==================== block 1
[config.mk]
export PLATFORM = sky130hd
export DESIGN_NAME = ft245_chan_arb
export DESIGN_NICKNAME = d
export VERILOG_FILES = /design/src/rtl/ft245_chan_arb_pkg.sv /design/src/rtl/ft245_chan_arb_arbiter.sv /design/src/rtl/ft245_chan_arb.sv
export SDC_FILE = /design/constraint.sdc
export NUM_CORES = 1
export LEC_CHECK = 0
export ABC_AREA = 1
export CAP_MARGIN = 20
export CORE_MARGIN = 5
export CORE_UTILIZATION = 40
export DETAILED_ROUTE_END_ITERATION = 10
export HOLD_SLACK_MARGIN = 0.15
export MAX_ROUTING_LAYER = met4
export PLACE_DENSITY = 0.74
export SKIP_LAST_GASP = 1
export SYNTH_ARGS = -nofsm -noshare
export SYNTH_HDL_FRONTEND = slang
export SYNTH_SLANG_ARGS = --single-unit
export TNS_END_PERCENT = 30
[constraint.sdc]
create_clock -name clk -period 1.6 [get_ports clk]
set_input_delay 0.32 -clock clk [delete_from_list [all_inputs] [get_ports clk]]
set_output_delay 0.32 -clock clk [all_outputs]
set_load 0.01 [all_outputs]
[src/rtl/ft245_chan_arb_pkg.sv]
// Shared types and header-field layout for the FT245 channel multiplexer.
package ft245_chan_arb_pkg;

  // Largest channel count the 4-bit header channel field can address
  localparam int MAX_NCH = 16;

  // Header byte layout: {ch, len}
  localparam int HDR_CH_MSB  = 7;
  localparam int HDR_CH_LSB  = 4;
  localparam int HDR_LEN_MSB = 3;
  localparam int HDR_LEN_LSB = 0;

  localparam int CH_W  = HDR_CH_MSB - HDR_CH_LSB + 1;
  localparam int LEN_W = HDR_LEN_MSB - HDR_LEN_LSB + 1;

  typedef enum logic [1:0] {
    TX_IDLE = 2'd0,
    TX_HDR  = 2'd1,
    TX_DATA = 2'd2
  } tx_state_t;

  typedef enum logic [1:0] {
    RX_HDR  = 2'd0,
    RX_DATA = 2'd1,
    RX_WAIT = 2'd2
  } rx_state_t;

  // Build a frame header byte from its channel and length fields
  function automatic logic [7:0] make_hdr(input logic [CH_W-1:0] ch, input logic [LEN_W-1:0] len);
    return {ch, len};
  endfunction

endpackage

[src/rtl/ft245_chan_arb_arbiter.sv]
// Per-frame TX channel arbiter.
// FT245_CHAN_ARB_RR_EN defined : round-robin, search starts after the last winner.
// FT245_CHAN_ARB_RR_EN undefined: fixed priority, lowest index wins, no state.
module chan_rr_arbiter
  import ft245_chan_arb_pkg::*;
#(
  parameter int NCH = 4
) (
  input  logic            clk,
  input  logic            rst_n,
  input  logic [NCH-1:0]  i_req,
  input  logic            i_grant_en,
  output logic [NCH-1:0]  o_grant,
  output logic [CH_W-1:0] o_idx
);

  logic w_found;

`ifdef FT245_CHAN_ARB_RR_EN

  logic [CH_W-1:0] r_ptr;

  // Rotating search: lowest requester at or above r_ptr, else lowest below it
  always_comb begin
    // NOTE: every output of a combinational block gets a default first so no path leaves it unassigned (no latch).
    o_grant = '0;
    o_idx   = '0;
    w_found = 1'b0;
    for (int i = 0; i < NCH; i++) begin
      if (!w_found && i_req[i] && (CH_W'(i) >= r_ptr)) begin
        o_grant[i] = 1'b1;
        o_idx      = CH_W'(i);
        w_found    = 1'b1;
      end
    end
    for (int i = 0; i < NCH; i++) begin
      if (!w_found && i_req[i] && (CH_W'(i) < r_ptr)) begin
        o_grant[i] = 1'b1;
        o_idx      = CH_W'(i);
        w_found    = 1'b1;
      end
    end
  end

  // Pointer moves to winner+1 (mod NCH) only when a grant is actually taken
  always_ff @(posedge clk or negedge rst_n) begin
    // NOTE: clocked state uses non-blocking assignments so every flop samples pre-edge values.
    if (!rst_n) begin
      r_ptr <= '0;
    end else if (i_grant_en && w_found) begin
      r_ptr <= (o_idx == CH_W'(NCH - 1)) ? '0 : o_idx + CH_W'(1);
    end
  end

`else

  // Fixed priority: lowest requesting index wins
  always_comb begin
    o_grant = '0;
    o_idx   = '0;
    w_found = 1'b0;
    for (int i = 0; i < NCH; i++) begin
      if (!w_found && i_req[i]) begin
        o_grant[i] = 1'b1;
        o_idx      = CH_W'(i);
        w_found    = 1'b1;
      end
    end
  end

  // Clock, reset and grant-enable only matter to the rotating pointer
  logic w_unused;
  assign w_unused = &{1'b0, clk, rst_n, i_grant_en};

`endif

endmodule

[src/rtl/ft245_chan_arb.sv]
// Multiplexes NCH client byte channels onto one FT245 byte stream using a
// one-byte {ch, len} header per frame. TX emits len=0 frames; RX accepts any len
// and demultiplexes by header. All handshakes are seq/ack toggle pairs.
// FT245_CHAN_ARB_RR_EN selects round-robin TX arbitration (default: fixed priority).
module ft245_chan_arb
  import ft245_chan_arb_pkg::*;
#(
  parameter int NCH = 4
) (
  input  logic             clk,
  input  logic             reset,
  input  logic [NCH*8-1:0] chan_tx_data,
  input  logic [NCH-1:0]   chan_tx_seq,
  output logic [NCH-1:0]   chan_tx_ack,
  output logic [7:0]       chan_rx_data,
  output logic [NCH-1:0]   chan_rx_seq,
  input  logic [NCH-1:0]   chan_rx_ack,
  output logic [7:0]       link_tx_data,
  output logic             link_tx_seq,
  input  logic             link_tx_ack,
  input  logic [7:0]       link_rx_data,
  input  logic             link_rx_seq,
  output logic             link_rx_ack,
  output logic             err_chan
);

  if (NCH < 1 || NCH > MAX_NCH) begin : g_bad_nch
    $error("ft245_chan_arb: NCH must be in 1..16");
  end

  // ---------------------------------------------------------------- TX path
  tx_state_t       r_tx_state, w_tx_next;
  logic [NCH-1:0]  r_chan_tx_ack, w_chan_tx_ack_nxt;
  logic [CH_W-1:0] r_tx_ch, w_tx_ch_nxt;
  logic [7:0]      r_tx_byte, w_tx_byte_nxt;
  logic [7:0]      r_link_tx_data, w_link_tx_data_nxt;
  logic            r_link_tx_seq, w_link_tx_seq_nxt;

  logic [NCH-1:0]  w_tx_pend;
  logic [NCH-1:0]  w_tx_grant;
  logic [CH_W-1:0] w_tx_idx;
  logic [7:0]      w_tx_sel_byte;
  logic            w_link_tx_free;

  assign w_tx_pend      = chan_tx_seq ^ r_chan_tx_ack;
  assign w_link_tx_free = (link_tx_ack == r_link_tx_seq);

  chan_rr_arbiter #(.NCH(NCH)) u_arb (
    .clk        (clk),
    .rst_n      (reset),
    .i_req      (w_tx_pend),
    .i_grant_en (r_tx_state == TX_IDLE),
    .o_grant    (w_tx_grant),
    .o_idx      (w_tx_idx)
  );

  // One-hot byte select of the winning channel's TX data
  always_comb begin
    w_tx_sel_byte = '0;
    for (int i = 0; i < NCH; i++) begin
      if (w_tx_grant[i]) w_tx_sel_byte = w_tx_sel_byte | chan_tx_data[i*8 +: 8];
    end
  end

  // TX state and registered outputs
  always_ff @(posedge clk or negedge reset) begin
    if (!reset) begin
      r_tx_state     <= TX_IDLE;
      r_chan_tx_ack  <= '0;
      r_tx_ch        <= '0;
      r_tx_byte      <= '0;
      r_link_tx_data <= '0;
      r_link_tx_seq  <= 1'b0;
    end else begin
      r_tx_state     <= w_tx_next;
      r_chan_tx_ack  <= w_chan_tx_ack_nxt;
      r_tx_ch        <= w_tx_ch_nxt;
      r_tx_byte      <= w_tx_byte_nxt;
      r_link_tx_data <= w_link_tx_data_nxt;
      r_link_tx_seq  <= w_link_tx_seq_nxt;
    end
  end

  // TX next state: grant, then header, then data, each gated by a free link
  always_comb begin
    w_tx_next = r_tx_state;
    unique case (r_tx_state)
      TX_IDLE: if (|w_tx_pend)     w_tx_next = TX_HDR;
      TX_HDR:  if (w_link_tx_free) w_tx_next = TX_DATA;
      TX_DATA: if (w_link_tx_free) w_tx_next = TX_IDLE;
      default:                     w_tx_next = TX_IDLE;
    endcase
  end

  // TX outputs: latch winner and ack it, then push header and byte to the link
  always_comb begin
    w_chan_tx_ack_nxt  = r_chan_tx_ack;
    w_tx_ch_nxt        = r_tx_ch;
    w_tx_byte_nxt      = r_tx_byte;
    w_link_tx_data_nxt = r_link_tx_data;
    w_link_tx_seq_nxt  = r_link_tx_seq;
    unique case (r_tx_state)
      TX_IDLE: begin
        if (|w_tx_pend) begin
          w_tx_ch_nxt       = w_tx_idx;
          w_tx_byte_nxt     = w_tx_sel_byte;
          w_chan_tx_ack_nxt = (r_chan_tx_ack & ~w_tx_grant) | (chan_tx_seq & w_tx_grant);
        end
      end
      TX_HDR: begin
        if (w_link_tx_free) begin
          w_link_tx_data_nxt = make_hdr(r_tx_ch, LEN_W'(0));
          w_link_tx_seq_nxt  = ~r_link_tx_seq;
        end
      end
      TX_DATA: begin
        if (w_link_tx_free) begin
          w_link_tx_data_nxt = r_tx_byte;
          w_link_tx_seq_nxt  = ~r_link_tx_seq;
        end
      end
      default: ;
    endcase
  end

  // ---------------------------------------------------------------- RX path
  rx_state_t        r_rx_state, w_rx_next;
  logic [CH_W-1:0]  r_rx_ch, w_rx_ch_nxt;
  logic [LEN_W-1:0] r_rx_cnt, w_rx_cnt_nxt;
  logic [7:0]       r_chan_rx_data, w_chan_rx_data_nxt;
  logic [NCH-1:0]   r_chan_rx_seq, w_chan_rx_seq_nxt;
  logic             r_link_rx_ack, w_link_rx_ack_nxt;
  logic             r_err_chan, w_err_chan_nxt;

  logic             w_link_rx_pend;
  logic             w_rx_bad_ch;
  logic             w_rx_last;
  logic [NCH-1:0]   w_rx_sel;
  logic             w_rx_client_done;

  assign w_link_rx_pend   = link_rx_seq ^ r_link_rx_ack;
  assign w_rx_bad_ch      = ({1'b0, r_rx_ch} >= (CH_W + 1)'(NCH));
  assign w_rx_last        = (r_rx_cnt == '0);
  assign w_rx_client_done = |(w_rx_sel & ~(chan_rx_ack ^ r_chan_rx_seq));

  // Decode the latched header channel to a one-hot client select
  always_comb begin
    w_rx_sel = '0;
    for (int i = 0; i < NCH; i++) begin
      w_rx_sel[i] = (r_rx_ch == CH_W'(i));
    end
  end

  // RX state and registered outputs
  always_ff @(posedge clk or negedge reset) begin
    if (!reset) begin
      r_rx_state     <= RX_HDR;
      r_rx_ch        <= '0;
      r_rx_cnt       <= '0;
      r_chan_rx_data <= '0;
      r_chan_rx_seq  <= '0;
      r_link_rx_ack  <= 1'b0;
      r_err_chan     <= 1'b0;
    end else begin
      r_rx_state     <= w_rx_next;
      r_rx_ch        <= w_rx_ch_nxt;
      r_rx_cnt       <= w_rx_cnt_nxt;
      r_chan_rx_data <= w_chan_rx_data_nxt;
      r_chan_rx_seq  <= w_chan_rx_seq_nxt;
      r_link_rx_ack  <= w_link_rx_ack_nxt;
      r_err_chan     <= w_err_chan_nxt;
    end
  end

  // RX next state: header, then one data byte at a time, waiting on the client
  always_comb begin
    w_rx_next = r_rx_state;
    unique case (r_rx_state)
      RX_HDR: if (w_link_rx_pend) w_rx_next = RX_DATA;
      RX_DATA: begin
        if (w_link_rx_pend) begin
          if (!w_rx_bad_ch)    w_rx_next = RX_WAIT;
          else if (w_rx_last)  w_rx_next = RX_HDR;
        end
      end
      RX_WAIT: if (w_rx_client_done) w_rx_next = w_rx_last ? RX_HDR : RX_DATA;
      default: w_rx_next = RX_HDR;
    endcase
  end

  // RX outputs: consume link bytes, hand valid ones to the client, flag bad ones
  always_comb begin
    w_rx_ch_nxt        = r_rx_ch;
    w_rx_cnt_nxt       = r_rx_cnt;
    w_chan_rx_data_nxt = r_chan_rx_data;
    w_chan_rx_seq_nxt  = r_chan_rx_seq;
    w_link_rx_ack_nxt  = r_link_rx_ack;
    w_err_chan_nxt     = 1'b0;
    unique case (r_rx_state)
      RX_HDR: begin
        if (w_link_rx_pend) begin
          w_rx_ch_nxt       = link_rx_data[HDR_CH_MSB:HDR_CH_LSB];
          w_rx_cnt_nxt      = link_rx_data[HDR_LEN_MSB:HDR_LEN_LSB];
          w_link_rx_ack_nxt = link_rx_seq;
        end
      end
      RX_DATA: begin
        if (w_link_rx_pend) begin
          w_link_rx_ack_nxt = link_rx_seq;
          if (w_rx_bad_ch) begin
            w_err_chan_nxt = 1'b1;
            if (!w_rx_last) w_rx_cnt_nxt = r_rx_cnt - LEN_W'(1);
          end else begin
            w_chan_rx_data_nxt = link_rx_data;
            w_chan_rx_seq_nxt  = r_chan_rx_seq ^ w_rx_sel;
          end
        end
      end
      RX_WAIT: begin
        if (w_rx_client_done && !w_rx_last) w_rx_cnt_nxt = r_rx_cnt - LEN_W'(1);
      end
      default: ;
    endcase
  end

  assign chan_tx_ack  = r_chan_tx_ack;
  assign link_tx_data = r_link_tx_data;
  assign link_tx_seq  = r_link_tx_seq;
  assign chan_rx_data = r_chan_rx_data;
  assign chan_rx_seq  = r_chan_rx_seq;
  assign link_rx_ack  = r_link_rx_ack;
  assign err_chan     = r_err_chan;

endmodule

==================== block 2
===== src/rtl/uart_tx_feeder.sv =====
// Byte FIFO plus Tx_WR/Tx_BUSY handshake sequencer feeding a UART transmitter.
// Define TX_FEEDER_OVF_EN to add the sticky overflow flag (ovf, ovf_clr).
module uart_tx_feeder #(
    parameter int unsigned DEPTH  = 16,
    parameter int unsigned ADDR_W = 4
) (
    input  logic              clk,
    input  logic              reset,
    input  logic              wr_en,
    input  logic [7:0]        wr_data,
    output logic              full,
    output logic              empty,
    output logic [ADDR_W:0]   count,
    input  logic              tx_enable,
    output logic              Tx_WR,
    output logic [7:0]        Tx_DATA,
    input  logic              Tx_BUSY,
    output logic              idle
`ifdef TX_FEEDER_OVF_EN
    ,
    output logic              ovf,
    input  logic              ovf_clr
`endif
);

    typedef enum logic [1:0] {
        IDLE,
        LOAD,
        REQ,
        WAIT
    } state_t;

    localparam logic [ADDR_W:0] FULL_COUNT = (ADDR_W + 1)'(DEPTH);

    state_t            state;
    state_t            state_next;
    logic [7:0]        mem [DEPTH];
    logic [ADDR_W-1:0] wr_ptr;
    logic [ADDR_W-1:0] rd_ptr;
    logic              pop;
    logic              push;

    assign full  = (count == FULL_COUNT);
    assign empty = (count == '0);
    assign pop   = (state == LOAD);
    // A pop in the same cycle frees a slot, so a push while full is still accepted.
    assign push  = wr_en && (!full || pop);

    always_ff @(posedge clk or negedge reset) begin
        if (!reset) begin
            wr_ptr <= '0;
            rd_ptr <= '0;
            count  <= '0;
        end else begin
            if (push)
                wr_ptr <= wr_ptr + 1'b1;
            if (pop)
                rd_ptr <= rd_ptr + 1'b1;
            case ({push, pop})
                2'b10:   count <= count + 1'b1;
                2'b01:   count <= count - 1'b1;
                default: count <= count;
            endcase
        end
    end

    always_ff @(posedge clk) begin
        if (push)
            mem[wr_ptr] <= wr_data;
    end

    always_ff @(posedge clk or negedge reset) begin
        if (!reset)
            Tx_DATA <= '0;
        else if (pop)
            Tx_DATA <= mem[rd_ptr];
    end

    always_ff @(posedge clk or negedge reset) begin
        if (!reset)
            state <= IDLE;
        else
            state <= state_next;
    end

    always_comb begin
        state_next = state;
        Tx_WR      = 1'b0;
        unique case (state)
            IDLE: if (!empty && tx_enable && !Tx_BUSY) state_next = LOAD;
            LOAD: state_next = REQ;
            REQ: begin
                Tx_WR = 1'b1;
                if (Tx_BUSY)
                    state_next = WAIT;
            end
            WAIT: if (!Tx_BUSY) state_next = IDLE;
            default: state_next = IDLE;
        endcase
    end

    assign idle = (state == IDLE) && empty;

`ifdef TX_FEEDER_OVF_EN
    always_ff @(posedge clk or negedge reset) begin
        if (!reset)
            ovf <= 1'b0;
        else if (wr_en && full && !pop)
            ovf <= 1'b1;
        else if (ovf_clr)
            ovf <= 1'b0;
    end
`endif

endmodule

===== config.mk =====
export PLATFORM = sky130hd
export DESIGN_NAME = uart_tx_feeder
export DESIGN_NICKNAME = d
export VERILOG_FILES = /design/src/rtl/uart_tx_feeder.sv
export SDC_FILE = /design/constraint.sdc
export NUM_CORES = 1
export LEC_CHECK = 0
export ABC_AREA = 1
export CAP_MARGIN = 20
export CELL_PAD_IN_SITES_DETAIL_PLACEMENT = 0
export CELL_PAD_IN_SITES_GLOBAL_PLACEMENT = 1
export CORE_UTILIZATION = 43
export DETAILED_ROUTE_END_ITERATION = 6
export MAX_ROUTING_LAYER = met4
export PLACE_DENSITY_LB_ADDON = 0.12
export SLEW_MARGIN = 0
export SYNTH_ARGS = -nofsm -noshare
export SYNTH_HDL_FRONTEND = slang
export SYNTH_SLANG_ARGS = --single-unit
export TNS_END_PERCENT = 5

===== constraint.sdc =====
create_clock -name clk -period 2.2 [get_ports clk]
set_clock_uncertainty 0.15 [all_clocks]
set_input_delay 0.44 -clock clk [delete_from_list [all_inputs] [get_ports clk]]
set_output_delay 0.44 -clock clk [all_outputs]
set_load 0.1 [all_outputs]

==================== block 3
## src/rtl/uart_rx_frame_if.sv

```systemverilog
// Byte stream from the UART receiver to the core: data with valid/ready, plus
// one-cycle status pulses for framing errors and overruns.
interface uart_rx_frame_if;
    logic [7:0] rx_data;
    logic       rx_valid;
    logic       rx_ready;
    logic       frame_err;
    logic       overrun;

    modport master (
        output rx_data,
        output rx_valid,
        output frame_err,
        output overrun,
        input  rx_ready
    );

    modport slave (
        input  rx_data,
        input  rx_valid,
        input  frame_err,
        input  overrun,
        output rx_ready
    );
endinterface

```

## src/rtl/uart_rx_frame.sv

```systemverilog
// Oversampling UART receiver (8N1, or 8E1 when UART_RX_PARITY_EN is defined)
// delivering bytes over a valid/ready handshake with framing-error/overrun pulses.
//
// state   | meaning
// IDLE    | line idle, waiting for a 1->0 edge
// START   | counting to mid start bit; re-check rejects glitches
// DATA    | sampling 8 data bits LSB first
// PARITY  | sampling even-parity bit (UART_RX_PARITY_EN only)
// STOP    | sampling stop bit, delivering or flagging
// BREAK   | line held low after a bad stop; wait for it to go high
module uart_rx_frame #(
    parameter int CLK_FREQ   = 50_000_000,
    parameter int BAUD       = 115_200,
    parameter int OVERSAMPLE = 16
) (
    input  logic            clk_i,
    input  logic            rst_ni,
    input  logic            uart_rxd_i,
    output logic            busy_o,
    uart_rx_frame_if.master rx_if
);

    localparam int DIV    = (CLK_FREQ + (BAUD * OVERSAMPLE) / 2) / (BAUD * OVERSAMPLE);
    localparam int CNT_W  = (DIV > 1) ? $clog2(DIV) : 1;
    localparam int SAMP_W = $clog2(OVERSAMPLE);

    if (DIV < 2) begin : g_div_check
        $error("uart_rx_frame: clock divider DIV=%0d must be >= 2", DIV);
    end
    if ((OVERSAMPLE < 8) || (OVERSAMPLE % 2 != 0)) begin : g_os_check
        $error("uart_rx_frame: OVERSAMPLE=%0d must be even and >= 8", OVERSAMPLE);
    end

    typedef enum logic [2:0] {
        S_IDLE,
        S_START,
        S_DATA,
`ifdef UART_RX_PARITY_EN
        S_PARITY,
`endif
        S_STOP,
        S_BREAK
    } state_e;

    state_e              state_q;
    logic [1:0]          sync_q;
    logic                rxd_prev_q;
    logic [CNT_W-1:0]    tick_cnt_q;
    logic [CNT_W-1:0]    tick_cnt_d;
    logic [SAMP_W-1:0]   samp_cnt_q;
    logic [2:0]          bit_cnt_q;
    logic [7:0]          shreg_q;
    logic [7:0]          data_q;
    logic                valid_q;
    logic                frame_err_q;
    logic                overrun_q;
    logic                rxd_s;
    logic                tick;
    logic                sample_pt;
    logic                start_edge;
    logic                deliver_ok;

    assign rxd_s      = sync_q[1];
    assign start_edge = rxd_prev_q && !rxd_s;
    assign tick       = (tick_cnt_q == CNT_W'(DIV - 1));
    assign sample_pt  = tick && (samp_cnt_q == '0);

`ifdef UART_RX_PARITY_EN
    logic par_err_q;
    assign deliver_ok = !par_err_q;
`else
    assign deliver_ok = 1'b1;
`endif

    always_comb begin
        tick_cnt_d = tick ? '0 : tick_cnt_q + CNT_W'(1);
        if ((state_q == S_IDLE) || (state_q == S_BREAK)) begin
            tick_cnt_d = '0;
        end
    end

    always_ff @(posedge clk_i or negedge rst_ni) begin
        if (!rst_ni) begin
            sync_q      <= 2'b11;
            rxd_prev_q  <= 1'b1;
            state_q     <= S_IDLE;
            tick_cnt_q  <= '0;
            samp_cnt_q  <= '0;
            bit_cnt_q   <= '0;
            shreg_q     <= '0;
            data_q      <= '0;
            valid_q     <= 1'b0;
            frame_err_q <= 1'b0;
            overrun_q   <= 1'b0;
`ifdef UART_RX_PARITY_EN
            par_err_q   <= 1'b0;
`endif
        end else begin
            sync_q      <= {sync_q[0], uart_rxd_i};
            rxd_prev_q  <= rxd_s;
            tick_cnt_q  <= tick_cnt_d;
            frame_err_q <= 1'b0;
            overrun_q   <= 1'b0;
            if (valid_q && rx_if.rx_ready) begin
                valid_q <= 1'b0;
            end
            // Sample counter runs down one step per tick; zero marks a sampling point.
            if (tick && (state_q != S_IDLE) && (state_q != S_BREAK)) begin
                samp_cnt_q <= sample_pt ? SAMP_W'(OVERSAMPLE - 1) : samp_cnt_q - SAMP_W'(1);
            end
            case (state_q)
                S_IDLE: begin
                    if (start_edge) begin
                        state_q    <= S_START;
                        samp_cnt_q <= SAMP_W'(OVERSAMPLE / 2 - 1);
                        bit_cnt_q  <= '0;
`ifdef UART_RX_PARITY_EN
                        par_err_q  <= 1'b0;
`endif
                    end
                end
                S_START: begin
                    if (sample_pt) begin
                        state_q <= rxd_s ? S_IDLE : S_DATA;
                    end
                end
                S_DATA: begin
                    if (sample_pt) begin
                        shreg_q   <= {rxd_s, shreg_q[7:1]};
                        bit_cnt_q <= bit_cnt_q + 3'd1;
                        if (bit_cnt_q == 3'd7) begin
`ifdef UART_RX_PARITY_EN
                            state_q <= S_PARITY;
`else
                            state_q <= S_STOP;
`endif
                        end
                    end
                end
`ifdef UART_RX_PARITY_EN
                S_PARITY: begin
                    if (sample_pt) begin
                        if (^{rxd_s, shreg_q}) begin
                            frame_err_q <= 1'b1;
                            par_err_q   <= 1'b1;
                        end
                        state_q <= S_STOP;
                    end
                end
`endif
                S_STOP: begin
                    if (sample_pt) begin
                        if (rxd_s) begin
                            state_q <= S_IDLE;
                            if (deliver_ok) begin
                                // A byte accepted this very cycle frees the holding register.
                                if (!valid_q || rx_if.rx_ready) begin
                                    data_q  <= shreg_q;
                                    valid_q <= 1'b1;
                                end else begin
                                    overrun_q <= 1'b1;
                                end
                            end
                        end else begin
                            frame_err_q <= 1'b1;
                            state_q     <= S_BREAK;
                        end
                    end
                end
                S_BREAK: begin
                    if (rxd_s) begin
                        state_q <= S_IDLE;
                    end
                end
                default: state_q <= S_IDLE;
            endcase
        end
    end

    assign rx_if.rx_data   = data_q;
    assign rx_if.rx_valid  = valid_q;
    assign rx_if.frame_err = frame_err_q;
    assign rx_if.overrun   = overrun_q;
    assign busy_o          = (state_q != S_IDLE);

endmodule

```

## src/flat_wrapper.sv

```systemverilog
// flat-port wrapper written by rule: the top's interface ports become plain ports
module uart_rx_frame_flat 
#(
    parameter int CLK_FREQ   = 50_000_000,
    parameter int BAUD       = 115_200,
    parameter int OVERSAMPLE = 16
)
  (clk_i, rst_ni, uart_rxd_i, busy_o, rx_if_rx_data, rx_if_rx_valid, rx_if_frame_err, rx_if_overrun, rx_if_rx_ready);
  uart_rx_frame_if rx_if_i ();
  input  logic clk_i;
  input  logic rst_ni;
  input  logic uart_rxd_i;
  output logic busy_o;
  output wire logic [$bits(rx_if_i.rx_data)-1:0] rx_if_rx_data;
  output wire logic [$bits(rx_if_i.rx_valid)-1:0] rx_if_rx_valid;
  output wire logic [$bits(rx_if_i.frame_err)-1:0] rx_if_frame_err;
  output wire logic [$bits(rx_if_i.overrun)-1:0] rx_if_overrun;
  input wire logic [$bits(rx_if_i.rx_ready)-1:0] rx_if_rx_ready;
  assign rx_if_rx_data = rx_if_i.rx_data;
  assign rx_if_rx_valid = rx_if_i.rx_valid;
  assign rx_if_frame_err = rx_if_i.frame_err;
  assign rx_if_overrun = rx_if_i.overrun;
  assign rx_if_i.rx_ready = rx_if_rx_ready;
  uart_rx_frame #(.CLK_FREQ(CLK_FREQ), .BAUD(BAUD), .OVERSAMPLE(OVERSAMPLE)) u_core (.clk_i(clk_i), .rst_ni(rst_ni), .uart_rxd_i(uart_rxd_i), .busy_o(busy_o), .rx_if(rx_if_i));
endmodule
```

## config.mk

```make
export PLATFORM = sky130hd
export DESIGN_NAME = uart_rx_frame_flat
export DESIGN_NICKNAME = d
export VERILOG_FILES = /design/src/rtl/uart_rx_frame_if.sv /design/src/rtl/uart_rx_frame.sv /design/src/flat_wrapper.sv
export SDC_FILE = /design/constraint.sdc
export NUM_CORES = 1
export LEC_CHECK = 0
export CAP_MARGIN = 10
export CORE_MARGIN = 4
export CORE_UTILIZATION = 45
export DETAILED_ROUTE_END_ITERATION = 8
export GPL_ROUTABILITY_DRIVEN = 1
export GPL_TIMING_DRIVEN = 0
export HOLD_SLACK_MARGIN = 0.05
export PLACE_DENSITY_LB_ADDON = 0.12
export SKIP_CTS_REPAIR_TIMING = 1
export SLEW_MARGIN = 20
export SYNTH_ARGS = -nofsm -noshare
export SYNTH_HDL_FRONTEND = slang
export SYNTH_SLANG_ARGS = --single-unit
```

## constraint.sdc

```tcl
create_clock -name clk_i -period 1.9 [get_ports clk_i]
set_input_delay 0.19 -clock clk_i [delete_from_list [all_inputs] [get_ports clk_i]]
set_output_delay 0.19 -clock clk_i [all_outputs]
set_load 0.03 [all_outputs]
```

### Track usage over the die, block 2

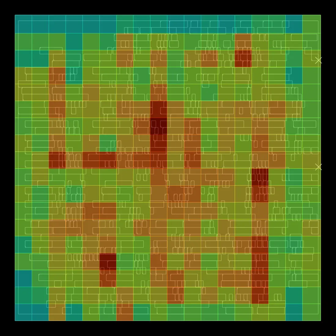
total track usage: 0.215
met1 usage: 0.254
end-of-flow core utilization: 0.549
wire length per cell: 17.7 um

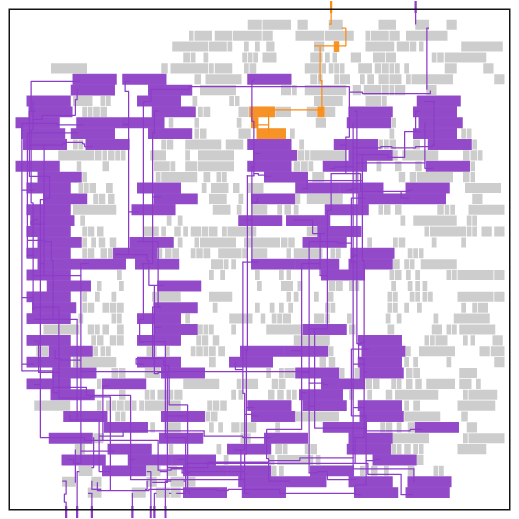
*I/O nets highlighted, block 2*
Scale: 4 px per um.
port	color	direction	edge	end cells	buffers	wire
`wr_en`	orange	input	north	5	2	55.3 um
`wr_data`	purple	input	7 south, 1 north	128	16	2630 um
I/O pins: 30
Port Buf Inserts: 29

==> Slide: Implementation Results, block 2 <==
Physical Implementation Snapshot

Power and ir drop
  • Clock share of power: 0.266
  • Net switching power: 4750 uW
  • Clock Power: 3150 uW
  • Total power: 11800 uW
  • Sequential share of power: 0.325
  • PwrDens: 1470 nW/um^2
  • Peak supply drop: 0.000665 V

Place
  • Detailed placement HPWL: 9690 um
  • Placed Area: ~7300 sq um

Timing
  • Final period util: 0.981
  • RSZ-0062 raised after global routing: yes
  • Fmax: 463 MHz

Die
  • Core ar.: between 10000 and 15000 sq um
  • Die height: about 120 um
  • Die outline width: 125 um

Synthesis
  • Synth logic family: simple AND/OR/NAND/NOR gates
  • Commonest cells post-synth: nand2_1 (226), edfxtp_1 (128), nand3_1 (103)
  • Seq share, synth: 0.682
  • Syn Area/Cell: 10.9 sq um
  • Ys flop type: edfxtp_1
  • Synth top area cells: edfxtp_1 (59%), nand2_1 (13%), dfrtp_1 (8.9%)
  • Simple-gate area share of the yosys netlist: 0.229
  • Count leader, synth: nand2_1

Run status
  • Failing checks: DRC
  • Status: finished, violations left

Finish
  • Highest-count logic cell in the final layout: nand2_1
  • Largest register FFs: 128
  • Seq_cells: 151
  • Layout cell share with drive strength beyond 1: 0.179
  • CLK BUF: 20
  • Signal buffers: around 61
  • Clock network area share: 0.0805
  • Comb/total area: 0.249

Setup path
  • CP Max Fanout: 4
  • Top cell by count, worst path: nor2_4
  • Startpoint types: register
  • R2r endpoint: mem[3][1]
  • CP Buf/Inv Count: 2
  • Critical Path End: idle
  • Crit Path Class: reg -> out
  • Crit-path cells: nor2_4 > nand3_2 > nor2_4 > nand2_2 > clkinvlp_4 > buf_12

Hold path
  • Min-delay worst type: in -> async

Global route
  • First-pass GRT wire length: 23700 um

Detailed routing
  • Routed via count: 4319
  • DRC: 4
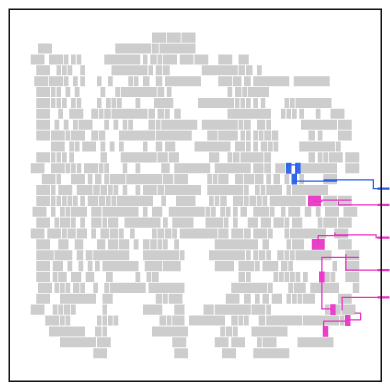
*I/O nets highlighted, block 1*
Scale: 4 px per um.
port	color	direction	edge	end cells	buffers	wire
`chan_rx_ack`	magenta	input	east	6	4	108 um
`link_rx_seq`	blue	input	east	3	1	34.1 um
I/O pins: 79
Port Buf Inserts: 78

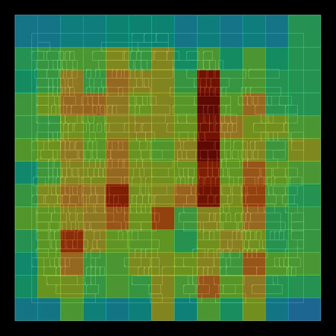
*Track usage over the die, block 1*
GR Util met2: 0.309
met1 usage: 0.172
wire length per cell: 11.9 um
total track usage: 0.166

==> Slide: Implementation Results, block 1 <==
Physical Implementation Snapshot

Power and ir drop
  • Peak supply drop: around 0.0009 V
  • PwrDens: about 1900 nW/um^2
  • Sequential share of power: 0.291
  • Switching share of power: 0.404
  • P_int: 4680 uW

Setup path
  • Worst path arrival time: 1320 ps
  • Critical Path End: chan_tx_ack[0]
  • CP delay by family, top: buffers and inverters
  • Crit. End Element: primary output
  • Critical path depth in cells: 2

Finish
  • Final cell count without fillers: roughly 580
  • Signal buffers: 116
  • # diodes: 0
  • Flop area: 1230 sq um
  • Logic area: 1380 sq um
  • # fillers: 598
  • NonClk Buf Share: 0.264
  • Highest-count logic cell in the final layout: nand2_1

Synthesis
  • Synth logic family: simple AND/OR/NAND/NOR gates
  • Synth warnings: 0
  • Number of enable flip-flop cells: 0
  • Yosys adder share: 0.0459
  • Count leader, synth: nand2_1
  • Ys flops: 49
  • Unique cell types: 21
  • Syn Area/Cell: 7.22 sq um
  • Synth top area cells: dfrtp_1 (45%), nand2_1 (18%), inv_1 (6.9%)

Detailed routing
  • Met2 WL post-DR: around 3500 um

Timing
  • Setup violators final: 6
  • Final setup margin: -43.9 ps
  • Final count of hold timing violations: 0
  • Worst-Margin Slew: 487 ps
  • Worst Hold Slack: 480 ps

Hold path
  • Hold Crit Depth: 2
  • Min-delay worst type: reg -> reg

Global route
  • Largest net degree at the start of global routing: 21
  • GR Util met3: 0.0390

Clock network
  • H-tree Lvls: 2
  • CTS tree: built

Run status
  • Failing checks: setup timing
  • Status: finished, violations left

Flow run
  • Max_cap viols: 0
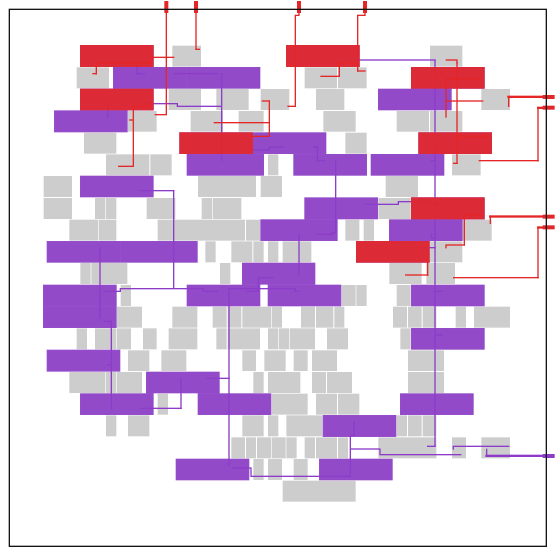
*I/O nets highlighted, block 3*
Scale: 8 px per um.
port	color	direction	edge	end cells	buffers	wire
`rx_if_rx_data`	red	output	4 north, 4 east	8	8	179 um
`rst_ni`	purple	input	east	37	3	290 um

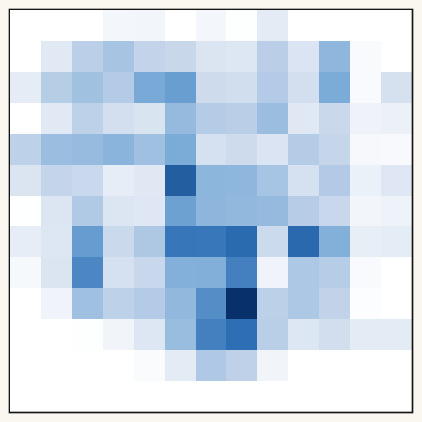
*Routed metal per tile, block 3*
Scale: 6 px per um. The die is cut into 13 by 13 equal tiles; white is low, dark blue is high, scaled to the fullest tile. Values are wire area over tile area, all layers added.
emptiest ninth of the die	south-west
densest ninth of the die	center
nearly empty tiles	24%

==> Slide: Implementation Results, block 3 <==
Physical Implementation Snapshot

Clock network
  • Root buf cell: clkbuf_4
  • Clk slew on worst S/H paths: about 120 ps
  • Number of buffers created by CTS: 5

Synthesis
  • Post-synth ARST share: 1.00
  • Synth logic family: simple AND/OR/NAND/NOR gates
  • Yosys adder share: 0.0480
  • Xor+xnor area frac: 0.0168
  • Commonest cells post-synth: dfrtp_1 (34), mux2_2 (15), nor2_1 (13)
  • Area leader share: 0.544
  • Mapped cell area: roughly 1600 sq um

Power and ir drop
  • Sequential share of power: 0.523
  • Clock Power: around 560 uW
  • Total power: 1780 uW
  • P_int: 1280 uW

Global route
  • GR Util met3: 0.0641
  • Total track usage: 0.144
  • Initial antenna violation count: 0

Setup path
  • Worst r2r src: u_core.samp_cnt_q[0]
  • CP delay by family, top: simple AND/OR/NAND/NOR gates
  • Worst path arrival time: 2410 ps
  • CP Max Fanout: 8
  • Crit. End Element: register
  • Slowest stage cell, crit path: or4_4

Run status
  • Failing checks: setup timing
  • Status: finished, violations left

Finish
  • Layout cell share with drive strength beyond 1: 0.269
  • Design Area, Final: 1960 sq um
  • Flop area: 930 sq um
  • Multi-In Gates: approximately 80
  • Comb/total area: 0.322
  • Largest class: flip-flops and latches

Timing
  • Final Skew: around 9.3 ps
  • Crit path time final: 2160 ps
  • Setup violators final: 10
  • Final setup margin: -258 ps
  • Final count of hold timing violations: 0

Hold path
  • Min-delay worst type: in -> async

Die
  • Die height: 67.0 um
  • Chip area: 4480 sq um

Detailed routing
  • Wire length per cell: about 14 um
  • Vias/cell: 5.15
  • TritonRoute pass-1 iters: 4

Place
  • Gp weighted congestion: ~0.83
  • Placed Area: 1790 sq um

==================== block 4
### Track usage over the die, block 4

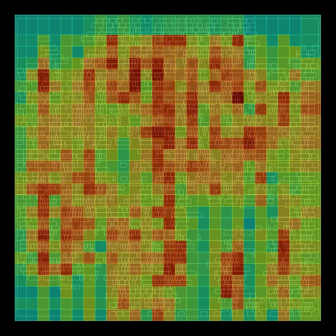

`src/rtl/matrix_tile_scheduler_pkg.sv`:
```
// Shared types for the MAC-array tile scheduler: BRAM address types, the
// controller command word, the whole-matrix job descriptor and FSM states.
package matrix_tile_scheduler_pkg;

  localparam int JOB_TILE_CNT_W      = 8;
  localparam int DEF_MAX_OUTSTANDING = 4;
  localparam int BRAM_ADDR_W         = 16;
  localparam int LINE_SIZE_W         = 12;
  localparam int MATRIX_K_W          = 12;

  typedef logic [BRAM_ADDR_W-1:0] bram_addr_t;
  typedef logic [LINE_SIZE_W-1:0] line_size_t;

  typedef struct packed {
    logic                  valid;
    bram_addr_t            input_a_addr_begin;
    bram_addr_t            input_b_addr_begin;
    bram_addr_t            output_c_addr_begin;
    line_size_t            a_line_size;
    line_size_t            b_line_size;
    line_size_t            c_line_size;
    logic [MATRIX_K_W-1:0] matrix_n;
  } matrix_mul_ctrl_t;

  typedef struct packed {
    bram_addr_t                a_base;
    bram_addr_t                b_base;
    bram_addr_t                c_base;
    bram_addr_t                a_tile_step;
    bram_addr_t                b_tile_step;
    bram_addr_t                c_row_step;
    bram_addr_t                c_col_step;
    line_size_t                a_line_size;
    line_size_t                b_line_size;
    line_size_t                c_line_size;
    logic [MATRIX_K_W-1:0]     k;
    logic [JOB_TILE_CNT_W-1:0] tiles_m;
    logic [JOB_TILE_CNT_W-1:0] tiles_n;
  } tile_job_t;

  typedef enum logic [1:0] {
    SCHED_IDLE  = 2'd0,
    SCHED_ISSUE = 2'd1,
    SCHED_DRAIN = 2'd2
  } sched_state_e;

  // A job with no tiles or no reduction depth produces no commands at all.
  function automatic logic is_empty_job(input tile_job_t j);
    return (j.tiles_m == '0) || (j.tiles_n == '0) || (j.k == '0);
  endfunction

endpackage

```
`src/rtl/matrix_tile_scheduler_tile_addr_walker.sv`:
```
// tile_addr_walker: walks tile indices n-inner / m-outer and keeps the tile
// base addresses with running adders (no multipliers). All sums wrap at the
// BRAM address width.
module tile_addr_walker
  import matrix_tile_scheduler_pkg::*;
#(
  parameter int TILE_CNT_W = JOB_TILE_CNT_W
) (
  input  logic                  clk,
  input  logic                  rst,
  input  logic                  load_i,
  input  logic                  step_i,
  input  bram_addr_t            a_base_i,
  input  bram_addr_t            b_base_i,
  input  bram_addr_t            c_base_i,
  input  bram_addr_t            a_step_i,
  input  bram_addr_t            b_step_i,
  input  bram_addr_t            c_row_step_i,
  input  bram_addr_t            c_col_step_i,
  input  logic [TILE_CNT_W-1:0] tiles_m_i,
  input  logic [TILE_CNT_W-1:0] tiles_n_i,
  output bram_addr_t            a_addr_o,
  output bram_addr_t            b_addr_o,
  output bram_addr_t            c_addr_o,
  output logic                  last_o
);

  logic [TILE_CNT_W-1:0] m_q, n_q, m_last_q, n_last_q;
  bram_addr_t b_base_q, a_step_q, b_step_q, c_row_step_q, c_col_step_q;
  bram_addr_t a_q, b_q, c_q, c_row_q;

  // Load the walk on job accept, advance one tile per accepted command.
  always_ff @(posedge clk) begin
    if (rst) begin
      m_q          <= '0;
      n_q          <= '0;
      m_last_q     <= '0;
      n_last_q     <= '0;
      b_base_q     <= '0;
      a_step_q     <= '0;
      b_step_q     <= '0;
      c_row_step_q <= '0;
      c_col_step_q <= '0;
      a_q          <= '0;
      b_q          <= '0;
      c_q          <= '0;
      c_row_q      <= '0;
    end else if (load_i) begin
      m_q          <= '0;
      n_q          <= '0;
      m_last_q     <= tiles_m_i - 1'b1;
      n_last_q     <= tiles_n_i - 1'b1;
      b_base_q     <= b_base_i;
      a_step_q     <= a_step_i;
      b_step_q     <= b_step_i;
      c_row_step_q <= c_row_step_i;
      c_col_step_q <= c_col_step_i;
      a_q          <= a_base_i;
      b_q          <= b_base_i;
      c_q          <= c_base_i;
      c_row_q      <= c_base_i;
    end else if (step_i) begin
      if (n_q == n_last_q) begin
        // Row wrap: C restarts from the next row base, B from its base.
        n_q     <= '0;
        m_q     <= m_q + 1'b1;
        a_q     <= a_q + a_step_q;
        b_q     <= b_base_q;
        c_row_q <= c_row_q + c_row_step_q;
        c_q     <= c_row_q + c_row_step_q;
      end else begin
        n_q <= n_q + 1'b1;
        b_q <= b_q + b_step_q;
        c_q <= c_q + c_col_step_q;
      end
    end
  end

  assign a_addr_o = a_q;
  assign b_addr_o = b_q;
  assign c_addr_o = c_q;
  assign last_o   = (m_q == m_last_q) && (n_q == n_last_q);

endmodule

```
`src/rtl/matrix_tile_scheduler.sv`:
```
// matrix_tile_scheduler: accepts one whole-matrix job and offers one
// matrix_mul_ctrl_t command per output tile, keeping at most MAX_OUTSTANDING
// tiles between accept and tile_done.
//
//   state       | meaning
//   ------------+-----------------------------------------------------------
//   SCHED_IDLE  | job_ready high, waiting for a descriptor
//   SCHED_ISSUE | offering tile commands while the outstanding window allows
//   SCHED_DRAIN | all tiles accepted, waiting for remaining completions
module matrix_tile_scheduler
  import matrix_tile_scheduler_pkg::*;
#(
  parameter int TILE_CNT_W      = JOB_TILE_CNT_W,
  parameter int MAX_OUTSTANDING = DEF_MAX_OUTSTANDING
) (
  input  logic             clk,
  input  logic             rst,
  input  logic             job_valid,
  output logic             job_ready,
  input  tile_job_t        job,
  output matrix_mul_ctrl_t cmd,
  input  logic             cmd_req_valid,
  input  logic             tile_done,
  output logic             busy,
  output logic             done,
  output logic             err
);

  localparam int OUTS_W = $clog2(MAX_OUTSTANDING + 1);

  sched_state_e          state_q, state_d;
  logic [OUTS_W-1:0]     outs_q, outs_d;
  logic                  err_q, err_d;
  logic                  done_q, done_d;
  line_size_t            a_line_q, b_line_q, c_line_q;
  logic [MATRIX_K_W-1:0] k_q;

  logic       cmd_valid, accept, job_acc, last_tile;
  bram_addr_t a_addr, b_addr, c_addr;

  assign job_acc   = (state_q == SCHED_IDLE) && job_valid;
  assign cmd_valid = (state_q == SCHED_ISSUE) && (outs_q < OUTS_W'(MAX_OUTSTANDING));
  assign accept    = cmd_valid && cmd_req_valid;

  tile_addr_walker #(
    .TILE_CNT_W(TILE_CNT_W)
  ) u_walker (
    .clk          (clk),
    .rst          (rst),
    .load_i       (job_acc && !is_empty_job(job)),
    .step_i       (accept && !last_tile),
    .a_base_i     (job.a_base),
    .b_base_i     (job.b_base),
    .c_base_i     (job.c_base),
    .a_step_i     (job.a_tile_step),
    .b_step_i     (job.b_tile_step),
    .c_row_step_i (job.c_row_step),
    .c_col_step_i (job.c_col_step),
    .tiles_m_i    (job.tiles_m),
    .tiles_n_i    (job.tiles_n),
    .a_addr_o     (a_addr),
    .b_addr_o     (b_addr),
    .c_addr_o     (c_addr),
    .last_o       (last_tile)
  );

  // Next-state for FSM, outstanding window, error flag and done pulse.
  always_comb begin
    state_d = state_q;
    outs_d  = outs_q;
    err_d   = err_q;
    done_d  = 1'b0;

    if (job_acc) err_d = 1'b0;

    // An accept and a completion in the same cycle cancel out.
    if (accept && !tile_done) begin
      outs_d = outs_q + 1'b1;
    end else if (tile_done && !accept) begin
      if (outs_q == '0) err_d = 1'b1;
      else              outs_d = outs_q - 1'b1;
    end

    case (state_q)
      SCHED_IDLE: begin
        if (job_valid) begin
          if (is_empty_job(job)) done_d  = 1'b1;
          else                   state_d = SCHED_ISSUE;
        end
      end
      SCHED_ISSUE: begin
        if (accept && last_tile) begin
          if (outs_d == '0) begin
            state_d = SCHED_IDLE;
            done_d  = 1'b1;
          end else begin
            state_d = SCHED_DRAIN;
          end
        end
      end
      SCHED_DRAIN: begin
        if (outs_d == '0) begin
          state_d = SCHED_IDLE;
          done_d  = 1'b1;
        end
      end
      default: state_d = SCHED_IDLE;
    endcase
  end

  // State registers; job-wide fields are latched on accept.
  always_ff @(posedge clk) begin
    if (rst) begin
      state_q  <= SCHED_IDLE;
      outs_q   <= '0;
      err_q    <= 1'b0;
      done_q   <= 1'b0;
      a_line_q <= '0;
      b_line_q <= '0;
      c_line_q <= '0;
      k_q      <= '0;
    end else begin
      state_q <= state_d;
      outs_q  <= outs_d;
      err_q   <= err_d;
      done_q  <= done_d;
      if (job_acc) begin
        a_line_q <= job.a_line_size;
        b_line_q <= job.b_line_size;
        c_line_q <= job.c_line_size;
        k_q      <= job.k;
      end
    end
  end

  // Command word: registered fields, offer computed from registered state.
  always_comb begin
    cmd                     = '0;
    cmd.valid               = cmd_valid;
    cmd.input_a_addr_begin  = a_addr;
    cmd.input_b_addr_begin  = b_addr;
    cmd.output_c_addr_begin = c_addr;
    cmd.a_line_size         = a_line_q;
    cmd.b_line_size         = b_line_q;
    cmd.c_line_size         = c_line_q;
    cmd.matrix_n            = k_q;
  end

  assign job_ready = (state_q == SCHED_IDLE);
  assign busy      = (state_q != SCHED_IDLE);
  assign done      = done_q;
  assign err       = err_q;

endmodule

```
`config.mk`:
```
export PLATFORM = sky130hd
export DESIGN_NAME = matrix_tile_scheduler
export DESIGN_NICKNAME = d
export VERILOG_FILES = /design/src/rtl/matrix_tile_scheduler_pkg.sv /design/src/rtl/matrix_tile_scheduler_tile_addr_walker.sv /design/src/rtl/matrix_tile_scheduler.sv
export SDC_FILE = /design/constraint.sdc
export NUM_CORES = 1
export LEC_CHECK = 0
export ABC_AREA = 1
export CAP_MARGIN = 15
export CORE_UTILIZATION = 40
export DETAILED_ROUTE_END_ITERATION = 12
export GPL_TIMING_DRIVEN = 1
export PLACE_DENSITY = 0.74
export SETUP_SLACK_MARGIN = 0.05
export SLEW_MARGIN = 0
export SYNTH_ARGS = -nofsm -noshare
export SYNTH_HDL_FRONTEND = slang
export SYNTH_SLANG_ARGS = --single-unit
```
`constraint.sdc`:
```
create_clock -name clk -period 2.5 [get_ports clk]
set_input_delay 0.5 -clock clk [delete_from_list [all_inputs] [get_ports clk]]
set_output_delay 0.5 -clock clk [all_outputs]
set_load 0.005 [all_outputs]
```
==================== block 5
**config.mk**
```make
export PLATFORM = sky130hd
export DESIGN_NAME = dmem_dma_arb
export DESIGN_NICKNAME = d
export VERILOG_FILES = /design/src/rtl/dmem_dma_arb.sv
export SDC_FILE = /design/constraint.sdc
export NUM_CORES = 1
export LEC_CHECK = 0
export CAP_MARGIN = 40
export CORE_MARGIN = 5
export CORE_UTILIZATION = 40
export DETAILED_ROUTE_END_ITERATION = 8
export MAX_ROUTING_LAYER = met4
export PLACE_DENSITY = 0.7
export SYNTH_ARGS = -nofsm -noshare
export SYNTH_HDL_FRONTEND = slang
export SYNTH_SLANG_ARGS = --single-unit
export TNS_END_PERCENT = 1
```
**constraint.sdc**
```tcl
create_clock -name clk -period 2.4 [get_ports clk]
set_input_delay 0.48 -clock clk [delete_from_list [all_inputs] [get_ports clk]]
set_output_delay 0.48 -clock clk [all_outputs]
set_load 0.05 [all_outputs]
```
**src/rtl/dmem_dma_arb.sv**
```systemverilog
// Arbitrates the single-port data memory between the CPU load/store port and a
// byte-wise block-copy engine. The CPU wins by default, with a starvation guard for the DMA.
module dmem_dma_arb #(
  parameter int AW         = 8,
  parameter int DW         = 8,
  parameter int STARVE_LIM = 8
) (
  input  logic          clk,
  input  logic          rst_n,
  input  logic          cpu_req,
  input  logic          cpu_we,
  input  logic [AW-1:0] cpu_addr,
  input  logic [DW-1:0] cpu_di,
  output logic          cpu_gnt,
  output logic [DW-1:0] cpu_dout,
  input  logic          dma_start,
  input  logic [AW-1:0] dma_src,
  input  logic [AW-1:0] dma_dst,
  input  logic [AW-1:0] dma_len,
  output logic          dma_busy,
  output logic          dma_done,
  output logic          mem_we,
  output logic [AW-1:0] mem_addr,
  output logic [DW-1:0] mem_di,
  input  logic [DW-1:0] mem_dout
);

  localparam int SW = (STARVE_LIM > 0) ? $clog2(STARVE_LIM + 1) : 1;
  localparam logic [SW-1:0] STARVE_MAX = SW'(STARVE_LIM);

  typedef enum logic [1:0] {IDLE, READ, WRITE, DONE} state_t;

  state_t        state_reg, state_next;
  logic [AW-1:0] src_reg, src_next;
  logic [AW-1:0] dst_reg, dst_next;
  logic [AW-1:0] cnt_reg, cnt_next;
  logic [DW-1:0] data_reg, data_next;
  logic [SW-1:0] starve_reg, starve_next;
  logic          copying;
  logic          forced;
  logic          dma_slot;

  assign copying  = (state_reg == READ) || (state_reg == WRITE);
  // With the guard disabled the counter may wrap freely; it is never compared.
  assign forced   = (STARVE_LIM != 0) && (starve_reg == STARVE_MAX);
  assign dma_slot = copying && (!cpu_req || forced);

  assign cpu_dout = mem_dout;
  assign dma_busy = (state_reg != IDLE);
  assign dma_done = (state_reg == DONE);

  always_ff @(posedge clk or negedge rst_n) begin
    if (!rst_n) begin
      state_reg  <= IDLE;
      src_reg    <= '0;
      dst_reg    <= '0;
      cnt_reg    <= '0;
      data_reg   <= '0;
      starve_reg <= '0;
    end else begin
      state_reg  <= state_next;
      src_reg    <= src_next;
      dst_reg    <= dst_next;
      cnt_reg    <= cnt_next;
      data_reg   <= data_next;
      starve_reg <= starve_next;
    end
  end

  always_comb begin
    state_next  = state_reg;
    src_next    = src_reg;
    dst_next    = dst_reg;
    cnt_next    = cnt_reg;
    data_next   = data_reg;
    starve_next = starve_reg;
    // CPU path by default; rst_n gating keeps the memory quiet while in reset.
    cpu_gnt     = rst_n && cpu_req && !dma_slot;
    mem_we      = rst_n && cpu_req && cpu_we && !dma_slot;
    mem_addr    = cpu_addr;
    mem_di      = cpu_di;

    unique case (state_reg)
      IDLE: begin
        starve_next = '0;
        if (dma_start) begin
          if (dma_len != '0) begin
            src_next   = dma_src;
            dst_next   = dma_dst;
            cnt_next   = dma_len;
            state_next = READ;
          end else begin
            state_next = DONE;
          end
        end
      end
      READ: begin
        if (dma_slot) begin
          mem_addr    = src_reg;
          mem_we      = 1'b0;
          data_next   = mem_dout;
          starve_next = '0;
          state_next  = WRITE;
        end else begin
          starve_next = starve_reg + SW'(1);
        end
      end
      WRITE: begin
        if (dma_slot) begin
          mem_addr    = dst_reg;
          mem_di      = data_reg;
          mem_we      = 1'b1;
          src_next    = src_reg + AW'(1);
          dst_next    = dst_reg + AW'(1);
          cnt_next    = cnt_reg - AW'(1);
          starve_next = '0;
          state_next  = (cnt_reg == AW'(1)) ? DONE : READ;
        end else begin
          starve_next = starve_reg + SW'(1);
        end
      end
      DONE: begin
        state_next = IDLE;
      end
      default: state_next = IDLE;
    endcase
  end

endmodule

```
==================== block 6
File: config.mk
export PLATFORM = sky130hd
export DESIGN_NAME = multicycle_control_unit
export DESIGN_NICKNAME = d
export VERILOG_FILES = /design/src/rtl/multicycle_control_unit.sv
export SDC_FILE = /design/constraint.sdc
export NUM_CORES = 1
export LEC_CHECK = 0
export CAP_MARGIN = 0
export CORE_AREA = 2 2 39 41
export CTS_BUF_LIST = sky130_fd_sc_hd__clkbuf_2
export DETAILED_ROUTE_END_ITERATION = 8
export DIE_AREA = 0 0 41 43
export PLACE_DENSITY_LB_ADDON = 0.15
export SYNTH_ARGS = -nofsm -noshare
export SYNTH_HDL_FRONTEND = slang
export SYNTH_SLANG_ARGS = --single-unit
File: constraint.sdc
create_clock -name clk -period 3.8 [get_ports clk]
set_input_delay 0.57 -clock clk [delete_from_list [all_inputs] [get_ports clk]]
set_output_delay 0.57 -clock clk [all_outputs]
set_load 0.005 [all_outputs]
File: src/rtl/multicycle_control_unit.sv
// Main control FSM for the multicycle MIPS datapath.
// Sequences fetch/decode/execute/memory/writeback and drives the datapath
// selects, write enables and the 3-bit aluop for alu_control_unit.
// Optional: define IMM_LOGIC_EN to add andi/ori support via IMMEX.
module multicycle_control_unit #(
   parameter logic [1:0] PC_INC_SEL = 2'b01,
   parameter int         STATE_W    = 4
) (
   input  logic               clk,
   input  logic               rst,
   input  logic [5:0]         opcode,
   input  logic               zero,
   input  logic               mem_ready,
   output logic               mem_req,
   output logic               mem_write,
   output logic               iord,
   output logic               ir_write,
   output logic               pc_write,
   output logic               reg_write,
   output logic               regdst,
   output logic               memtoreg,
   output logic               alusrca,
   output logic [1:0]         alusrcb,
   output logic [1:0]         pcsrc,
   output logic [2:0]         aluop,
   output logic               illegal_op,
   output logic [STATE_W-1:0] state
);

   typedef enum logic [STATE_W-1:0] {
      S_FETCH  = 0,  S_DECODE = 1,  S_MEMADR = 2,  S_MEMRD = 3,
      S_MEMWB  = 4,  S_MEMWR  = 5,  S_RTEX   = 6,  S_ALUWB = 7,
      S_BRANCH = 8,  S_ADDIEX = 9,  S_IMMEX  = 10, S_JUMP  = 11,
      S_IMMWB  = 12
   } state_t;

   localparam logic [5:0] OP_RTYPE = 6'h00;
   localparam logic [5:0] OP_J     = 6'h02;
   localparam logic [5:0] OP_BEQ   = 6'h04;
   localparam logic [5:0] OP_ADDI  = 6'h08;
   localparam logic [5:0] OP_ANDI  = 6'h0C;
   localparam logic [5:0] OP_ORI   = 6'h0D;
   localparam logic [5:0] OP_LW    = 6'h23;
   localparam logic [5:0] OP_SW    = 6'h2B;

   localparam logic [2:0] ALU_ADD = 3'b000;
   localparam logic [2:0] ALU_SUB = 3'b001;
   localparam logic [2:0] ALU_R   = 3'b010;
   localparam logic [2:0] ALU_AND = 3'b011;
   localparam logic [2:0] ALU_OR  = 3'b100;

   state_t state_q, state_d;

   assign state = state_q;

   // State register; reset drops straight back to FETCH, abandoning any access.
   always_ff @(posedge clk or posedge rst) begin
      if (rst) state_q <= S_FETCH;
      else     state_q <= state_d;
   end

   // Next-state and output decode; every output defaults to 0 per state.
   always_comb begin
      state_d    = state_q;
      mem_req    = 1'b0;
      mem_write  = 1'b0;
      iord       = 1'b0;
      ir_write   = 1'b0;
      pc_write   = 1'b0;
      reg_write  = 1'b0;
      regdst     = 1'b0;
      memtoreg   = 1'b0;
      alusrca    = 1'b0;
      alusrcb    = 2'b00;
      pcsrc      = 2'b00;
      aluop      = ALU_ADD;
      illegal_op = 1'b0;
      case (state_q)
         S_FETCH: begin
            // IR capture and PC+4 happen together on the completing cycle;
            // gated by rst so nothing loads while reset is held.
            mem_req  = 1'b1;
            alusrcb  = PC_INC_SEL;
            ir_write = mem_ready & ~rst;
            pc_write = mem_ready & ~rst;
            if (mem_ready) state_d = S_DECODE;
         end
         S_DECODE: begin
            alusrcb = 2'b11;
            case (opcode)
               OP_LW, OP_SW: state_d = S_MEMADR;
               OP_RTYPE:     state_d = S_RTEX;
               OP_BEQ:       state_d = S_BRANCH;
               OP_ADDI:      state_d = S_ADDIEX;
               OP_J:         state_d = S_JUMP;
`ifdef IMM_LOGIC_EN
               OP_ANDI, OP_ORI: state_d = S_IMMEX;
`endif
               default: begin
                  illegal_op = 1'b1;
                  state_d    = S_FETCH;
               end
            endcase
         end
         S_MEMADR: begin
            alusrca = 1'b1;
            alusrcb = 2'b10;
            state_d = (opcode == OP_SW) ? S_MEMWR : S_MEMRD;
         end
         S_MEMRD: begin
            mem_req = 1'b1;
            iord    = 1'b1;
            if (mem_ready) state_d = S_MEMWB;
         end
         S_MEMWB: begin
            reg_write = 1'b1;
            memtoreg  = 1'b1;
            state_d   = S_FETCH;
         end
         S_MEMWR: begin
            mem_req   = 1'b1;
            mem_write = 1'b1;
            iord      = 1'b1;
            if (mem_ready) state_d = S_FETCH;
         end
         S_RTEX: begin
            alusrca = 1'b1;
            aluop   = ALU_R;
            state_d = S_ALUWB;
         end
         S_ALUWB: begin
            reg_write = 1'b1;
            regdst    = 1'b1;
            state_d   = S_FETCH;
         end
         S_BRANCH: begin
            alusrca  = 1'b1;
            aluop    = ALU_SUB;
            pcsrc    = 2'b01;
            pc_write = zero;
            state_d  = S_FETCH;
         end
         S_ADDIEX: begin
            alusrca = 1'b1;
            alusrcb = 2'b10;
            state_d = S_IMMWB;
         end
`ifdef IMM_LOGIC_EN
         S_IMMEX: begin
            alusrca = 1'b1;
            alusrcb = 2'b10;
            aluop   = (opcode == OP_ORI) ? ALU_OR : ALU_AND;
            state_d = S_IMMWB;
         end
`endif
         S_IMMWB: begin
            reg_write = 1'b1;
            state_d   = S_FETCH;
         end
         S_JUMP: begin
            pcsrc    = 2'b10;
            pc_write = 1'b1;
            state_d  = S_FETCH;
         end
         default: state_d = S_FETCH;
      endcase
   end

endmodule

==================== block 7
File: src/rtl/execute_unit.sv
// Integer execute stage: single-cycle ALU, branch resolution, 32-step restoring divider, EX/MEM register.
// Single-cycle ops register after one edge; divides hold EX for 34 cycles with ex_nstall low for the first 33.
module execute_unit (
  input  logic        clk,
  input  logic        rst,
  input  logic [31:0] dec_op1,
  input  logic [31:0] dec_op2,
  input  logic [6:0]  aluctl,
  input  logic [6:0]  dec_rd,
  input  logic        dec_mre,
  input  logic        dec_mwe,
  input  logic [6:0]  dec_branch,
  input  logic        dec_jump,
  input  logic [24:0] npc,
  input  logic [29:0] daddr,
  input  logic        mem_ready,
  output logic [31:0] alu_fwd,
  output logic        ex_nstall,
  output logic        ex_flush,
  output logic [24:0] ex_pc,
  output logic [31:0] ex_res,
  output logic [31:0] ex_wdata,
  output logic [6:0]  ex_rd,
  output logic        ex_mre,
  output logic        ex_mwe,
  output logic [29:0] ex_daddr
);

  localparam logic [1:0] S_IDLE = 2'd0;
  localparam logic [1:0] S_BUSY = 2'd1;
  localparam logic [1:0] S_DONE = 2'd2;

  logic       s_bit;
  logic [2:0] op, funct;
  logic [4:0] shamt;
  logic       is_div;

  assign s_bit  = aluctl[6];
  assign op     = aluctl[5:3];
  assign funct  = aluctl[2:0];
  assign shamt  = dec_op2[4:0];
  assign is_div = (op == 3'b001) && funct[2];

  // Low 64 bits of the product of sign-extended operands give both mul and mulh.
  logic [63:0] op1_sx, op2_sx, prod;
  logic [31:0] sra_res, sum;

  assign op1_sx  = {{32{dec_op1[31]}}, dec_op1};
  assign op2_sx  = {{32{dec_op2[31]}}, dec_op2};
  assign prod    = op1_sx * op2_sx;
  assign sra_res = $signed(dec_op1) >>> shamt;
  assign sum     = dec_op1 + dec_op2;

  always_comb begin
    alu_fwd = 32'd0;
    case (op)
      3'b000, 3'b100: begin
        case (funct)
          3'b000:  alu_fwd = (s_bit && op == 3'b000) ? dec_op1 - dec_op2 : sum;
          3'b001:  alu_fwd = dec_op1 << shamt;
          3'b010:  alu_fwd = {31'd0, $signed(dec_op1) < $signed(dec_op2)};
          3'b011:  alu_fwd = {31'd0, dec_op1 < dec_op2};
          3'b100:  alu_fwd = dec_op1 ^ dec_op2;
          3'b101:  alu_fwd = s_bit ? sra_res : dec_op1 >> shamt;
          3'b110:  alu_fwd = dec_op1 | dec_op2;
          default: alu_fwd = dec_op1 & dec_op2;
        endcase
      end
      3'b001: begin
        if (funct == 3'b000)      alu_fwd = prod[31:0];
        else if (funct == 3'b001) alu_fwd = prod[63:32];
        else                      alu_fwd = 32'd0;
      end
      3'b010, 3'b011: alu_fwd = dec_op1;
      3'b101:  alu_fwd = (funct == 3'b010) ? dec_op2 : sum;
      3'b110:  alu_fwd = 32'd0;
      default: alu_fwd = sum;
    endcase
  end

  // Branch resolution
  logic [5:0] cond;
  logic       taken, redirect;

  assign cond = {dec_op1 >= dec_op2,
                 dec_op1 <  dec_op2,
                 $signed(dec_op1) >= $signed(dec_op2),
                 $signed(dec_op1) <  $signed(dec_op2),
                 dec_op1 != dec_op2,
                 dec_op1 == dec_op2};
  assign taken    = dec_branch[6] && |(dec_branch[5:0] & cond);
  assign redirect = taken || dec_jump;
  assign ex_pc    = npc;
  assign ex_flush = redirect && ex_nstall && mem_ready;

  // Divider: magnitudes divided unsigned, signs reapplied once the 32 steps finish.
  logic [1:0]  state;
  logic [4:0]  count;
  logic [31:0] quo, dvs, rem;
  logic        neg_q, neg_r, want_rem;
  logic        sgn_div;
  logic [31:0] a_abs, b_abs;
  logic [33:0] trial;
  logic [31:0] quo_n, rem_n;
  logic [31:0] q_fix, r_fix, div_res;

  assign sgn_div = ~funct[0];
  assign a_abs   = (sgn_div && dec_op1[31]) ? -dec_op1 : dec_op1;
  assign b_abs   = (sgn_div && dec_op2[31]) ? -dec_op2 : dec_op2;

  assign trial = {1'b0, rem, quo[31]} - {2'b00, dvs};

  always_comb begin
    if (!trial[33]) begin
      rem_n = trial[31:0];
      quo_n = {quo[30:0], 1'b1};
    end else begin
      rem_n = {rem[30:0], quo[31]};
      quo_n = {quo[30:0], 1'b0};
    end
  end

  // A zero divisor naturally leaves quo all ones and rem = |dividend|.
  assign q_fix   = neg_q ? -quo : quo;
  assign r_fix   = neg_r ? -rem : rem;
  assign div_res = want_rem ? r_fix : q_fix;

  always_ff @(posedge clk) begin
    if (rst) begin
      state <= S_IDLE;
      count <= 5'd0;
    end else begin
      case (state)
        S_IDLE: if (is_div) begin
          state <= S_BUSY;
          count <= 5'd0;
        end
        S_BUSY: begin
          count <= count + 5'd1;
          if (count == 5'd31) state <= S_DONE;
        end
        S_DONE: if (mem_ready) state <= S_IDLE;
        default: state <= S_IDLE;
      endcase
    end
  end

  always_ff @(posedge clk) begin
    if (state == S_IDLE && is_div) begin
      quo      <= a_abs;
      dvs      <= b_abs;
      rem      <= 32'd0;
      neg_q    <= sgn_div && (dec_op1[31] ^ dec_op2[31]) && (dec_op2 != 32'd0);
      neg_r    <= sgn_div && dec_op1[31];
      want_rem <= funct[1];
    end else if (state == S_BUSY) begin
      quo <= quo_n;
      rem <= rem_n;
    end
  end

  assign ex_nstall = !((state == S_BUSY) || (state == S_IDLE && is_div));

  // EX/MEM pipeline register
  always_ff @(posedge clk) begin
    if (rst) begin
      ex_res   <= 32'd0;
      ex_wdata <= 32'd0;
      ex_rd    <= 7'd0;
      ex_mre   <= 1'b0;
      ex_mwe   <= 1'b0;
      ex_daddr <= 30'd0;
    end else if (mem_ready) begin
      if (ex_nstall) begin
        ex_res   <= is_div ? div_res : alu_fwd;
        ex_wdata <= dec_op2;
        ex_rd    <= dec_rd;
        ex_mre   <= dec_mre;
        ex_mwe   <= dec_mwe;
        ex_daddr <= daddr;
      end else begin
        ex_res   <= 32'd0;
        ex_wdata <= 32'd0;
        ex_rd    <= 7'd0;
        ex_mre   <= 1'b0;
        ex_mwe   <= 1'b0;
        ex_daddr <= 30'd0;
      end
    end
  end

endmodule

File: config.mk
export PLATFORM = sky130hd
export DESIGN_NAME = execute_unit
export DESIGN_NICKNAME = d
export VERILOG_FILES = /design/src/rtl/execute_unit.sv
export SDC_FILE = /design/constraint.sdc
export NUM_CORES = 2
export LEC_CHECK = 0
export CAP_MARGIN = 15
export CORE_MARGIN = 1
export CORE_UTILIZATION = 55
export CTS_CLUSTER_SIZE = 30
export DETAILED_ROUTE_END_ITERATION = 12
export PLACE_DENSITY_LB_ADDON = 0.12
export SLEW_MARGIN = 30
export SYNTH_ARGS = -nofsm -noshare
export SYNTH_HDL_FRONTEND = slang
export SYNTH_SLANG_ARGS = --single-unit
export TNS_END_PERCENT = 1
File: constraint.sdc
create_clock -name clk -period 24.2 [get_ports clk]
set_clock_uncertainty 0.05 [all_clocks]
set_input_delay 7.26 -clock clk [delete_from_list [all_inputs] [get_ports clk]]
set_output_delay 7.26 -clock clk [all_outputs]
set_load 0.005 [all_outputs]

==> gallery <==
I/O nets highlighted.
picture 1
Scale: 4 px per um.
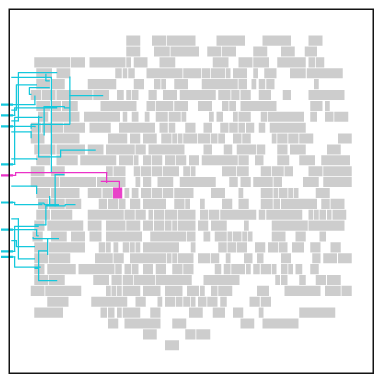
picture 2
Scale: 2 px per um.
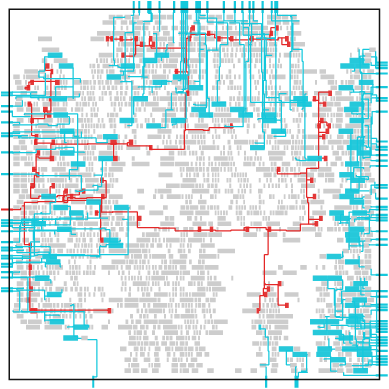
picture 3
Scale: 1.5 px per um.
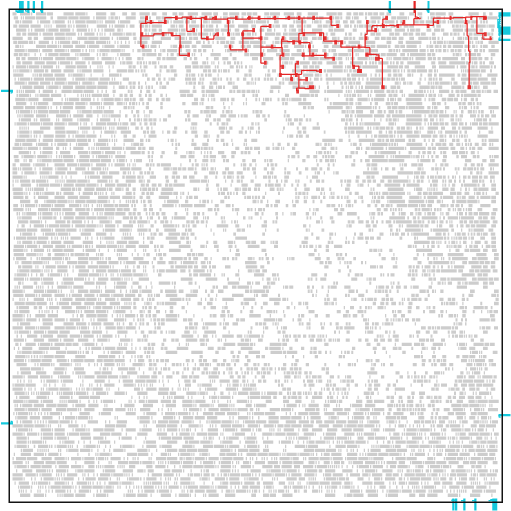
picture 4
Scale: 12 px per um.
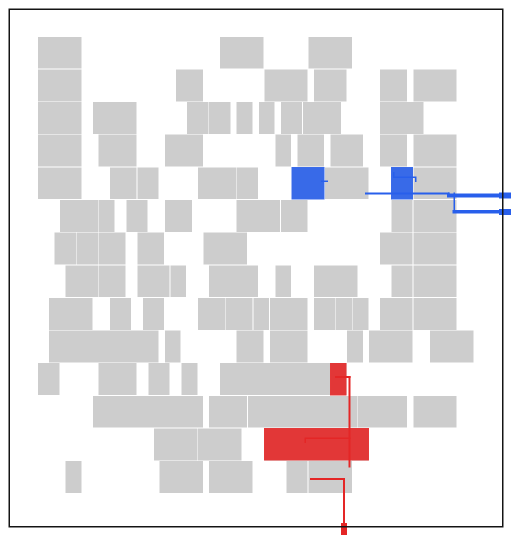
Picture 4 comes from block 6.
Picture 3 comes from block 7.
Picture 1 comes from block 5.
Picture 2 comes from block 4.
- largest die: picture 3
- fewest cells: picture 4

Key to picture 4:
port	color	direction	edge	end cells	buffers	wire
`rst`	red	input	south	2	1	19.0 um
`pcsrc`	blue	output	east	2	2	19.2 um

### Track usage over the die, block 6

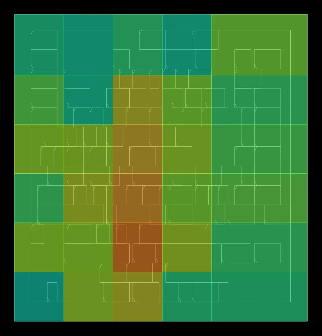
total track usage: 0.169
wire length per cell: 12.2 um

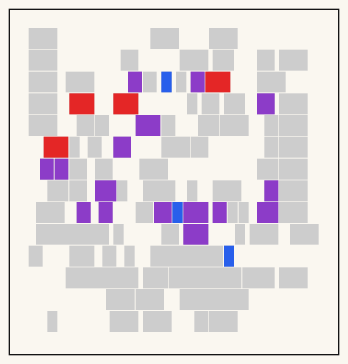
*Logic cells by family, block 6*
Scale: 8 px per um.
family	color	cells
XOR/XNOR gates	red	4
inverting AOI/OAI gates	purple	16
inverters	blue	3

==> Slide: Implementation Results, block 6 <==
Physical Implementation Snapshot

Detailed routing
  • Metal3 WL: 93 um
  • 1st-iter DRT viols: 9
  • Met2 WL post-DR: between 700 and 800 um
  • Vias/cell: 5.50

Synthesis
  • Synth Net Count: 81
  • Synth logic family: simple AND/OR/NAND/NOR gates
  • Synth warnings: 0
  • Post-synthesis cell count: 71
  • Synthesized chip area reported by yosys: 531 sq um
  • Xor+xnor area frac: 0.0660
  • Post-synth ARST share: 1.00
  • Yosys adder share: 0
  • Area leader share: 0.189
  • Syn Area/Cell: 7.47 sq um
  • Post-synthesis mux area share: 0.0189

Finish
  • End-of-flow core utilization: 0.590
  • CLK BUF: 3
  • Flop area: 100 sq um
  • Layout net count: roughly 110

Global route
  • Met1 usage: 0.201
  • Largest net degree at the start of global routing: 20

Clock network
  • CTS tree: built
  • Clock Tree Buf Depth: 2
  • Number of setup buffers added after CTS: 0

Timing
  • Worst-Margin Slew: 645 ps
  • Setup TNS: 0 ps
  • Setup violators final: 0
  • Final count of hold timing violations: 0

Place
  • Port Buf Inserts: 29
  • Pre-CTS WS: 950 ps

Flow run
  • Max_cap viols: 0

Setup path
  • Critical path depth in cells: 5
  • CP peak stage delay: 550 ps

Die
  • Chip area: 1760 sq um
  • Die height: 43 um

Run status
  • Status: complete, no violations
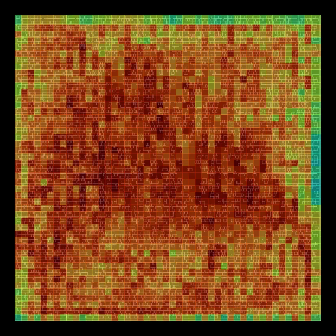
*Track usage over the die, block 7*
met1 usage: 0.654
end-of-flow core utilization: 0.616
most crowded layer after global routing: met2
GR Util met2: 0.711

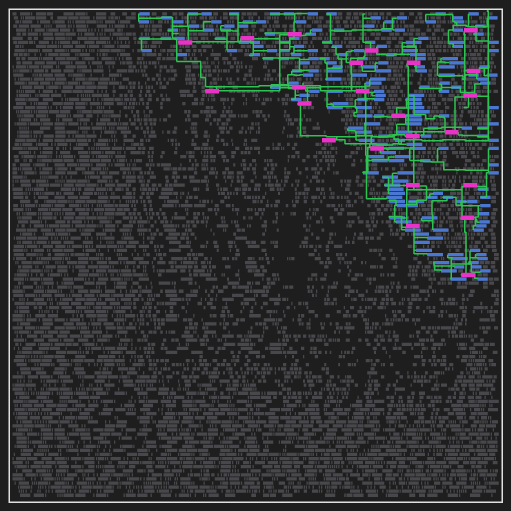
*Routed clock nets over the placement, block 7*
Scale: 1.5 px per um.
[clock wires] green | length: 3220 um
[cells driving clock nets] magenta | count: 23
[flip-flops] blue | count: 209
routed clock nets	24

==> Slide: Implementation Results, block 7 <==
Physical Implementation Snapshot

Finish
  • Largest class: combinational gates
  • # diodes: 11
  • Signal buffers: approximately 620
  • Highest-count logic cell in the final layout: inv_1
  • Layout net count: 8700
  • Logic area: between 40000 and 50000 sq um
  • Multi-In Gates: 5165
  • Clock network area share: 0.0114

Place
  • Detailed placement HPWL: 216000 um
  • Pre-CTS WS: -48.0 ps
  • Gp weighted congestion: 1.14
  • Port Buf Inserts: 257

Setup path
  • CP startpoint: dec_op2[12]
  • CP Max Fanout: 21
  • Worst r2r src: state[0]
  • R2r endpoint: ex_res[15]
  • R2R setup slack: between 15000 and 20000 ps

Die
  • Core ar.: 105000 sq um

Timing
  • Final setup margin: -27.4 ps
  • Setup violators final: 3
  • Worst Hold Slack: 410 ps

Clock network
  • CTS tree: built
  • # hold bufs at CTS: 0
  • Number of buffers created by CTS: 23
  • Clk slew on worst S/H paths: 60 ps
  • Root buf cell: clkbuf_16

Synthesis
  • Area fraction in compound gates: 0.137
  • Post-synthesis mux area share: 0.0406
  • Number of enable flip-flop cells: 67
  • Ys flops: between 200 and 250

Detailed routing
  • Drt total wl: roughly 280000 um
  • Routed via count: about 57000

Run status
  • Failing checks: setup timing
  • Status: finished, violations left

Global route
  • Total track usage: 0.517
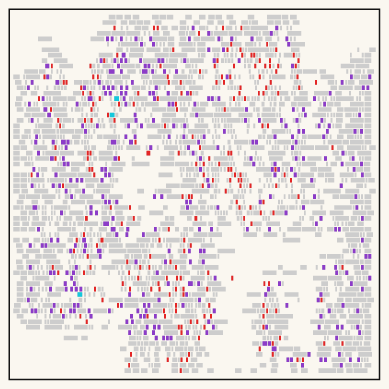
*Logic cells by family, block 4*
Scale: 2 px per um.
family	color	cells
AND-OR and OR-AND gates	cyan	3
inverting AOI/OAI gates	purple	355
inverters	red	226

## Picture notes: 'Track usage over the die' of block 4
wire length per cell: 14.7 um
end-of-flow core utilization: 0.547
total track usage: 0.242
GR Util met3: 0.0510
GR Util met2: 0.421

==> Slide: Implementation Results, block 4 <==
Physical Implementation Snapshot

Run status
  • Status: complete, no violations

Finish
  • Logic area: 7460 sq um
  • Multi-In Gates: 1529
  • Highest-count logic cell in the final layout: nand2_1
  • Layout cell share with drive strength beyond 1: 0.0568

Synthesis
  • Simple-gate area share of the yosys netlist: 0.322
  • Ys flops: between 200 and 250
  • Yosys cell count: 2066
  • Count leader, synth: nand2_1
  • Synthesized chip area reported by yosys: 13300 sq um

Setup path
  • CP Buf/Inv Count: 2
  • CP startpoint: state_q[1]
  • Crit Path Class: reg -> out

Detailed routing
  • Drt total wl: 41500 um
  • Detail Route Antenna Nets: 0

Timing
  • Worst-Margin Slew: 597 ps

Flow run
  • Max_cap viols: 0
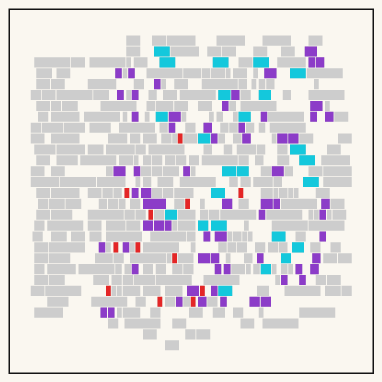
*Logic cells by family, block 5*
Scale: 4 px per um.
family	color	cells
inverting AOI/OAI gates	purple	65
inverters	red	12
AND-OR and OR-AND gates	cyan	24

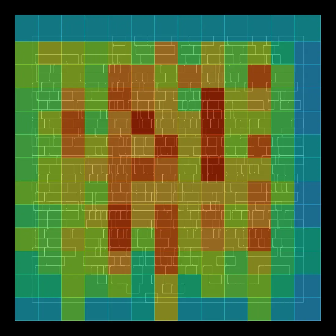
*Track usage over the die, block 5*
met1 usage: 0.244
wire length per cell: 16.9 um
GR Util met2: 0.326
most crowded layer after global routing: met2
GR Util met3: 0.0542

==> Slide: Implementation Results, block 5 <==
Physical Implementation Snapshot

Run status
  • Status: finished, violations left
  • Failing checks: setup timing

Synthesis
  • Synthesized chip area reported by yosys: roughly 2600 sq um
  • Post-synthesis cell count: 287
  • Simple-gate area share of the yosys netlist: 0.182
  • Synth Net Count: roughly 350
  • Yosys cell count: 287
  • Commonest cells post-synth: dfrtp_1 (38), nor2_1 (24), a21oi_1 (21), nand2_1 (21), mux2_2 (17)
  • Mapped cell area: 2600 sq um

Setup path
  • Slowest stage cell, crit path: dfrtp_1
  • CP peak stage delay: roughly 380 ps
  • Crit Path Class: reg -> out
  • CP required: 1920 ps
  • CP delay by family, top: buffers and inverters

Finish
  • Layout net count: 465
  • Nonclk inv count: 12
  • Multi-In Gates: 215
  • # diodes: 0

Place
  • Pre-CTS WS: -239 ps
  • Gp weighted congestion: 0.883
  • Number of instances in the placed design: between 400 and 500

Detailed routing
  • Routed via count: 2715
  • Metal1 wirelength: 3400 um
  • DRC: 0
  • Drt total wl: 8040 um

Timing
  • Final period util: 1.06
  • Setup violators final: 16
  • Setup TNS: -1920 ps
  • Final setup margin: -150 ps

Die
  • Number of well taps: 77
  • Die outline width: 90.6 um
  • Chip area: 8210 sq um
  • Init Core Util: 0.409
  • I/O pins: roughly 81

Clock network
  • Clk sinks: 38
  • Number of buffers created by CTS: 5
  • Number of setup buffers added after CTS: 4

Hold path
  • Min-delay worst type: in -> async

Global route
  • Total track usage: 0.201
  • GR Overflow Total: 0

Flow run
  • Max_cap viols: 0

==================== block 8
### Logic cells by family, block 8

Scale: 3 px per um.
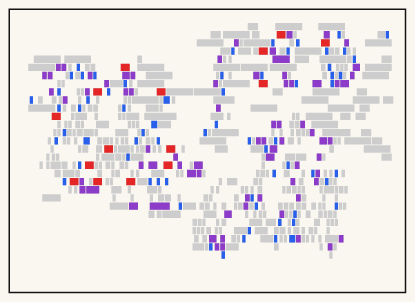

### config.mk
export PLATFORM = sky130hd
export DESIGN_NAME = fsk_modulator
export DESIGN_NICKNAME = d
export VERILOG_FILES = /design/src/rtl/fsk_pkg.sv /design/src/rtl/fsk_sine_rom.sv /design/src/rtl/fsk_modulator.sv
export SDC_FILE = /design/constraint.sdc
export NUM_CORES = 1
export LEC_CHECK = 0
export ABC_AREA = 1
export CAP_MARGIN = 20
export CORE_ASPECT_RATIO = 0.7
export CORE_MARGIN = 3
export CORE_UTILIZATION = 30
export DETAILED_ROUTE_END_ITERATION = 10
export PLACE_DENSITY = 0.49
export SLEW_MARGIN = 0
export SYNTH_ARGS = -nofsm -noshare
export SYNTH_HDL_FRONTEND = slang
export SYNTH_SLANG_ARGS = --single-unit
### constraint.sdc
create_clock -name clk -period 6.5 [get_ports clk]
set_clock_uncertainty 0.1 [all_clocks]
set_input_delay 0.975 -clock clk [delete_from_list [all_inputs] [get_ports clk]]
set_output_delay 0.975 -clock clk [all_outputs]
set_load 0.02 [all_outputs]
### src/rtl/fsk_pkg.sv
// fsk_pkg: shared types, constants and phase arithmetic for the FSK modulator.
`timescale 1ns/1ps

package fsk_pkg;

    // Transmitter states: IDLE has no bit in flight, SEND is emitting cur_bit.
    typedef enum logic {
        IDLE = 1'b0,
        SEND = 1'b1
    } state_t;

    localparam int              PHASE_W     = 9;
    localparam int              PHASE_MOD   = 360;
    localparam int              SAMPLE_W    = 8;
    localparam logic [7:0]      MIDSCALE    = 8'd128;
    localparam logic [PHASE_W:0] PHASE_MOD_W = 10'(PHASE_MOD);

    // Advance a table phase by step entries, modulo 360. Steps never exceed
    // 179, so the widened sum stays below 720 and one subtraction suffices.
    function automatic logic [PHASE_W-1:0] phase_advance(
        input logic [PHASE_W-1:0] phase,
        input logic [PHASE_W-1:0] step
    );
        logic [PHASE_W:0] sum;
        sum = {1'b0, phase} + {1'b0, step};
        if (sum >= PHASE_MOD_W) begin
            sum = sum - PHASE_MOD_W;
        end
        return sum[PHASE_W-1:0];
    endfunction

endpackage

### src/rtl/fsk_sine_rom.sv
// fsk_sine_rom: combinational 360-entry sine lookup, sine[k] = 128 + round(127*sin(2*pi*k/360)).
// Only the quarter wave k=0..90 is stored; the other quadrants are produced by
// mirroring the index and reflecting the value about midscale (256 - q).
`timescale 1ns/1ps

module fsk_sine_rom
    import fsk_pkg::*;
(
    input  logic [PHASE_W-1:0]  phase,
    output logic [SAMPLE_W-1:0] sample
);

    // Quarter-wave table, k = 0..90.
    localparam logic [7:0] QUARTER [0:90] = '{
        8'd128, 8'd130, 8'd132, 8'd135, 8'd137, 8'd139, 8'd141, 8'd143, 8'd146, 8'd148,
        8'd150, 8'd152, 8'd154, 8'd157, 8'd159, 8'd161, 8'd163, 8'd165, 8'd167, 8'd169,
        8'd171, 8'd174, 8'd176, 8'd178, 8'd180, 8'd182, 8'd184, 8'd186, 8'd188, 8'd190,
        8'd192, 8'd193, 8'd195, 8'd197, 8'd199, 8'd201, 8'd203, 8'd204, 8'd206, 8'd208,
        8'd210, 8'd211, 8'd213, 8'd215, 8'd216, 8'd218, 8'd219, 8'd221, 8'd222, 8'd224,
        8'd225, 8'd227, 8'd228, 8'd229, 8'd231, 8'd232, 8'd233, 8'd235, 8'd236, 8'd237,
        8'd238, 8'd239, 8'd240, 8'd241, 8'd242, 8'd243, 8'd244, 8'd245, 8'd246, 8'd247,
        8'd247, 8'd248, 8'd249, 8'd249, 8'd250, 8'd251, 8'd251, 8'd252, 8'd252, 8'd253,
        8'd253, 8'd253, 8'd254, 8'd254, 8'd254, 8'd255, 8'd255, 8'd255, 8'd255, 8'd255,
        8'd255
    };

    logic [6:0] mirror_idx;
    logic       reflect;
    logic [7:0] quarter_val;

    // Fold the phase into the first quadrant, then reflect for the negative half-cycle.
    always_comb begin
        mirror_idx = 7'd0;
        reflect    = 1'b0;
        if (phase <= 9'd90) begin
            mirror_idx = phase[6:0];
        end else if (phase <= 9'd180) begin
            mirror_idx = 7'(9'd180 - phase);
        end else if (phase <= 9'd270) begin
            mirror_idx = 7'(phase - 9'd180);
            reflect    = 1'b1;
        end else if (phase < 9'd360) begin
            mirror_idx = 7'(9'd360 - phase);
            reflect    = 1'b1;
        end else begin
            // Unreachable phase codes fall back to midscale.
            mirror_idx = 7'd0;
            reflect    = 1'b0;
        end
        quarter_val = QUARTER[mirror_idx];
        sample      = reflect ? 8'(9'd256 - {1'b0, quarter_val}) : quarter_val;
    end

endmodule

### src/rtl/fsk_modulator.sv
// fsk_modulator: binary FSK transmitter. Accepts one bit per valid/ready
// handshake and emits SAMPLES_PER_BIT continuous-phase sine samples per bit.
// Optional build macro FSK_IDLE_MARK_EN: when defined, IDLE transmits the mark
// tone continuously instead of sitting silent at midscale.
`timescale 1ns/1ps

module fsk_modulator
    import fsk_pkg::*;
#(
    parameter int SAMPLES_PER_BIT = 1500,
    parameter int STEP_MARK       = 2,
    parameter int STEP_SPACE      = 1
) (
    input  logic                clk,
    input  logic                rst,
    input  logic                bit_valid,
    input  logic                bit_in,
    output logic                bit_ready,
    output logic [SAMPLE_W-1:0] sample,
    output logic                sample_valid
);

    localparam int                 CNT_W        = (SAMPLES_PER_BIT > 2) ? $clog2(SAMPLES_PER_BIT) : 1;
    localparam logic [CNT_W-1:0]   CNT_LAST     = CNT_W'(SAMPLES_PER_BIT - 1);
    localparam logic [PHASE_W-1:0] STEP_MARK_P  = PHASE_W'(STEP_MARK);
    localparam logic [PHASE_W-1:0] STEP_SPACE_P = PHASE_W'(STEP_SPACE);

    state_t                state_reg,        state_next;
    logic [CNT_W-1:0]      cnt_reg,          cnt_next;
    logic                  cur_bit_reg,      cur_bit_next;
    logic [PHASE_W-1:0]    phase_reg,        phase_next;
    logic [SAMPLE_W-1:0]   sample_reg,       sample_next;
    logic                  sample_valid_reg, sample_valid_next;

    logic [SAMPLE_W-1:0]   rom_sample;
    logic                  cnt_last;
    logic                  xfer;

    // Table lookup is combinational from the phase register; its output is
    // registered into sample so no input reaches the sample outputs directly.
    fsk_sine_rom u_rom (
        .phase  (phase_reg),
        .sample (rom_sample)
    );

    // Next-state, handshake and datapath decisions; defaults hold every register.
    always_comb begin
        state_next        = state_reg;
        cnt_next          = cnt_reg;
        cur_bit_next      = cur_bit_reg;
        phase_next        = phase_reg;
        sample_next       = sample_reg;
        sample_valid_next = sample_valid_reg;

        cnt_last  = (cnt_reg == CNT_LAST);
        // Ready depends on state only, so a new bit lands exactly as the last
        // sample of the current bit leaves and back-to-back bits are gapless.
        bit_ready = (state_reg == IDLE) || ((state_reg == SEND) && cnt_last);
        xfer      = bit_valid && bit_ready;

        case (state_reg)
            IDLE: begin
`ifdef FSK_IDLE_MARK_EN
                // Keep the carrier up with the mark tone; phase keeps running so
                // the next burst continues from wherever the tone is.
                sample_next       = rom_sample;
                sample_valid_next = 1'b1;
                phase_next        = phase_advance(phase_reg, STEP_MARK_P);
`else
                // Silence at midscale; every burst restarts at phase 0.
                sample_next       = MIDSCALE;
                sample_valid_next = 1'b0;
                phase_next        = '0;
`endif
                if (xfer) begin
                    cur_bit_next = bit_in;
                    cnt_next     = '0;
                    state_next   = SEND;
                end
            end

            SEND: begin
                sample_next       = rom_sample;
                sample_valid_next = 1'b1;
                phase_next        = phase_advance(phase_reg,
                                                  cur_bit_reg ? STEP_MARK_P : STEP_SPACE_P);
                cnt_next          = cnt_reg + CNT_W'(1);
                if (cnt_last) begin
                    // This edge still emits the final sample of the old bit.
                    cnt_next = '0;
                    if (xfer) begin
                        cur_bit_next = bit_in;
                    end else begin
                        state_next = IDLE;
                    end
                end
            end

            default: begin
                state_next = IDLE;
                cnt_next   = '0;
            end
        endcase
    end

    // State and datapath registers; reset discards any bit in flight.
    always_ff @(posedge clk or posedge rst) begin
        if (rst) begin
            state_reg        <= IDLE;
            cnt_reg          <= '0;
            cur_bit_reg      <= 1'b0;
            phase_reg        <= '0;
            sample_reg       <= MIDSCALE;
            sample_valid_reg <= 1'b0;
        end else begin
            state_reg        <= state_next;
            cnt_reg          <= cnt_next;
            cur_bit_reg      <= cur_bit_next;
            phase_reg        <= phase_next;
            sample_reg       <= sample_next;
            sample_valid_reg <= sample_valid_next;
        end
    end

    assign sample       = sample_reg;
    assign sample_valid = sample_valid_reg;

endmodule

==================== block 9
**config.mk**
```make
export PLATFORM = sky130hd
export DESIGN_NAME = drp_master_flat
export DESIGN_NICKNAME = d
export VERILOG_FILES = /design/src/rtl/drp_master_if.sv /design/src/rtl/drp_master.sv /design/src/flat_wrapper.sv
export SDC_FILE = /design/constraint.sdc
export NUM_CORES = 1
export LEC_CHECK = 0
export ABC_AREA = 0
export CORE_MARGIN = 3
export CORE_UTILIZATION = 45
export DETAILED_ROUTE_END_ITERATION = 16
export PLACE_DENSITY = 0.72
export SYNTH_ARGS = -nofsm -noshare
export SYNTH_HDL_FRONTEND = slang
export SYNTH_SLANG_ARGS = --single-unit
```
**constraint.sdc**
```tcl
create_clock -name clk -period 5.3 [get_ports clk]
set_clock_uncertainty 0.05 [all_clocks]
set_input_delay 1.06 -clock clk [delete_from_list [all_inputs] [get_ports clk]]
set_output_delay 1.06 -clock clk [all_outputs]
set_load 0.02 [all_outputs]
```
**src/rtl/drp_master_if.sv**
```systemverilog
// -----------------------------------------------------------------------------
// drp_master_if
//
// Purpose:
//   Bundles the request/response handshake of a DRP access engine and the
//   transceiver-side DRP bus into one interface.
//
// Signal summary:
//   Request  : req_valid, req_ready, req_write, req_addr[9:0],
//              req_wdata[15:0], req_wmask[15:0]
//   Response : rsp_valid, rsp_ready, rsp_rdata[15:0], rsp_timeout
//   DRP bus  : drpen, drpwe, drpaddr[9:0], drpdi[15:0], drpdo[15:0], drprdy
//
// Modports:
//   master : the DRP access engine (drives req_ready, rsp_*, DRP strobes).
//   slave  : the user of the engine plus the DRP responder side
//            (drives requests, rsp_ready, drpdo, drprdy).
// -----------------------------------------------------------------------------
interface drp_master_if;
  // request channel
  logic        req_valid;
  logic        req_ready;
  logic        req_write;
  logic [9:0]  req_addr;
  logic [15:0] req_wdata;
  logic [15:0] req_wmask;

  // response channel
  logic        rsp_valid;
  logic        rsp_ready;
  logic [15:0] rsp_rdata;
  logic        rsp_timeout;

  // DRP bus toward the transceiver
  logic        drpen;
  logic        drpwe;
  logic [9:0]  drpaddr;
  logic [15:0] drpdi;
  logic [15:0] drpdo;
  logic        drprdy;

  modport master (
    input  req_valid, req_write, req_addr, req_wdata, req_wmask,
    input  rsp_ready,
    input  drpdo, drprdy,
    output req_ready,
    output rsp_valid, rsp_rdata, rsp_timeout,
    output drpen, drpwe, drpaddr, drpdi
  );

  modport slave (
    output req_valid, req_write, req_addr, req_wdata, req_wmask,
    output rsp_ready,
    output drpdo, drprdy,
    input  req_ready,
    input  rsp_valid, rsp_rdata, rsp_timeout,
    input  drpen, drpwe, drpaddr, drpdi
  );
endinterface

```
**src/rtl/drp_master.sv**
```systemverilog
// -----------------------------------------------------------------------------
// drp_master
//
// Purpose:
//   Turns single read / write / read-modify-write requests into Xilinx-style
//   DRP accesses. One access is outstanding at a time. Every DRP strobe is
//   guarded by a timeout counter so a silent transceiver cannot hang the
//   requester. drprdy pulses that arrive when no access is waiting are
//   flagged on the sticky stray_rdy output.
//
// Parameters:
//   TIMEOUT_CYCLES : wait cycles allowed after a strobe before the access is
//                    aborted (legal 2..65535).
//
// Ports:
//   clk       : DRP clock, also drives the transceiver drpclk.
//   rst_n     : asynchronous active-low reset.
//   bus_if    : drp_master_if.master - request, response and DRP bus.
//   busy      : high whenever the engine is not idle.
//   stray_rdy : sticky, drprdy seen with no access waiting; reset clears it.
//
// All outputs come straight from flops.
// -----------------------------------------------------------------------------
module drp_master #(
  parameter int unsigned TIMEOUT_CYCLES = 1000
) (
  input  logic         clk,
  input  logic         rst_n,
  drp_master_if.master bus_if,
  output logic         busy,
  output logic         stray_rdy
);

  localparam logic [15:0] TIMEOUT_LIMIT = 16'(TIMEOUT_CYCLES);
  localparam logic [15:0] FULL_MASK     = 16'hFFFF;

  typedef enum logic [2:0] {
    ST_IDLE,
    ST_RD_ISSUE,
    ST_RD_WAIT,
    ST_WR_ISSUE,
    ST_WR_WAIT,
    ST_RESP
  } state_t;

  state_t      state_q, state_d;
  logic [15:0] cnt_q, cnt_d;
  logic        rmw_q, rmw_d;
  logic [15:0] wdata_q, wdata_d;
  logic [15:0] wmask_q, wmask_d;
  logic [15:0] rdata_q, rdata_d;

  logic        req_ready_q, req_ready_d;
  logic        rsp_valid_q, rsp_valid_d;
  logic [15:0] rsp_rdata_q, rsp_rdata_d;
  logic        rsp_timeout_q, rsp_timeout_d;
  logic        drpen_q, drpen_d;
  logic        drpwe_q, drpwe_d;
  logic [9:0]  drpaddr_q, drpaddr_d;
  logic [15:0] drpdi_q, drpdi_d;
  logic        busy_q, busy_d;
  logic        stray_q, stray_d;

  logic [15:0] cnt_inc;
  logic        cnt_expired;
  logic [15:0] merged_data;

  assign cnt_inc     = cnt_q + 16'd1;
  // The wait cycle that brings the count to the limit is the last one allowed.
  assign cnt_expired = (cnt_inc == TIMEOUT_LIMIT);

  // Read-modify-write merge: masked bits come from the request, the rest
  // from the value just read back.
  genvar gi;
  generate
    for (gi = 0; gi < 16; gi++) begin : g_merge
      assign merged_data[gi] = wmask_q[gi] ? wdata_q[gi] : bus_if.drpdo[gi];
    end
  endgenerate

  // ---------------------------------------------------------------------------
  // State register
  // ---------------------------------------------------------------------------
  always_ff @(posedge clk or negedge rst_n) begin
    if (!rst_n) begin
      state_q       <= ST_IDLE;
      cnt_q         <= 16'd0;
      rmw_q         <= 1'b0;
      wdata_q       <= 16'd0;
      wmask_q       <= 16'd0;
      rdata_q       <= 16'd0;
      req_ready_q   <= 1'b0;
      rsp_valid_q   <= 1'b0;
      rsp_rdata_q   <= 16'd0;
      rsp_timeout_q <= 1'b0;
      drpen_q       <= 1'b0;
      drpwe_q       <= 1'b0;
      drpaddr_q     <= 10'd0;
      drpdi_q       <= 16'd0;
      busy_q        <= 1'b0;
      stray_q       <= 1'b0;
    end else begin
      state_q       <= state_d;
      cnt_q         <= cnt_d;
      rmw_q         <= rmw_d;
      wdata_q       <= wdata_d;
      wmask_q       <= wmask_d;
      rdata_q       <= rdata_d;
      req_ready_q   <= req_ready_d;
      rsp_valid_q   <= rsp_valid_d;
      rsp_rdata_q   <= rsp_rdata_d;
      rsp_timeout_q <= rsp_timeout_d;
      drpen_q       <= drpen_d;
      drpwe_q       <= drpwe_d;
      drpaddr_q     <= drpaddr_d;
      drpdi_q       <= drpdi_d;
      busy_q        <= busy_d;
      stray_q       <= stray_d;
    end
  end

  // ---------------------------------------------------------------------------
  // Next state and registered-output next values
  // ---------------------------------------------------------------------------
  always_comb begin
    state_d       = state_q;
    cnt_d         = cnt_q;
    rmw_d         = rmw_q;
    wdata_d       = wdata_q;
    wmask_d       = wmask_q;
    rdata_d       = rdata_q;
    rsp_valid_d   = rsp_valid_q;
    rsp_rdata_d   = rsp_rdata_q;
    rsp_timeout_d = rsp_timeout_q;
    drpaddr_d     = drpaddr_q;
    drpdi_d       = drpdi_q;
    stray_d       = stray_q;
    // strobes are single-cycle pulses, only raised on the entry edge
    drpen_d       = 1'b0;
    drpwe_d       = 1'b0;

    unique case (state_q)
      ST_IDLE: begin
        if (bus_if.drprdy) begin
          stray_d = 1'b1;
        end
        // req_ready_q is low on the first cycle after reset, so it must
        // qualify the handshake rather than the state alone.
        if (bus_if.req_valid && req_ready_q) begin
          wdata_d   = bus_if.req_wdata;
          wmask_d   = bus_if.req_wmask;
          drpaddr_d = bus_if.req_addr;
          cnt_d     = 16'd0;
          drpen_d   = 1'b1;
          if (bus_if.req_write && (bus_if.req_wmask == FULL_MASK)) begin
            rmw_d   = 1'b0;
            drpwe_d = 1'b1;
            drpdi_d = bus_if.req_wdata;
            state_d = ST_WR_ISSUE;
          end else begin
            rmw_d   = bus_if.req_write;
            state_d = ST_RD_ISSUE;
          end
        end
      end

      ST_RD_ISSUE: begin
        // A transceiver never answers in the strobe cycle itself.
        if (bus_if.drprdy) begin
          stray_d = 1'b1;
        end
        cnt_d   = 16'd0;
        state_d = ST_RD_WAIT;
      end

      ST_RD_WAIT: begin
        // drprdy wins over an expiring counter.
        if (bus_if.drprdy) begin
          rdata_d = bus_if.drpdo;
          if (rmw_q) begin
            drpen_d = 1'b1;
            drpwe_d = 1'b1;
            drpdi_d = merged_data;
            cnt_d   = 16'd0;
            state_d = ST_WR_ISSUE;
          end else begin
            rsp_rdata_d   = bus_if.drpdo;
            rsp_timeout_d = 1'b0;
            rsp_valid_d   = 1'b1;
            state_d       = ST_RESP;
          end
        end else if (cnt_expired) begin
          // RMW aborts here without a write phase.
          rsp_rdata_d   = 16'd0;
          rsp_timeout_d = 1'b1;
          rsp_valid_d   = 1'b1;
          state_d       = ST_RESP;
        end else begin
          cnt_d = cnt_inc;
        end
      end

      ST_WR_ISSUE: begin
        if (bus_if.drprdy) begin
          stray_d = 1'b1;
        end
        cnt_d   = 16'd0;
        state_d = ST_WR_WAIT;
      end

      ST_WR_WAIT: begin
        if (bus_if.drprdy) begin
          // RMW reports the pre-write value, a full write reports zero.
          rsp_rdata_d   = rmw_q ? rdata_q : 16'd0;
          rsp_timeout_d = 1'b0;
          rsp_valid_d   = 1'b1;
          state_d       = ST_RESP;
        end else if (cnt_expired) begin
          rsp_rdata_d   = 16'd0;
          rsp_timeout_d = 1'b1;
          rsp_valid_d   = 1'b1;
          state_d       = ST_RESP;
        end else begin
          cnt_d = cnt_inc;
        end
      end

      ST_RESP: begin
        if (bus_if.drprdy) begin
          stray_d = 1'b1;
        end
        if (bus_if.rsp_ready) begin
          rsp_valid_d = 1'b0;
          state_d     = ST_IDLE;
        end
      end

      default: begin
        state_d = ST_IDLE;
      end
    endcase

    // Derived from the next state so they line up with the state register.
    req_ready_d = (state_d == ST_IDLE);
    busy_d      = (state_d != ST_IDLE);
  end

  // ---------------------------------------------------------------------------
  // Outputs
  // ---------------------------------------------------------------------------
  assign bus_if.req_ready   = req_ready_q;
  assign bus_if.rsp_valid   = rsp_valid_q;
  assign bus_if.rsp_rdata   = rsp_rdata_q;
  assign bus_if.rsp_timeout = rsp_timeout_q;
  assign bus_if.drpen       = drpen_q;
  assign bus_if.drpwe       = drpwe_q;
  assign bus_if.drpaddr     = drpaddr_q;
  assign bus_if.drpdi       = drpdi_q;
  assign busy               = busy_q;
  assign stray_rdy          = stray_q;

endmodule
```
**src/flat_wrapper.sv**
```systemverilog
// flat-port wrapper written by rule: the top's interface ports become plain ports
module drp_master_flat 
#(
  parameter int unsigned TIMEOUT_CYCLES = 1000
)
  (clk, rst_n, busy, stray_rdy, bus_if_req_valid, bus_if_req_write, bus_if_req_addr, bus_if_req_wdata, bus_if_req_wmask, bus_if_rsp_ready, bus_if_drpdo, bus_if_drprdy, bus_if_req_ready, bus_if_rsp_valid, bus_if_rsp_rdata, bus_if_rsp_timeout, bus_if_drpen, bus_if_drpwe, bus_if_drpaddr, bus_if_drpdi);
  drp_master_if bus_if_i ();
  input  logic clk;
  input  logic rst_n;
  output logic busy;
  output logic stray_rdy;
  input wire logic [$bits(bus_if_i.req_valid)-1:0] bus_if_req_valid;
  input wire logic [$bits(bus_if_i.req_write)-1:0] bus_if_req_write;
  input wire logic [$bits(bus_if_i.req_addr)-1:0] bus_if_req_addr;
  input wire logic [$bits(bus_if_i.req_wdata)-1:0] bus_if_req_wdata;
  input wire logic [$bits(bus_if_i.req_wmask)-1:0] bus_if_req_wmask;
  input wire logic [$bits(bus_if_i.rsp_ready)-1:0] bus_if_rsp_ready;
  input wire logic [$bits(bus_if_i.drpdo)-1:0] bus_if_drpdo;
  input wire logic [$bits(bus_if_i.drprdy)-1:0] bus_if_drprdy;
  output wire logic [$bits(bus_if_i.req_ready)-1:0] bus_if_req_ready;
  output wire logic [$bits(bus_if_i.rsp_valid)-1:0] bus_if_rsp_valid;
  output wire logic [$bits(bus_if_i.rsp_rdata)-1:0] bus_if_rsp_rdata;
  output wire logic [$bits(bus_if_i.rsp_timeout)-1:0] bus_if_rsp_timeout;
  output wire logic [$bits(bus_if_i.drpen)-1:0] bus_if_drpen;
  output wire logic [$bits(bus_if_i.drpwe)-1:0] bus_if_drpwe;
  output wire logic [$bits(bus_if_i.drpaddr)-1:0] bus_if_drpaddr;
  output wire logic [$bits(bus_if_i.drpdi)-1:0] bus_if_drpdi;
  assign bus_if_i.req_valid = bus_if_req_valid;
  assign bus_if_i.req_write = bus_if_req_write;
  assign bus_if_i.req_addr = bus_if_req_addr;
  assign bus_if_i.req_wdata = bus_if_req_wdata;
  assign bus_if_i.req_wmask = bus_if_req_wmask;
  assign bus_if_i.rsp_ready = bus_if_rsp_ready;
  assign bus_if_i.drpdo = bus_if_drpdo;
  assign bus_if_i.drprdy = bus_if_drprdy;
  assign bus_if_req_ready = bus_if_i.req_ready;
  assign bus_if_rsp_valid = bus_if_i.rsp_valid;
  assign bus_if_rsp_rdata = bus_if_i.rsp_rdata;
  assign bus_if_rsp_timeout = bus_if_i.rsp_timeout;
  assign bus_if_drpen = bus_if_i.drpen;
  assign bus_if_drpwe = bus_if_i.drpwe;
  assign bus_if_drpaddr = bus_if_i.drpaddr;
  assign bus_if_drpdi = bus_if_i.drpdi;
  drp_master #(.TIMEOUT_CYCLES(TIMEOUT_CYCLES)) u_core (.clk(clk), .rst_n(rst_n), .bus_if(bus_if_i), .busy(busy), .stray_rdy(stray_rdy));
endmodule
```
==================== block 10
==> src/rtl/hkspi_pkg.sv <==
// hkspi_pkg: command field positions and FSM state type shared by the housekeeping SPI responder
package hkspi_pkg;
  localparam int CMD_WR_BIT  = 7;
  localparam int CMD_RD_BIT  = 6;
  localparam int CMD_CNT_MSB = 5;
  localparam int CMD_CNT_LSB = 3;
  typedef enum logic [2:0] {IDLE, CMD, ADDR, DATA, DONE} state_t;
endpackage

==> src/rtl/hkspi_sync_edge.sv <==
// hkspi_sync_edge: N-stage synchronizer with one-cycle rise/fall pulses on the synchronized level
// Ports: clock, reset (async, active high); d asynchronous input; q synchronized level; rise/fall edge pulses.
module hkspi_sync_edge #(
  parameter int N = 2
) (
  input  logic clock,
  input  logic reset,
  input  logic d,
  output logic q,
  output logic rise,
  output logic fall
);
  logic [N:0] s;
  always_ff @(posedge clock or posedge reset)
    if (reset) s <= '0;
    else s <= {s[N-1:0], d};
  assign q = s[N-1];
  assign rise = s[N-1] & ~s[N];
  assign fall = ~s[N-1] & s[N];
endmodule

==> src/rtl/hkspi_responder.sv <==
// hkspi_responder: housekeeping SPI slave turning a CSB/SCK/SDI command stream into register-port strobes
// Ports: clock, reset (async, active high); CSB/SCK/SDI/SDO/sdo_oe mode-0 SPI pins oversampled in clock;
//        reg_addr/reg_wdata/reg_wstb/reg_rstb/reg_rdata byte-wide register port; busy = synchronized CSB low.
module hkspi_responder
  import hkspi_pkg::*;
#(
  parameter int SYNC_STAGES = 2
) (
  input  logic       clock,
  input  logic       reset,
  input  logic       CSB,
  input  logic       SCK,
  input  logic       SDI,
  output logic       SDO,
  output logic       sdo_oe,
  output logic [7:0] reg_addr,
  output logic [7:0] reg_wdata,
  output logic       reg_wstb,
  output logic       reg_rstb,
  input  logic [7:0] reg_rdata,
  output logic       busy
);
  state_t state, state_d;
  logic csb_s, csb_rise, csb_fall, sck_rise, sck_fall, unused_sck, sdi_s;
  logic [SYNC_STAGES-1:0] sdi_sr;
  logic [2:0] bit_cnt, remaining;
  logic [7:0] rx, tx, rx_next;
  logic cmd_rd, cmd_wr, inc_pend, more_pend, cap_pend, sdo_q, armed, byte_end, cmd_ok;
  hkspi_sync_edge #(.N(SYNC_STAGES)) u_csb (
    .clock(clock), .reset(reset), .d(CSB), .q(csb_s), .rise(csb_rise), .fall(csb_fall)
  );
  hkspi_sync_edge #(.N(SYNC_STAGES)) u_sck (
    .clock(clock), .reset(reset), .d(SCK), .q(unused_sck), .rise(sck_rise), .fall(sck_fall)
  );
  always_ff @(posedge clock or posedge reset)
    if (reset) sdi_sr <= '0;
    else sdi_sr <= {sdi_sr[SYNC_STAGES-2:0], SDI};
  assign sdi_s = sdi_sr[SYNC_STAGES-1];
  assign rx_next = {rx[6:0], sdi_s};
  assign byte_end = sck_rise && bit_cnt == 3'd7;
  assign cmd_ok = (rx_next[CMD_WR_BIT] | rx_next[CMD_RD_BIT]) && rx_next[CMD_CNT_LSB-1:0] == '0;
  // The synchronizer clears to "CSB low", so a fall is only seen after CSB has been high at least once;
  // armed keeps busy quiet until that first genuine deselect after reset.
  assign busy = ~csb_s & armed;
  assign sdo_oe = state == DATA && cmd_rd && !csb_s;
  assign SDO = sdo_q & sdo_oe;
  always_ff @(posedge clock or posedge reset)
    if (reset) state <= IDLE;
    else state <= state_d;
  always_comb begin
    state_d = state;
    if (csb_s) state_d = IDLE;
    else if (state == IDLE && csb_fall) state_d = CMD;
    else if (byte_end && state == CMD) state_d = cmd_ok ? ADDR : DONE;
    else if (byte_end && state == ADDR) state_d = DATA;
    else if (byte_end && state == DATA && remaining == 3'd1) state_d = DONE;
  end
  // Byte end -> (wstb) -> address increment + prefetch rstb -> capture flag -> tx load: each step
  // one clock apart so wstb/rstb never overlap and the new address is stable for the read.
  always_ff @(posedge clock or posedge reset)
    if (reset) begin
      bit_cnt <= '0;
      remaining <= '0;
      rx <= '0;
      tx <= '0;
      cmd_rd <= 1'b0;
      cmd_wr <= 1'b0;
      inc_pend <= 1'b0;
      more_pend <= 1'b0;
      cap_pend <= 1'b0;
      sdo_q <= 1'b0;
      armed <= 1'b0;
      reg_addr <= '0;
      reg_wdata <= '0;
      reg_wstb <= 1'b0;
      reg_rstb <= 1'b0;
    end else begin
      reg_wstb <= 1'b0;
      reg_rstb <= 1'b0;
      inc_pend <= 1'b0;
      cap_pend <= reg_rstb;
      armed <= armed | csb_rise;
      if (cap_pend) tx <= reg_rdata;
      if (csb_fall) begin
        bit_cnt <= '0;
        sdo_q <= 1'b0;
      end else if (sck_rise && state inside {CMD, ADDR, DATA}) begin
        bit_cnt <= bit_cnt + 3'd1;
        rx <= rx_next;
      end
      if (byte_end && state == CMD)
        {cmd_wr, cmd_rd, remaining} <= {rx_next[CMD_WR_BIT], rx_next[CMD_RD_BIT], rx_next[CMD_CNT_MSB:CMD_CNT_LSB]};
      if (byte_end && state == ADDR) begin
        reg_addr <= rx_next;
        reg_rstb <= cmd_rd;
      end
      if (byte_end && state == DATA) begin
        reg_wstb <= cmd_wr;
        if (cmd_wr) reg_wdata <= rx_next;
        inc_pend <= 1'b1;
        more_pend <= remaining != 3'd1;
        if (remaining != 3'd0) remaining <= remaining - 3'd1;
      end
      if (inc_pend) begin
        reg_addr <= reg_addr + 8'd1;
        reg_rstb <= cmd_rd && more_pend && !csb_s;
      end
      if (sck_fall && state == DATA && cmd_rd) begin
        sdo_q <= tx[7];
        tx <= {tx[6:0], 1'b0};
      end
    end
endmodule

==> config.mk <==
export PLATFORM = sky130hd
export DESIGN_NAME = hkspi_responder
export DESIGN_NICKNAME = d
export VERILOG_FILES = /design/src/rtl/hkspi_pkg.sv /design/src/rtl/hkspi_sync_edge.sv /design/src/rtl/hkspi_responder.sv
export SDC_FILE = /design/constraint.sdc
export NUM_CORES = 1
export LEC_CHECK = 0
export CAP_MARGIN = 20
export CORE_UTILIZATION = 50
export DETAILED_ROUTE_END_ITERATION = 10
export GPL_TIMING_DRIVEN = 0
export PLACE_DENSITY = 0.83
export SYNTH_ARGS = -nofsm -noshare
export SYNTH_HDL_FRONTEND = slang
export SYNTH_SLANG_ARGS = --single-unit
==> constraint.sdc <==
create_clock -name clock -period 2.8 [get_ports clock]
set_input_delay 0.84 -clock clock [delete_from_list [all_inputs] [get_ports clock]]
set_output_delay 0.84 -clock clock [all_outputs]
set_load 0.01 [all_outputs]

==> screenshots <==
Track usage over the die.
(a)
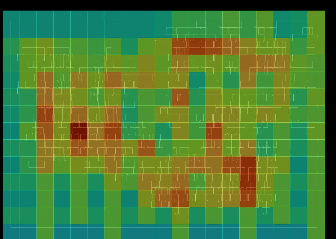
(b)
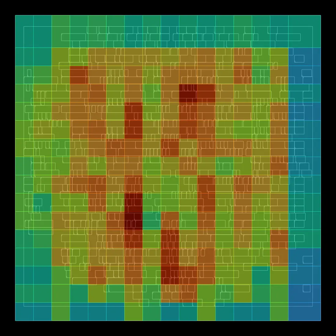
(c)
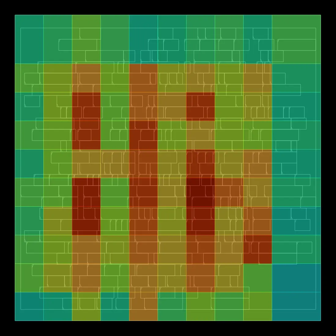
- lowest utilization: (a)
- most wire per cell: (b)
(b): block 9
(a): block 8
(c): block 10

### Routed metal per tile, block 8

Scale: 3 px per um. The die is cut into 26 by 19 equal tiles; white is low, dark blue is high, scaled to the fullest tile. Values are wire area over tile area, all layers added.
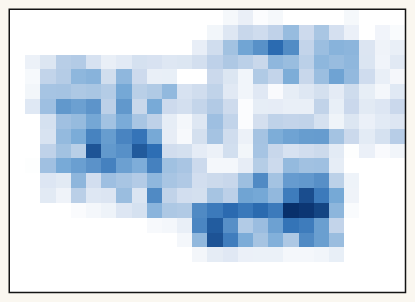
nearly empty tiles	37%
tiles over half the peak	12%
emptiest ninth of the die	south-west

Notes on 'Logic cells by family' of block 8 above:
family	color	cells
inverters	blue	66
inverting AOI/OAI gates	purple	73
XOR/XNOR gates	red	15
Comb/total area: 0.587
highest-count logic cell in the final layout: nand2_1
final cell count without fillers: 663

==> Slide: Implementation Results, block 8 <==
Physical Implementation Snapshot

Synthesis
  • Count leader, synth: nand2_1
  • Number of enable flip-flop cells: 0
  • Seq share, synth: 0.235
  • Synth logic family: simple AND/OR/NAND/NOR gates

Run status
  • Status: complete, no violations

Timing
  • Setup violators final: 0
  • Worst Hold Slack: 419 ps

Place
  • Pre-CTS WS: 2770 ps
  • Placed Area: 3550 sq um

Global route
  • Met1 usage: 0.224
  • Total track usage: 0.144
  • Most crowded layer after global routing: met1
  • Initial antenna violation count: 0

Finish
  • Synthesis-to-layout area growth: 12.4%
  • NonClk Buf Share: 0.0390
  • Top Layout Cells: nand2_1 (138), nand3_1 (54), nor2_1 (49), inv_1 (47), dfrtp_1 (30)
  • Nonclk inv count: 66
  • # fillers: 1167

Setup path
  • Slowest stage cell, crit path: dfrtp_1
  • Worst R2R Path Depth: 28
  • R2r endpoint: sample[6]
  • CP delay by family, top: simple AND/OR/NAND/NOR gates
  • R2R setup slack: 2730 ps
  • Startpoint types: register
  • CP required: about 6600 ps
  • CP Buf/Inv Count: 6
  • Critical path depth in cells: 28

Clock network
  • # hold bufs at CTS: 0
  • Clock Tree Buf Depth: 2

Hold path
  • Min-Delay Endpoint: cnt_reg[1]

Power and ir drop
  • Peak supply drop: 0.000115 V
  • P_int: 386 uW
  • Clock share of power: 0.579
  • Logic gate share of total power: 0.013

Detailed routing
  • Detail Route Antenna Nets: 0
  • Metal3 WL: about 470 um

Die
  • Init Core Util: 0.314
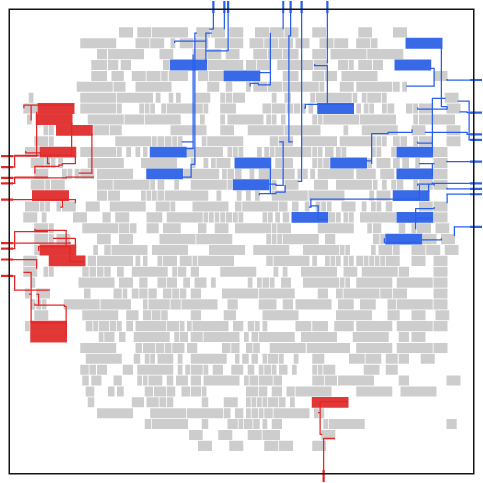
*I/O nets highlighted, block 9*
Scale: 4 px per um.
port	color	direction	edge	end cells	buffers	wire
`bus_if_drpaddr`	red	output	9 west, 1 south	10	10	301 um
`bus_if_drpdi`	blue	output	9 east, 7 north	16	16	520 um

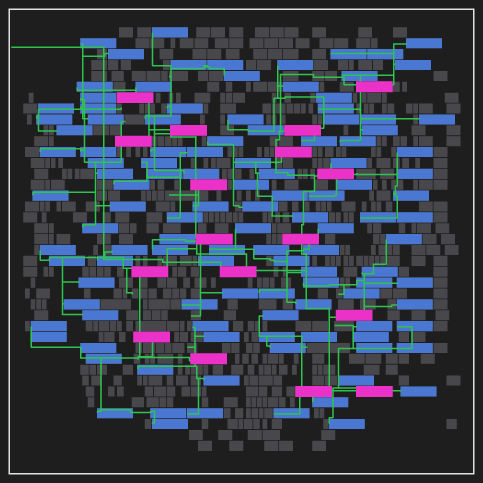
*Routed clock nets over the placement, block 9*
Scale: 4 px per um.
[cells driving clock nets] magenta | count: 17
[flip-flops] blue | count: 117
[clock wires] green | length: 1530 um
routed clock nets	18
clk latency late pin: 400 ps
clock share of power: 0.279
Clock Power: 1130 uW

==> Slide: Implementation Results, block 9 <==
Physical Implementation Snapshot

Finish
  • Highest-count logic cell in the final layout: nand2_1
  • Logic area: 2340 sq um
  • End-of-flow core utilization: 0.624
  • # diodes: 0
  • Layout cell share with drive strength beyond 1: 0.0981
  • Synthesis-to-layout area growth: 33.6%
  • Flop area: 2930 sq um

Clock network
  • Root buf cell: clkbuf_16
  • H-tree Lvls: 4
  • Number of setup buffers added after CTS: 0
  • # hold bufs at CTS: 0
  • Clock Tree Buf Depth: 2

Synthesis
  • Commonest cells post-synth: nand2_1 (167), dfrtp_1 (117), a21oi_1 (39)
  • Yosys cell count: 569
  • Synth Net Count: 634
  • Yosys top cell by area: dfrtp_1
  • Xor+xnor area frac: 0.0113

Hold path
  • Hold Crit Depth: 2
  • Min-delay worst type: reg -> reg

Timing
  • Crit path time final: between 3000 and 4000 ps
  • Worst Hold Slack: 421 ps
  • Slew Limit Fails: 0
  • Final count of hold timing violations: 0

Setup path
  • Crit. End Element: register
  • Slowest stage cell, crit path: or3b_2
  • Worst r2r src: u_core.cnt_q[0]

Place
  • Gp weighted congestion: 0.862
  • Placed Area: 6650 sq um

Power and ir drop
  • Max power group: sequential cells

Flow run
  • Max_cap viols: 0

Global route
  • GR Overflow Total: 0

Run status
  • Status: complete, no violations

Detailed routing
  • DRC: 0
  • Vias/cell: 5.54
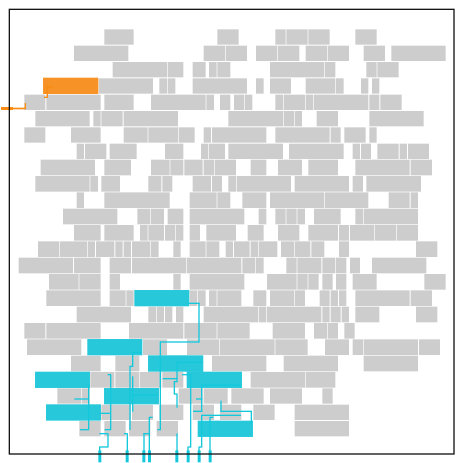
*I/O nets highlighted, block 10*
Scale: 6 px per um.
port	color	direction	edge	end cells	buffers	wire
`CSB`	orange	input	west	1	1	6.00 um
`reg_wdata`	cyan	output	south	8	8	170 um

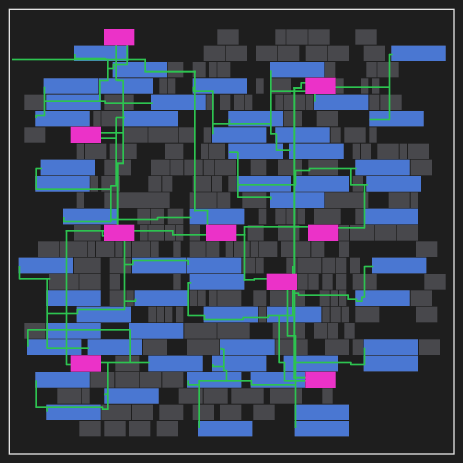
*Routed clock nets over the placement, block 10*
Scale: 6 px per um.
[cells driving clock nets] magenta | count: 9
[flip-flops] blue | count: 57
[clock wires] green | length: 757 um
routed clock nets	10

==> Slide: Implementation Results, block 10 <==
Physical Implementation Snapshot

Finish
  • Synthesis-to-layout area growth: 25.1%
  • Clock network area share: 0.0662
  • Seq area share: 0.442
  • Nonclk inv count: 9

Detailed routing
  • Routed via count: 1812
  • Metal1 wirelength: 2210 um
  • Drt total wl: 4730 um

Die
  • Init Core Util: 0.533

Run status
  • Status: complete, no violations

Synthesis
  • Synthesized chip area reported by yosys: around 2600 sq um
  • Area fraction in compound gates: 0.103
  • Yosys top cell by area: dfrtp_1

Timing
  • RSZ-0062 raised after global routing: no
  • Crit path time final: about 2700 ps

Setup path
  • CP peak stage delay: 520 ps

Place
  • Number of instances in the placed design: 323
  • Pre-CTS WS: approximately 460 ps

Flow run
  • Tally of OpenROAD warnings: 28

Power and ir drop
  • Logic gate share of total power: 0.057

Global route
  • Most crowded layer after global routing: met2

Hold path
  • Min-delay worst type: reg -> reg
  • Hold Crit Depth: 0


==> gallery <==
Routed metal per tile.
panel A
Scale: 4 px per um. The die is cut into 18 by 18 equal tiles; white is low, dark blue is high, scaled to the fullest tile. Values are wire area over tile area, all layers added.
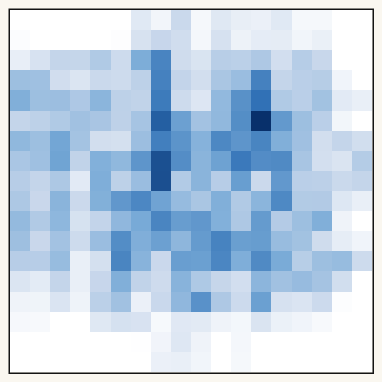
panel B
Scale: 1 px per um. The die is cut into 33 by 33 equal tiles; white is low, dark blue is high, scaled to the fullest tile. Values are wire area over tile area, all layers added.
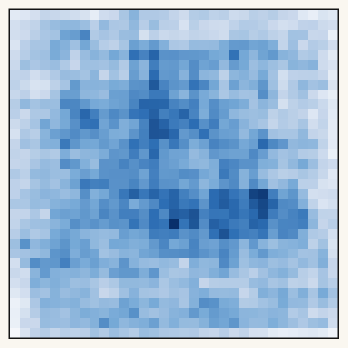
panel C
Scale: 2 px per um. The die is cut into 37 by 37 equal tiles; white is low, dark blue is high, scaled to the fullest tile. Values are wire area over tile area, all layers added.
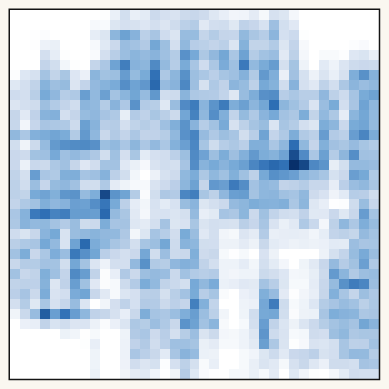
panel D
Scale: 4 px per um. The die is cut into 19 by 19 equal tiles; white is low, dark blue is high, scaled to the fullest tile. Values are wire area over tile area, all layers added.
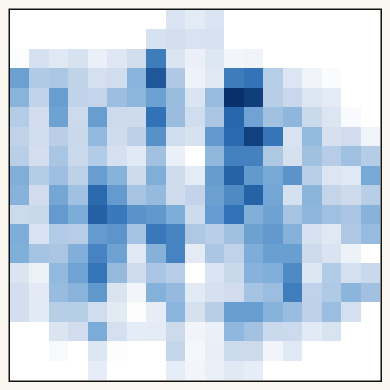
panel E
Scale: 3 px per um. The die is cut into 25 by 25 equal tiles; white is low, dark blue is high, scaled to the fullest tile. Values are wire area over tile area, all layers added.
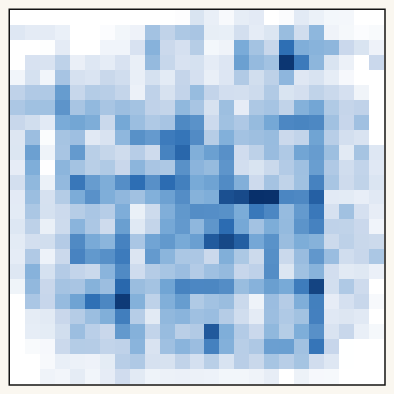
panel F
Scale: 3 px per um. The die is cut into 23 by 23 equal tiles; white is low, dark blue is high, scaled to the fullest tile. Values are wire area over tile area, all layers added.
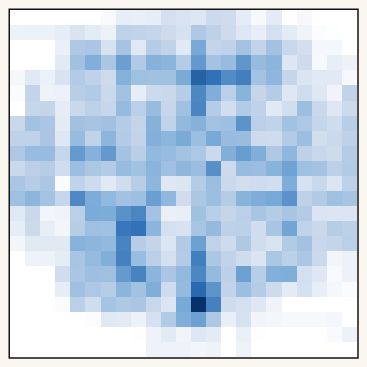
panel B: block 7
panel A: block 5
panel E: block 2
panel C: block 4
panel D: block 1
panel F: block 9
- largest die: panel B


==> layout pictures side by side <==
Logic cells by family.
Plate I
Scale: 6 px per um.
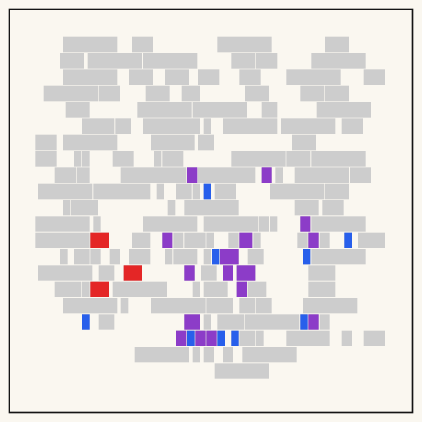
Plate II
Scale: 3 px per um.
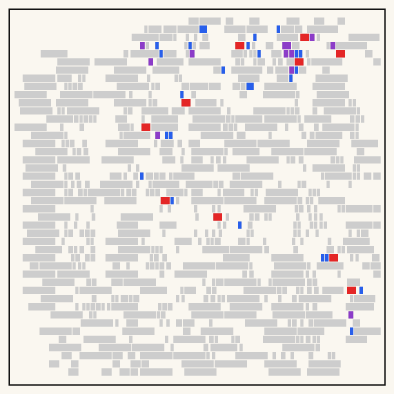
Plate III
Scale: 3 px per um.
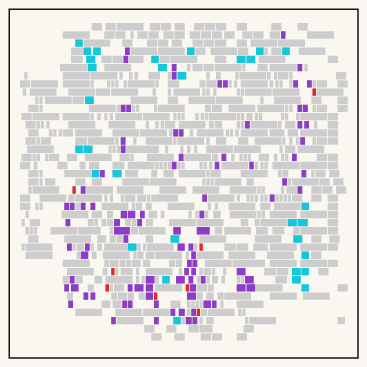
Plate IV
Scale: 4 px per um.
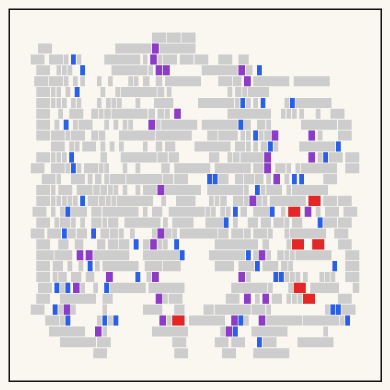
Plate V
Scale: 4 px per um.
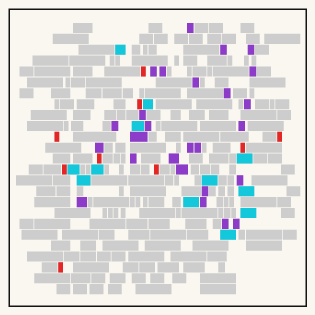
- Plate V = block 10
- Plate III = block 9
- Plate I = block 3
- Plate II = block 2
- Plate IV = block 1

Power figures rest on the tool's default switching activity, not on a simulated workload.
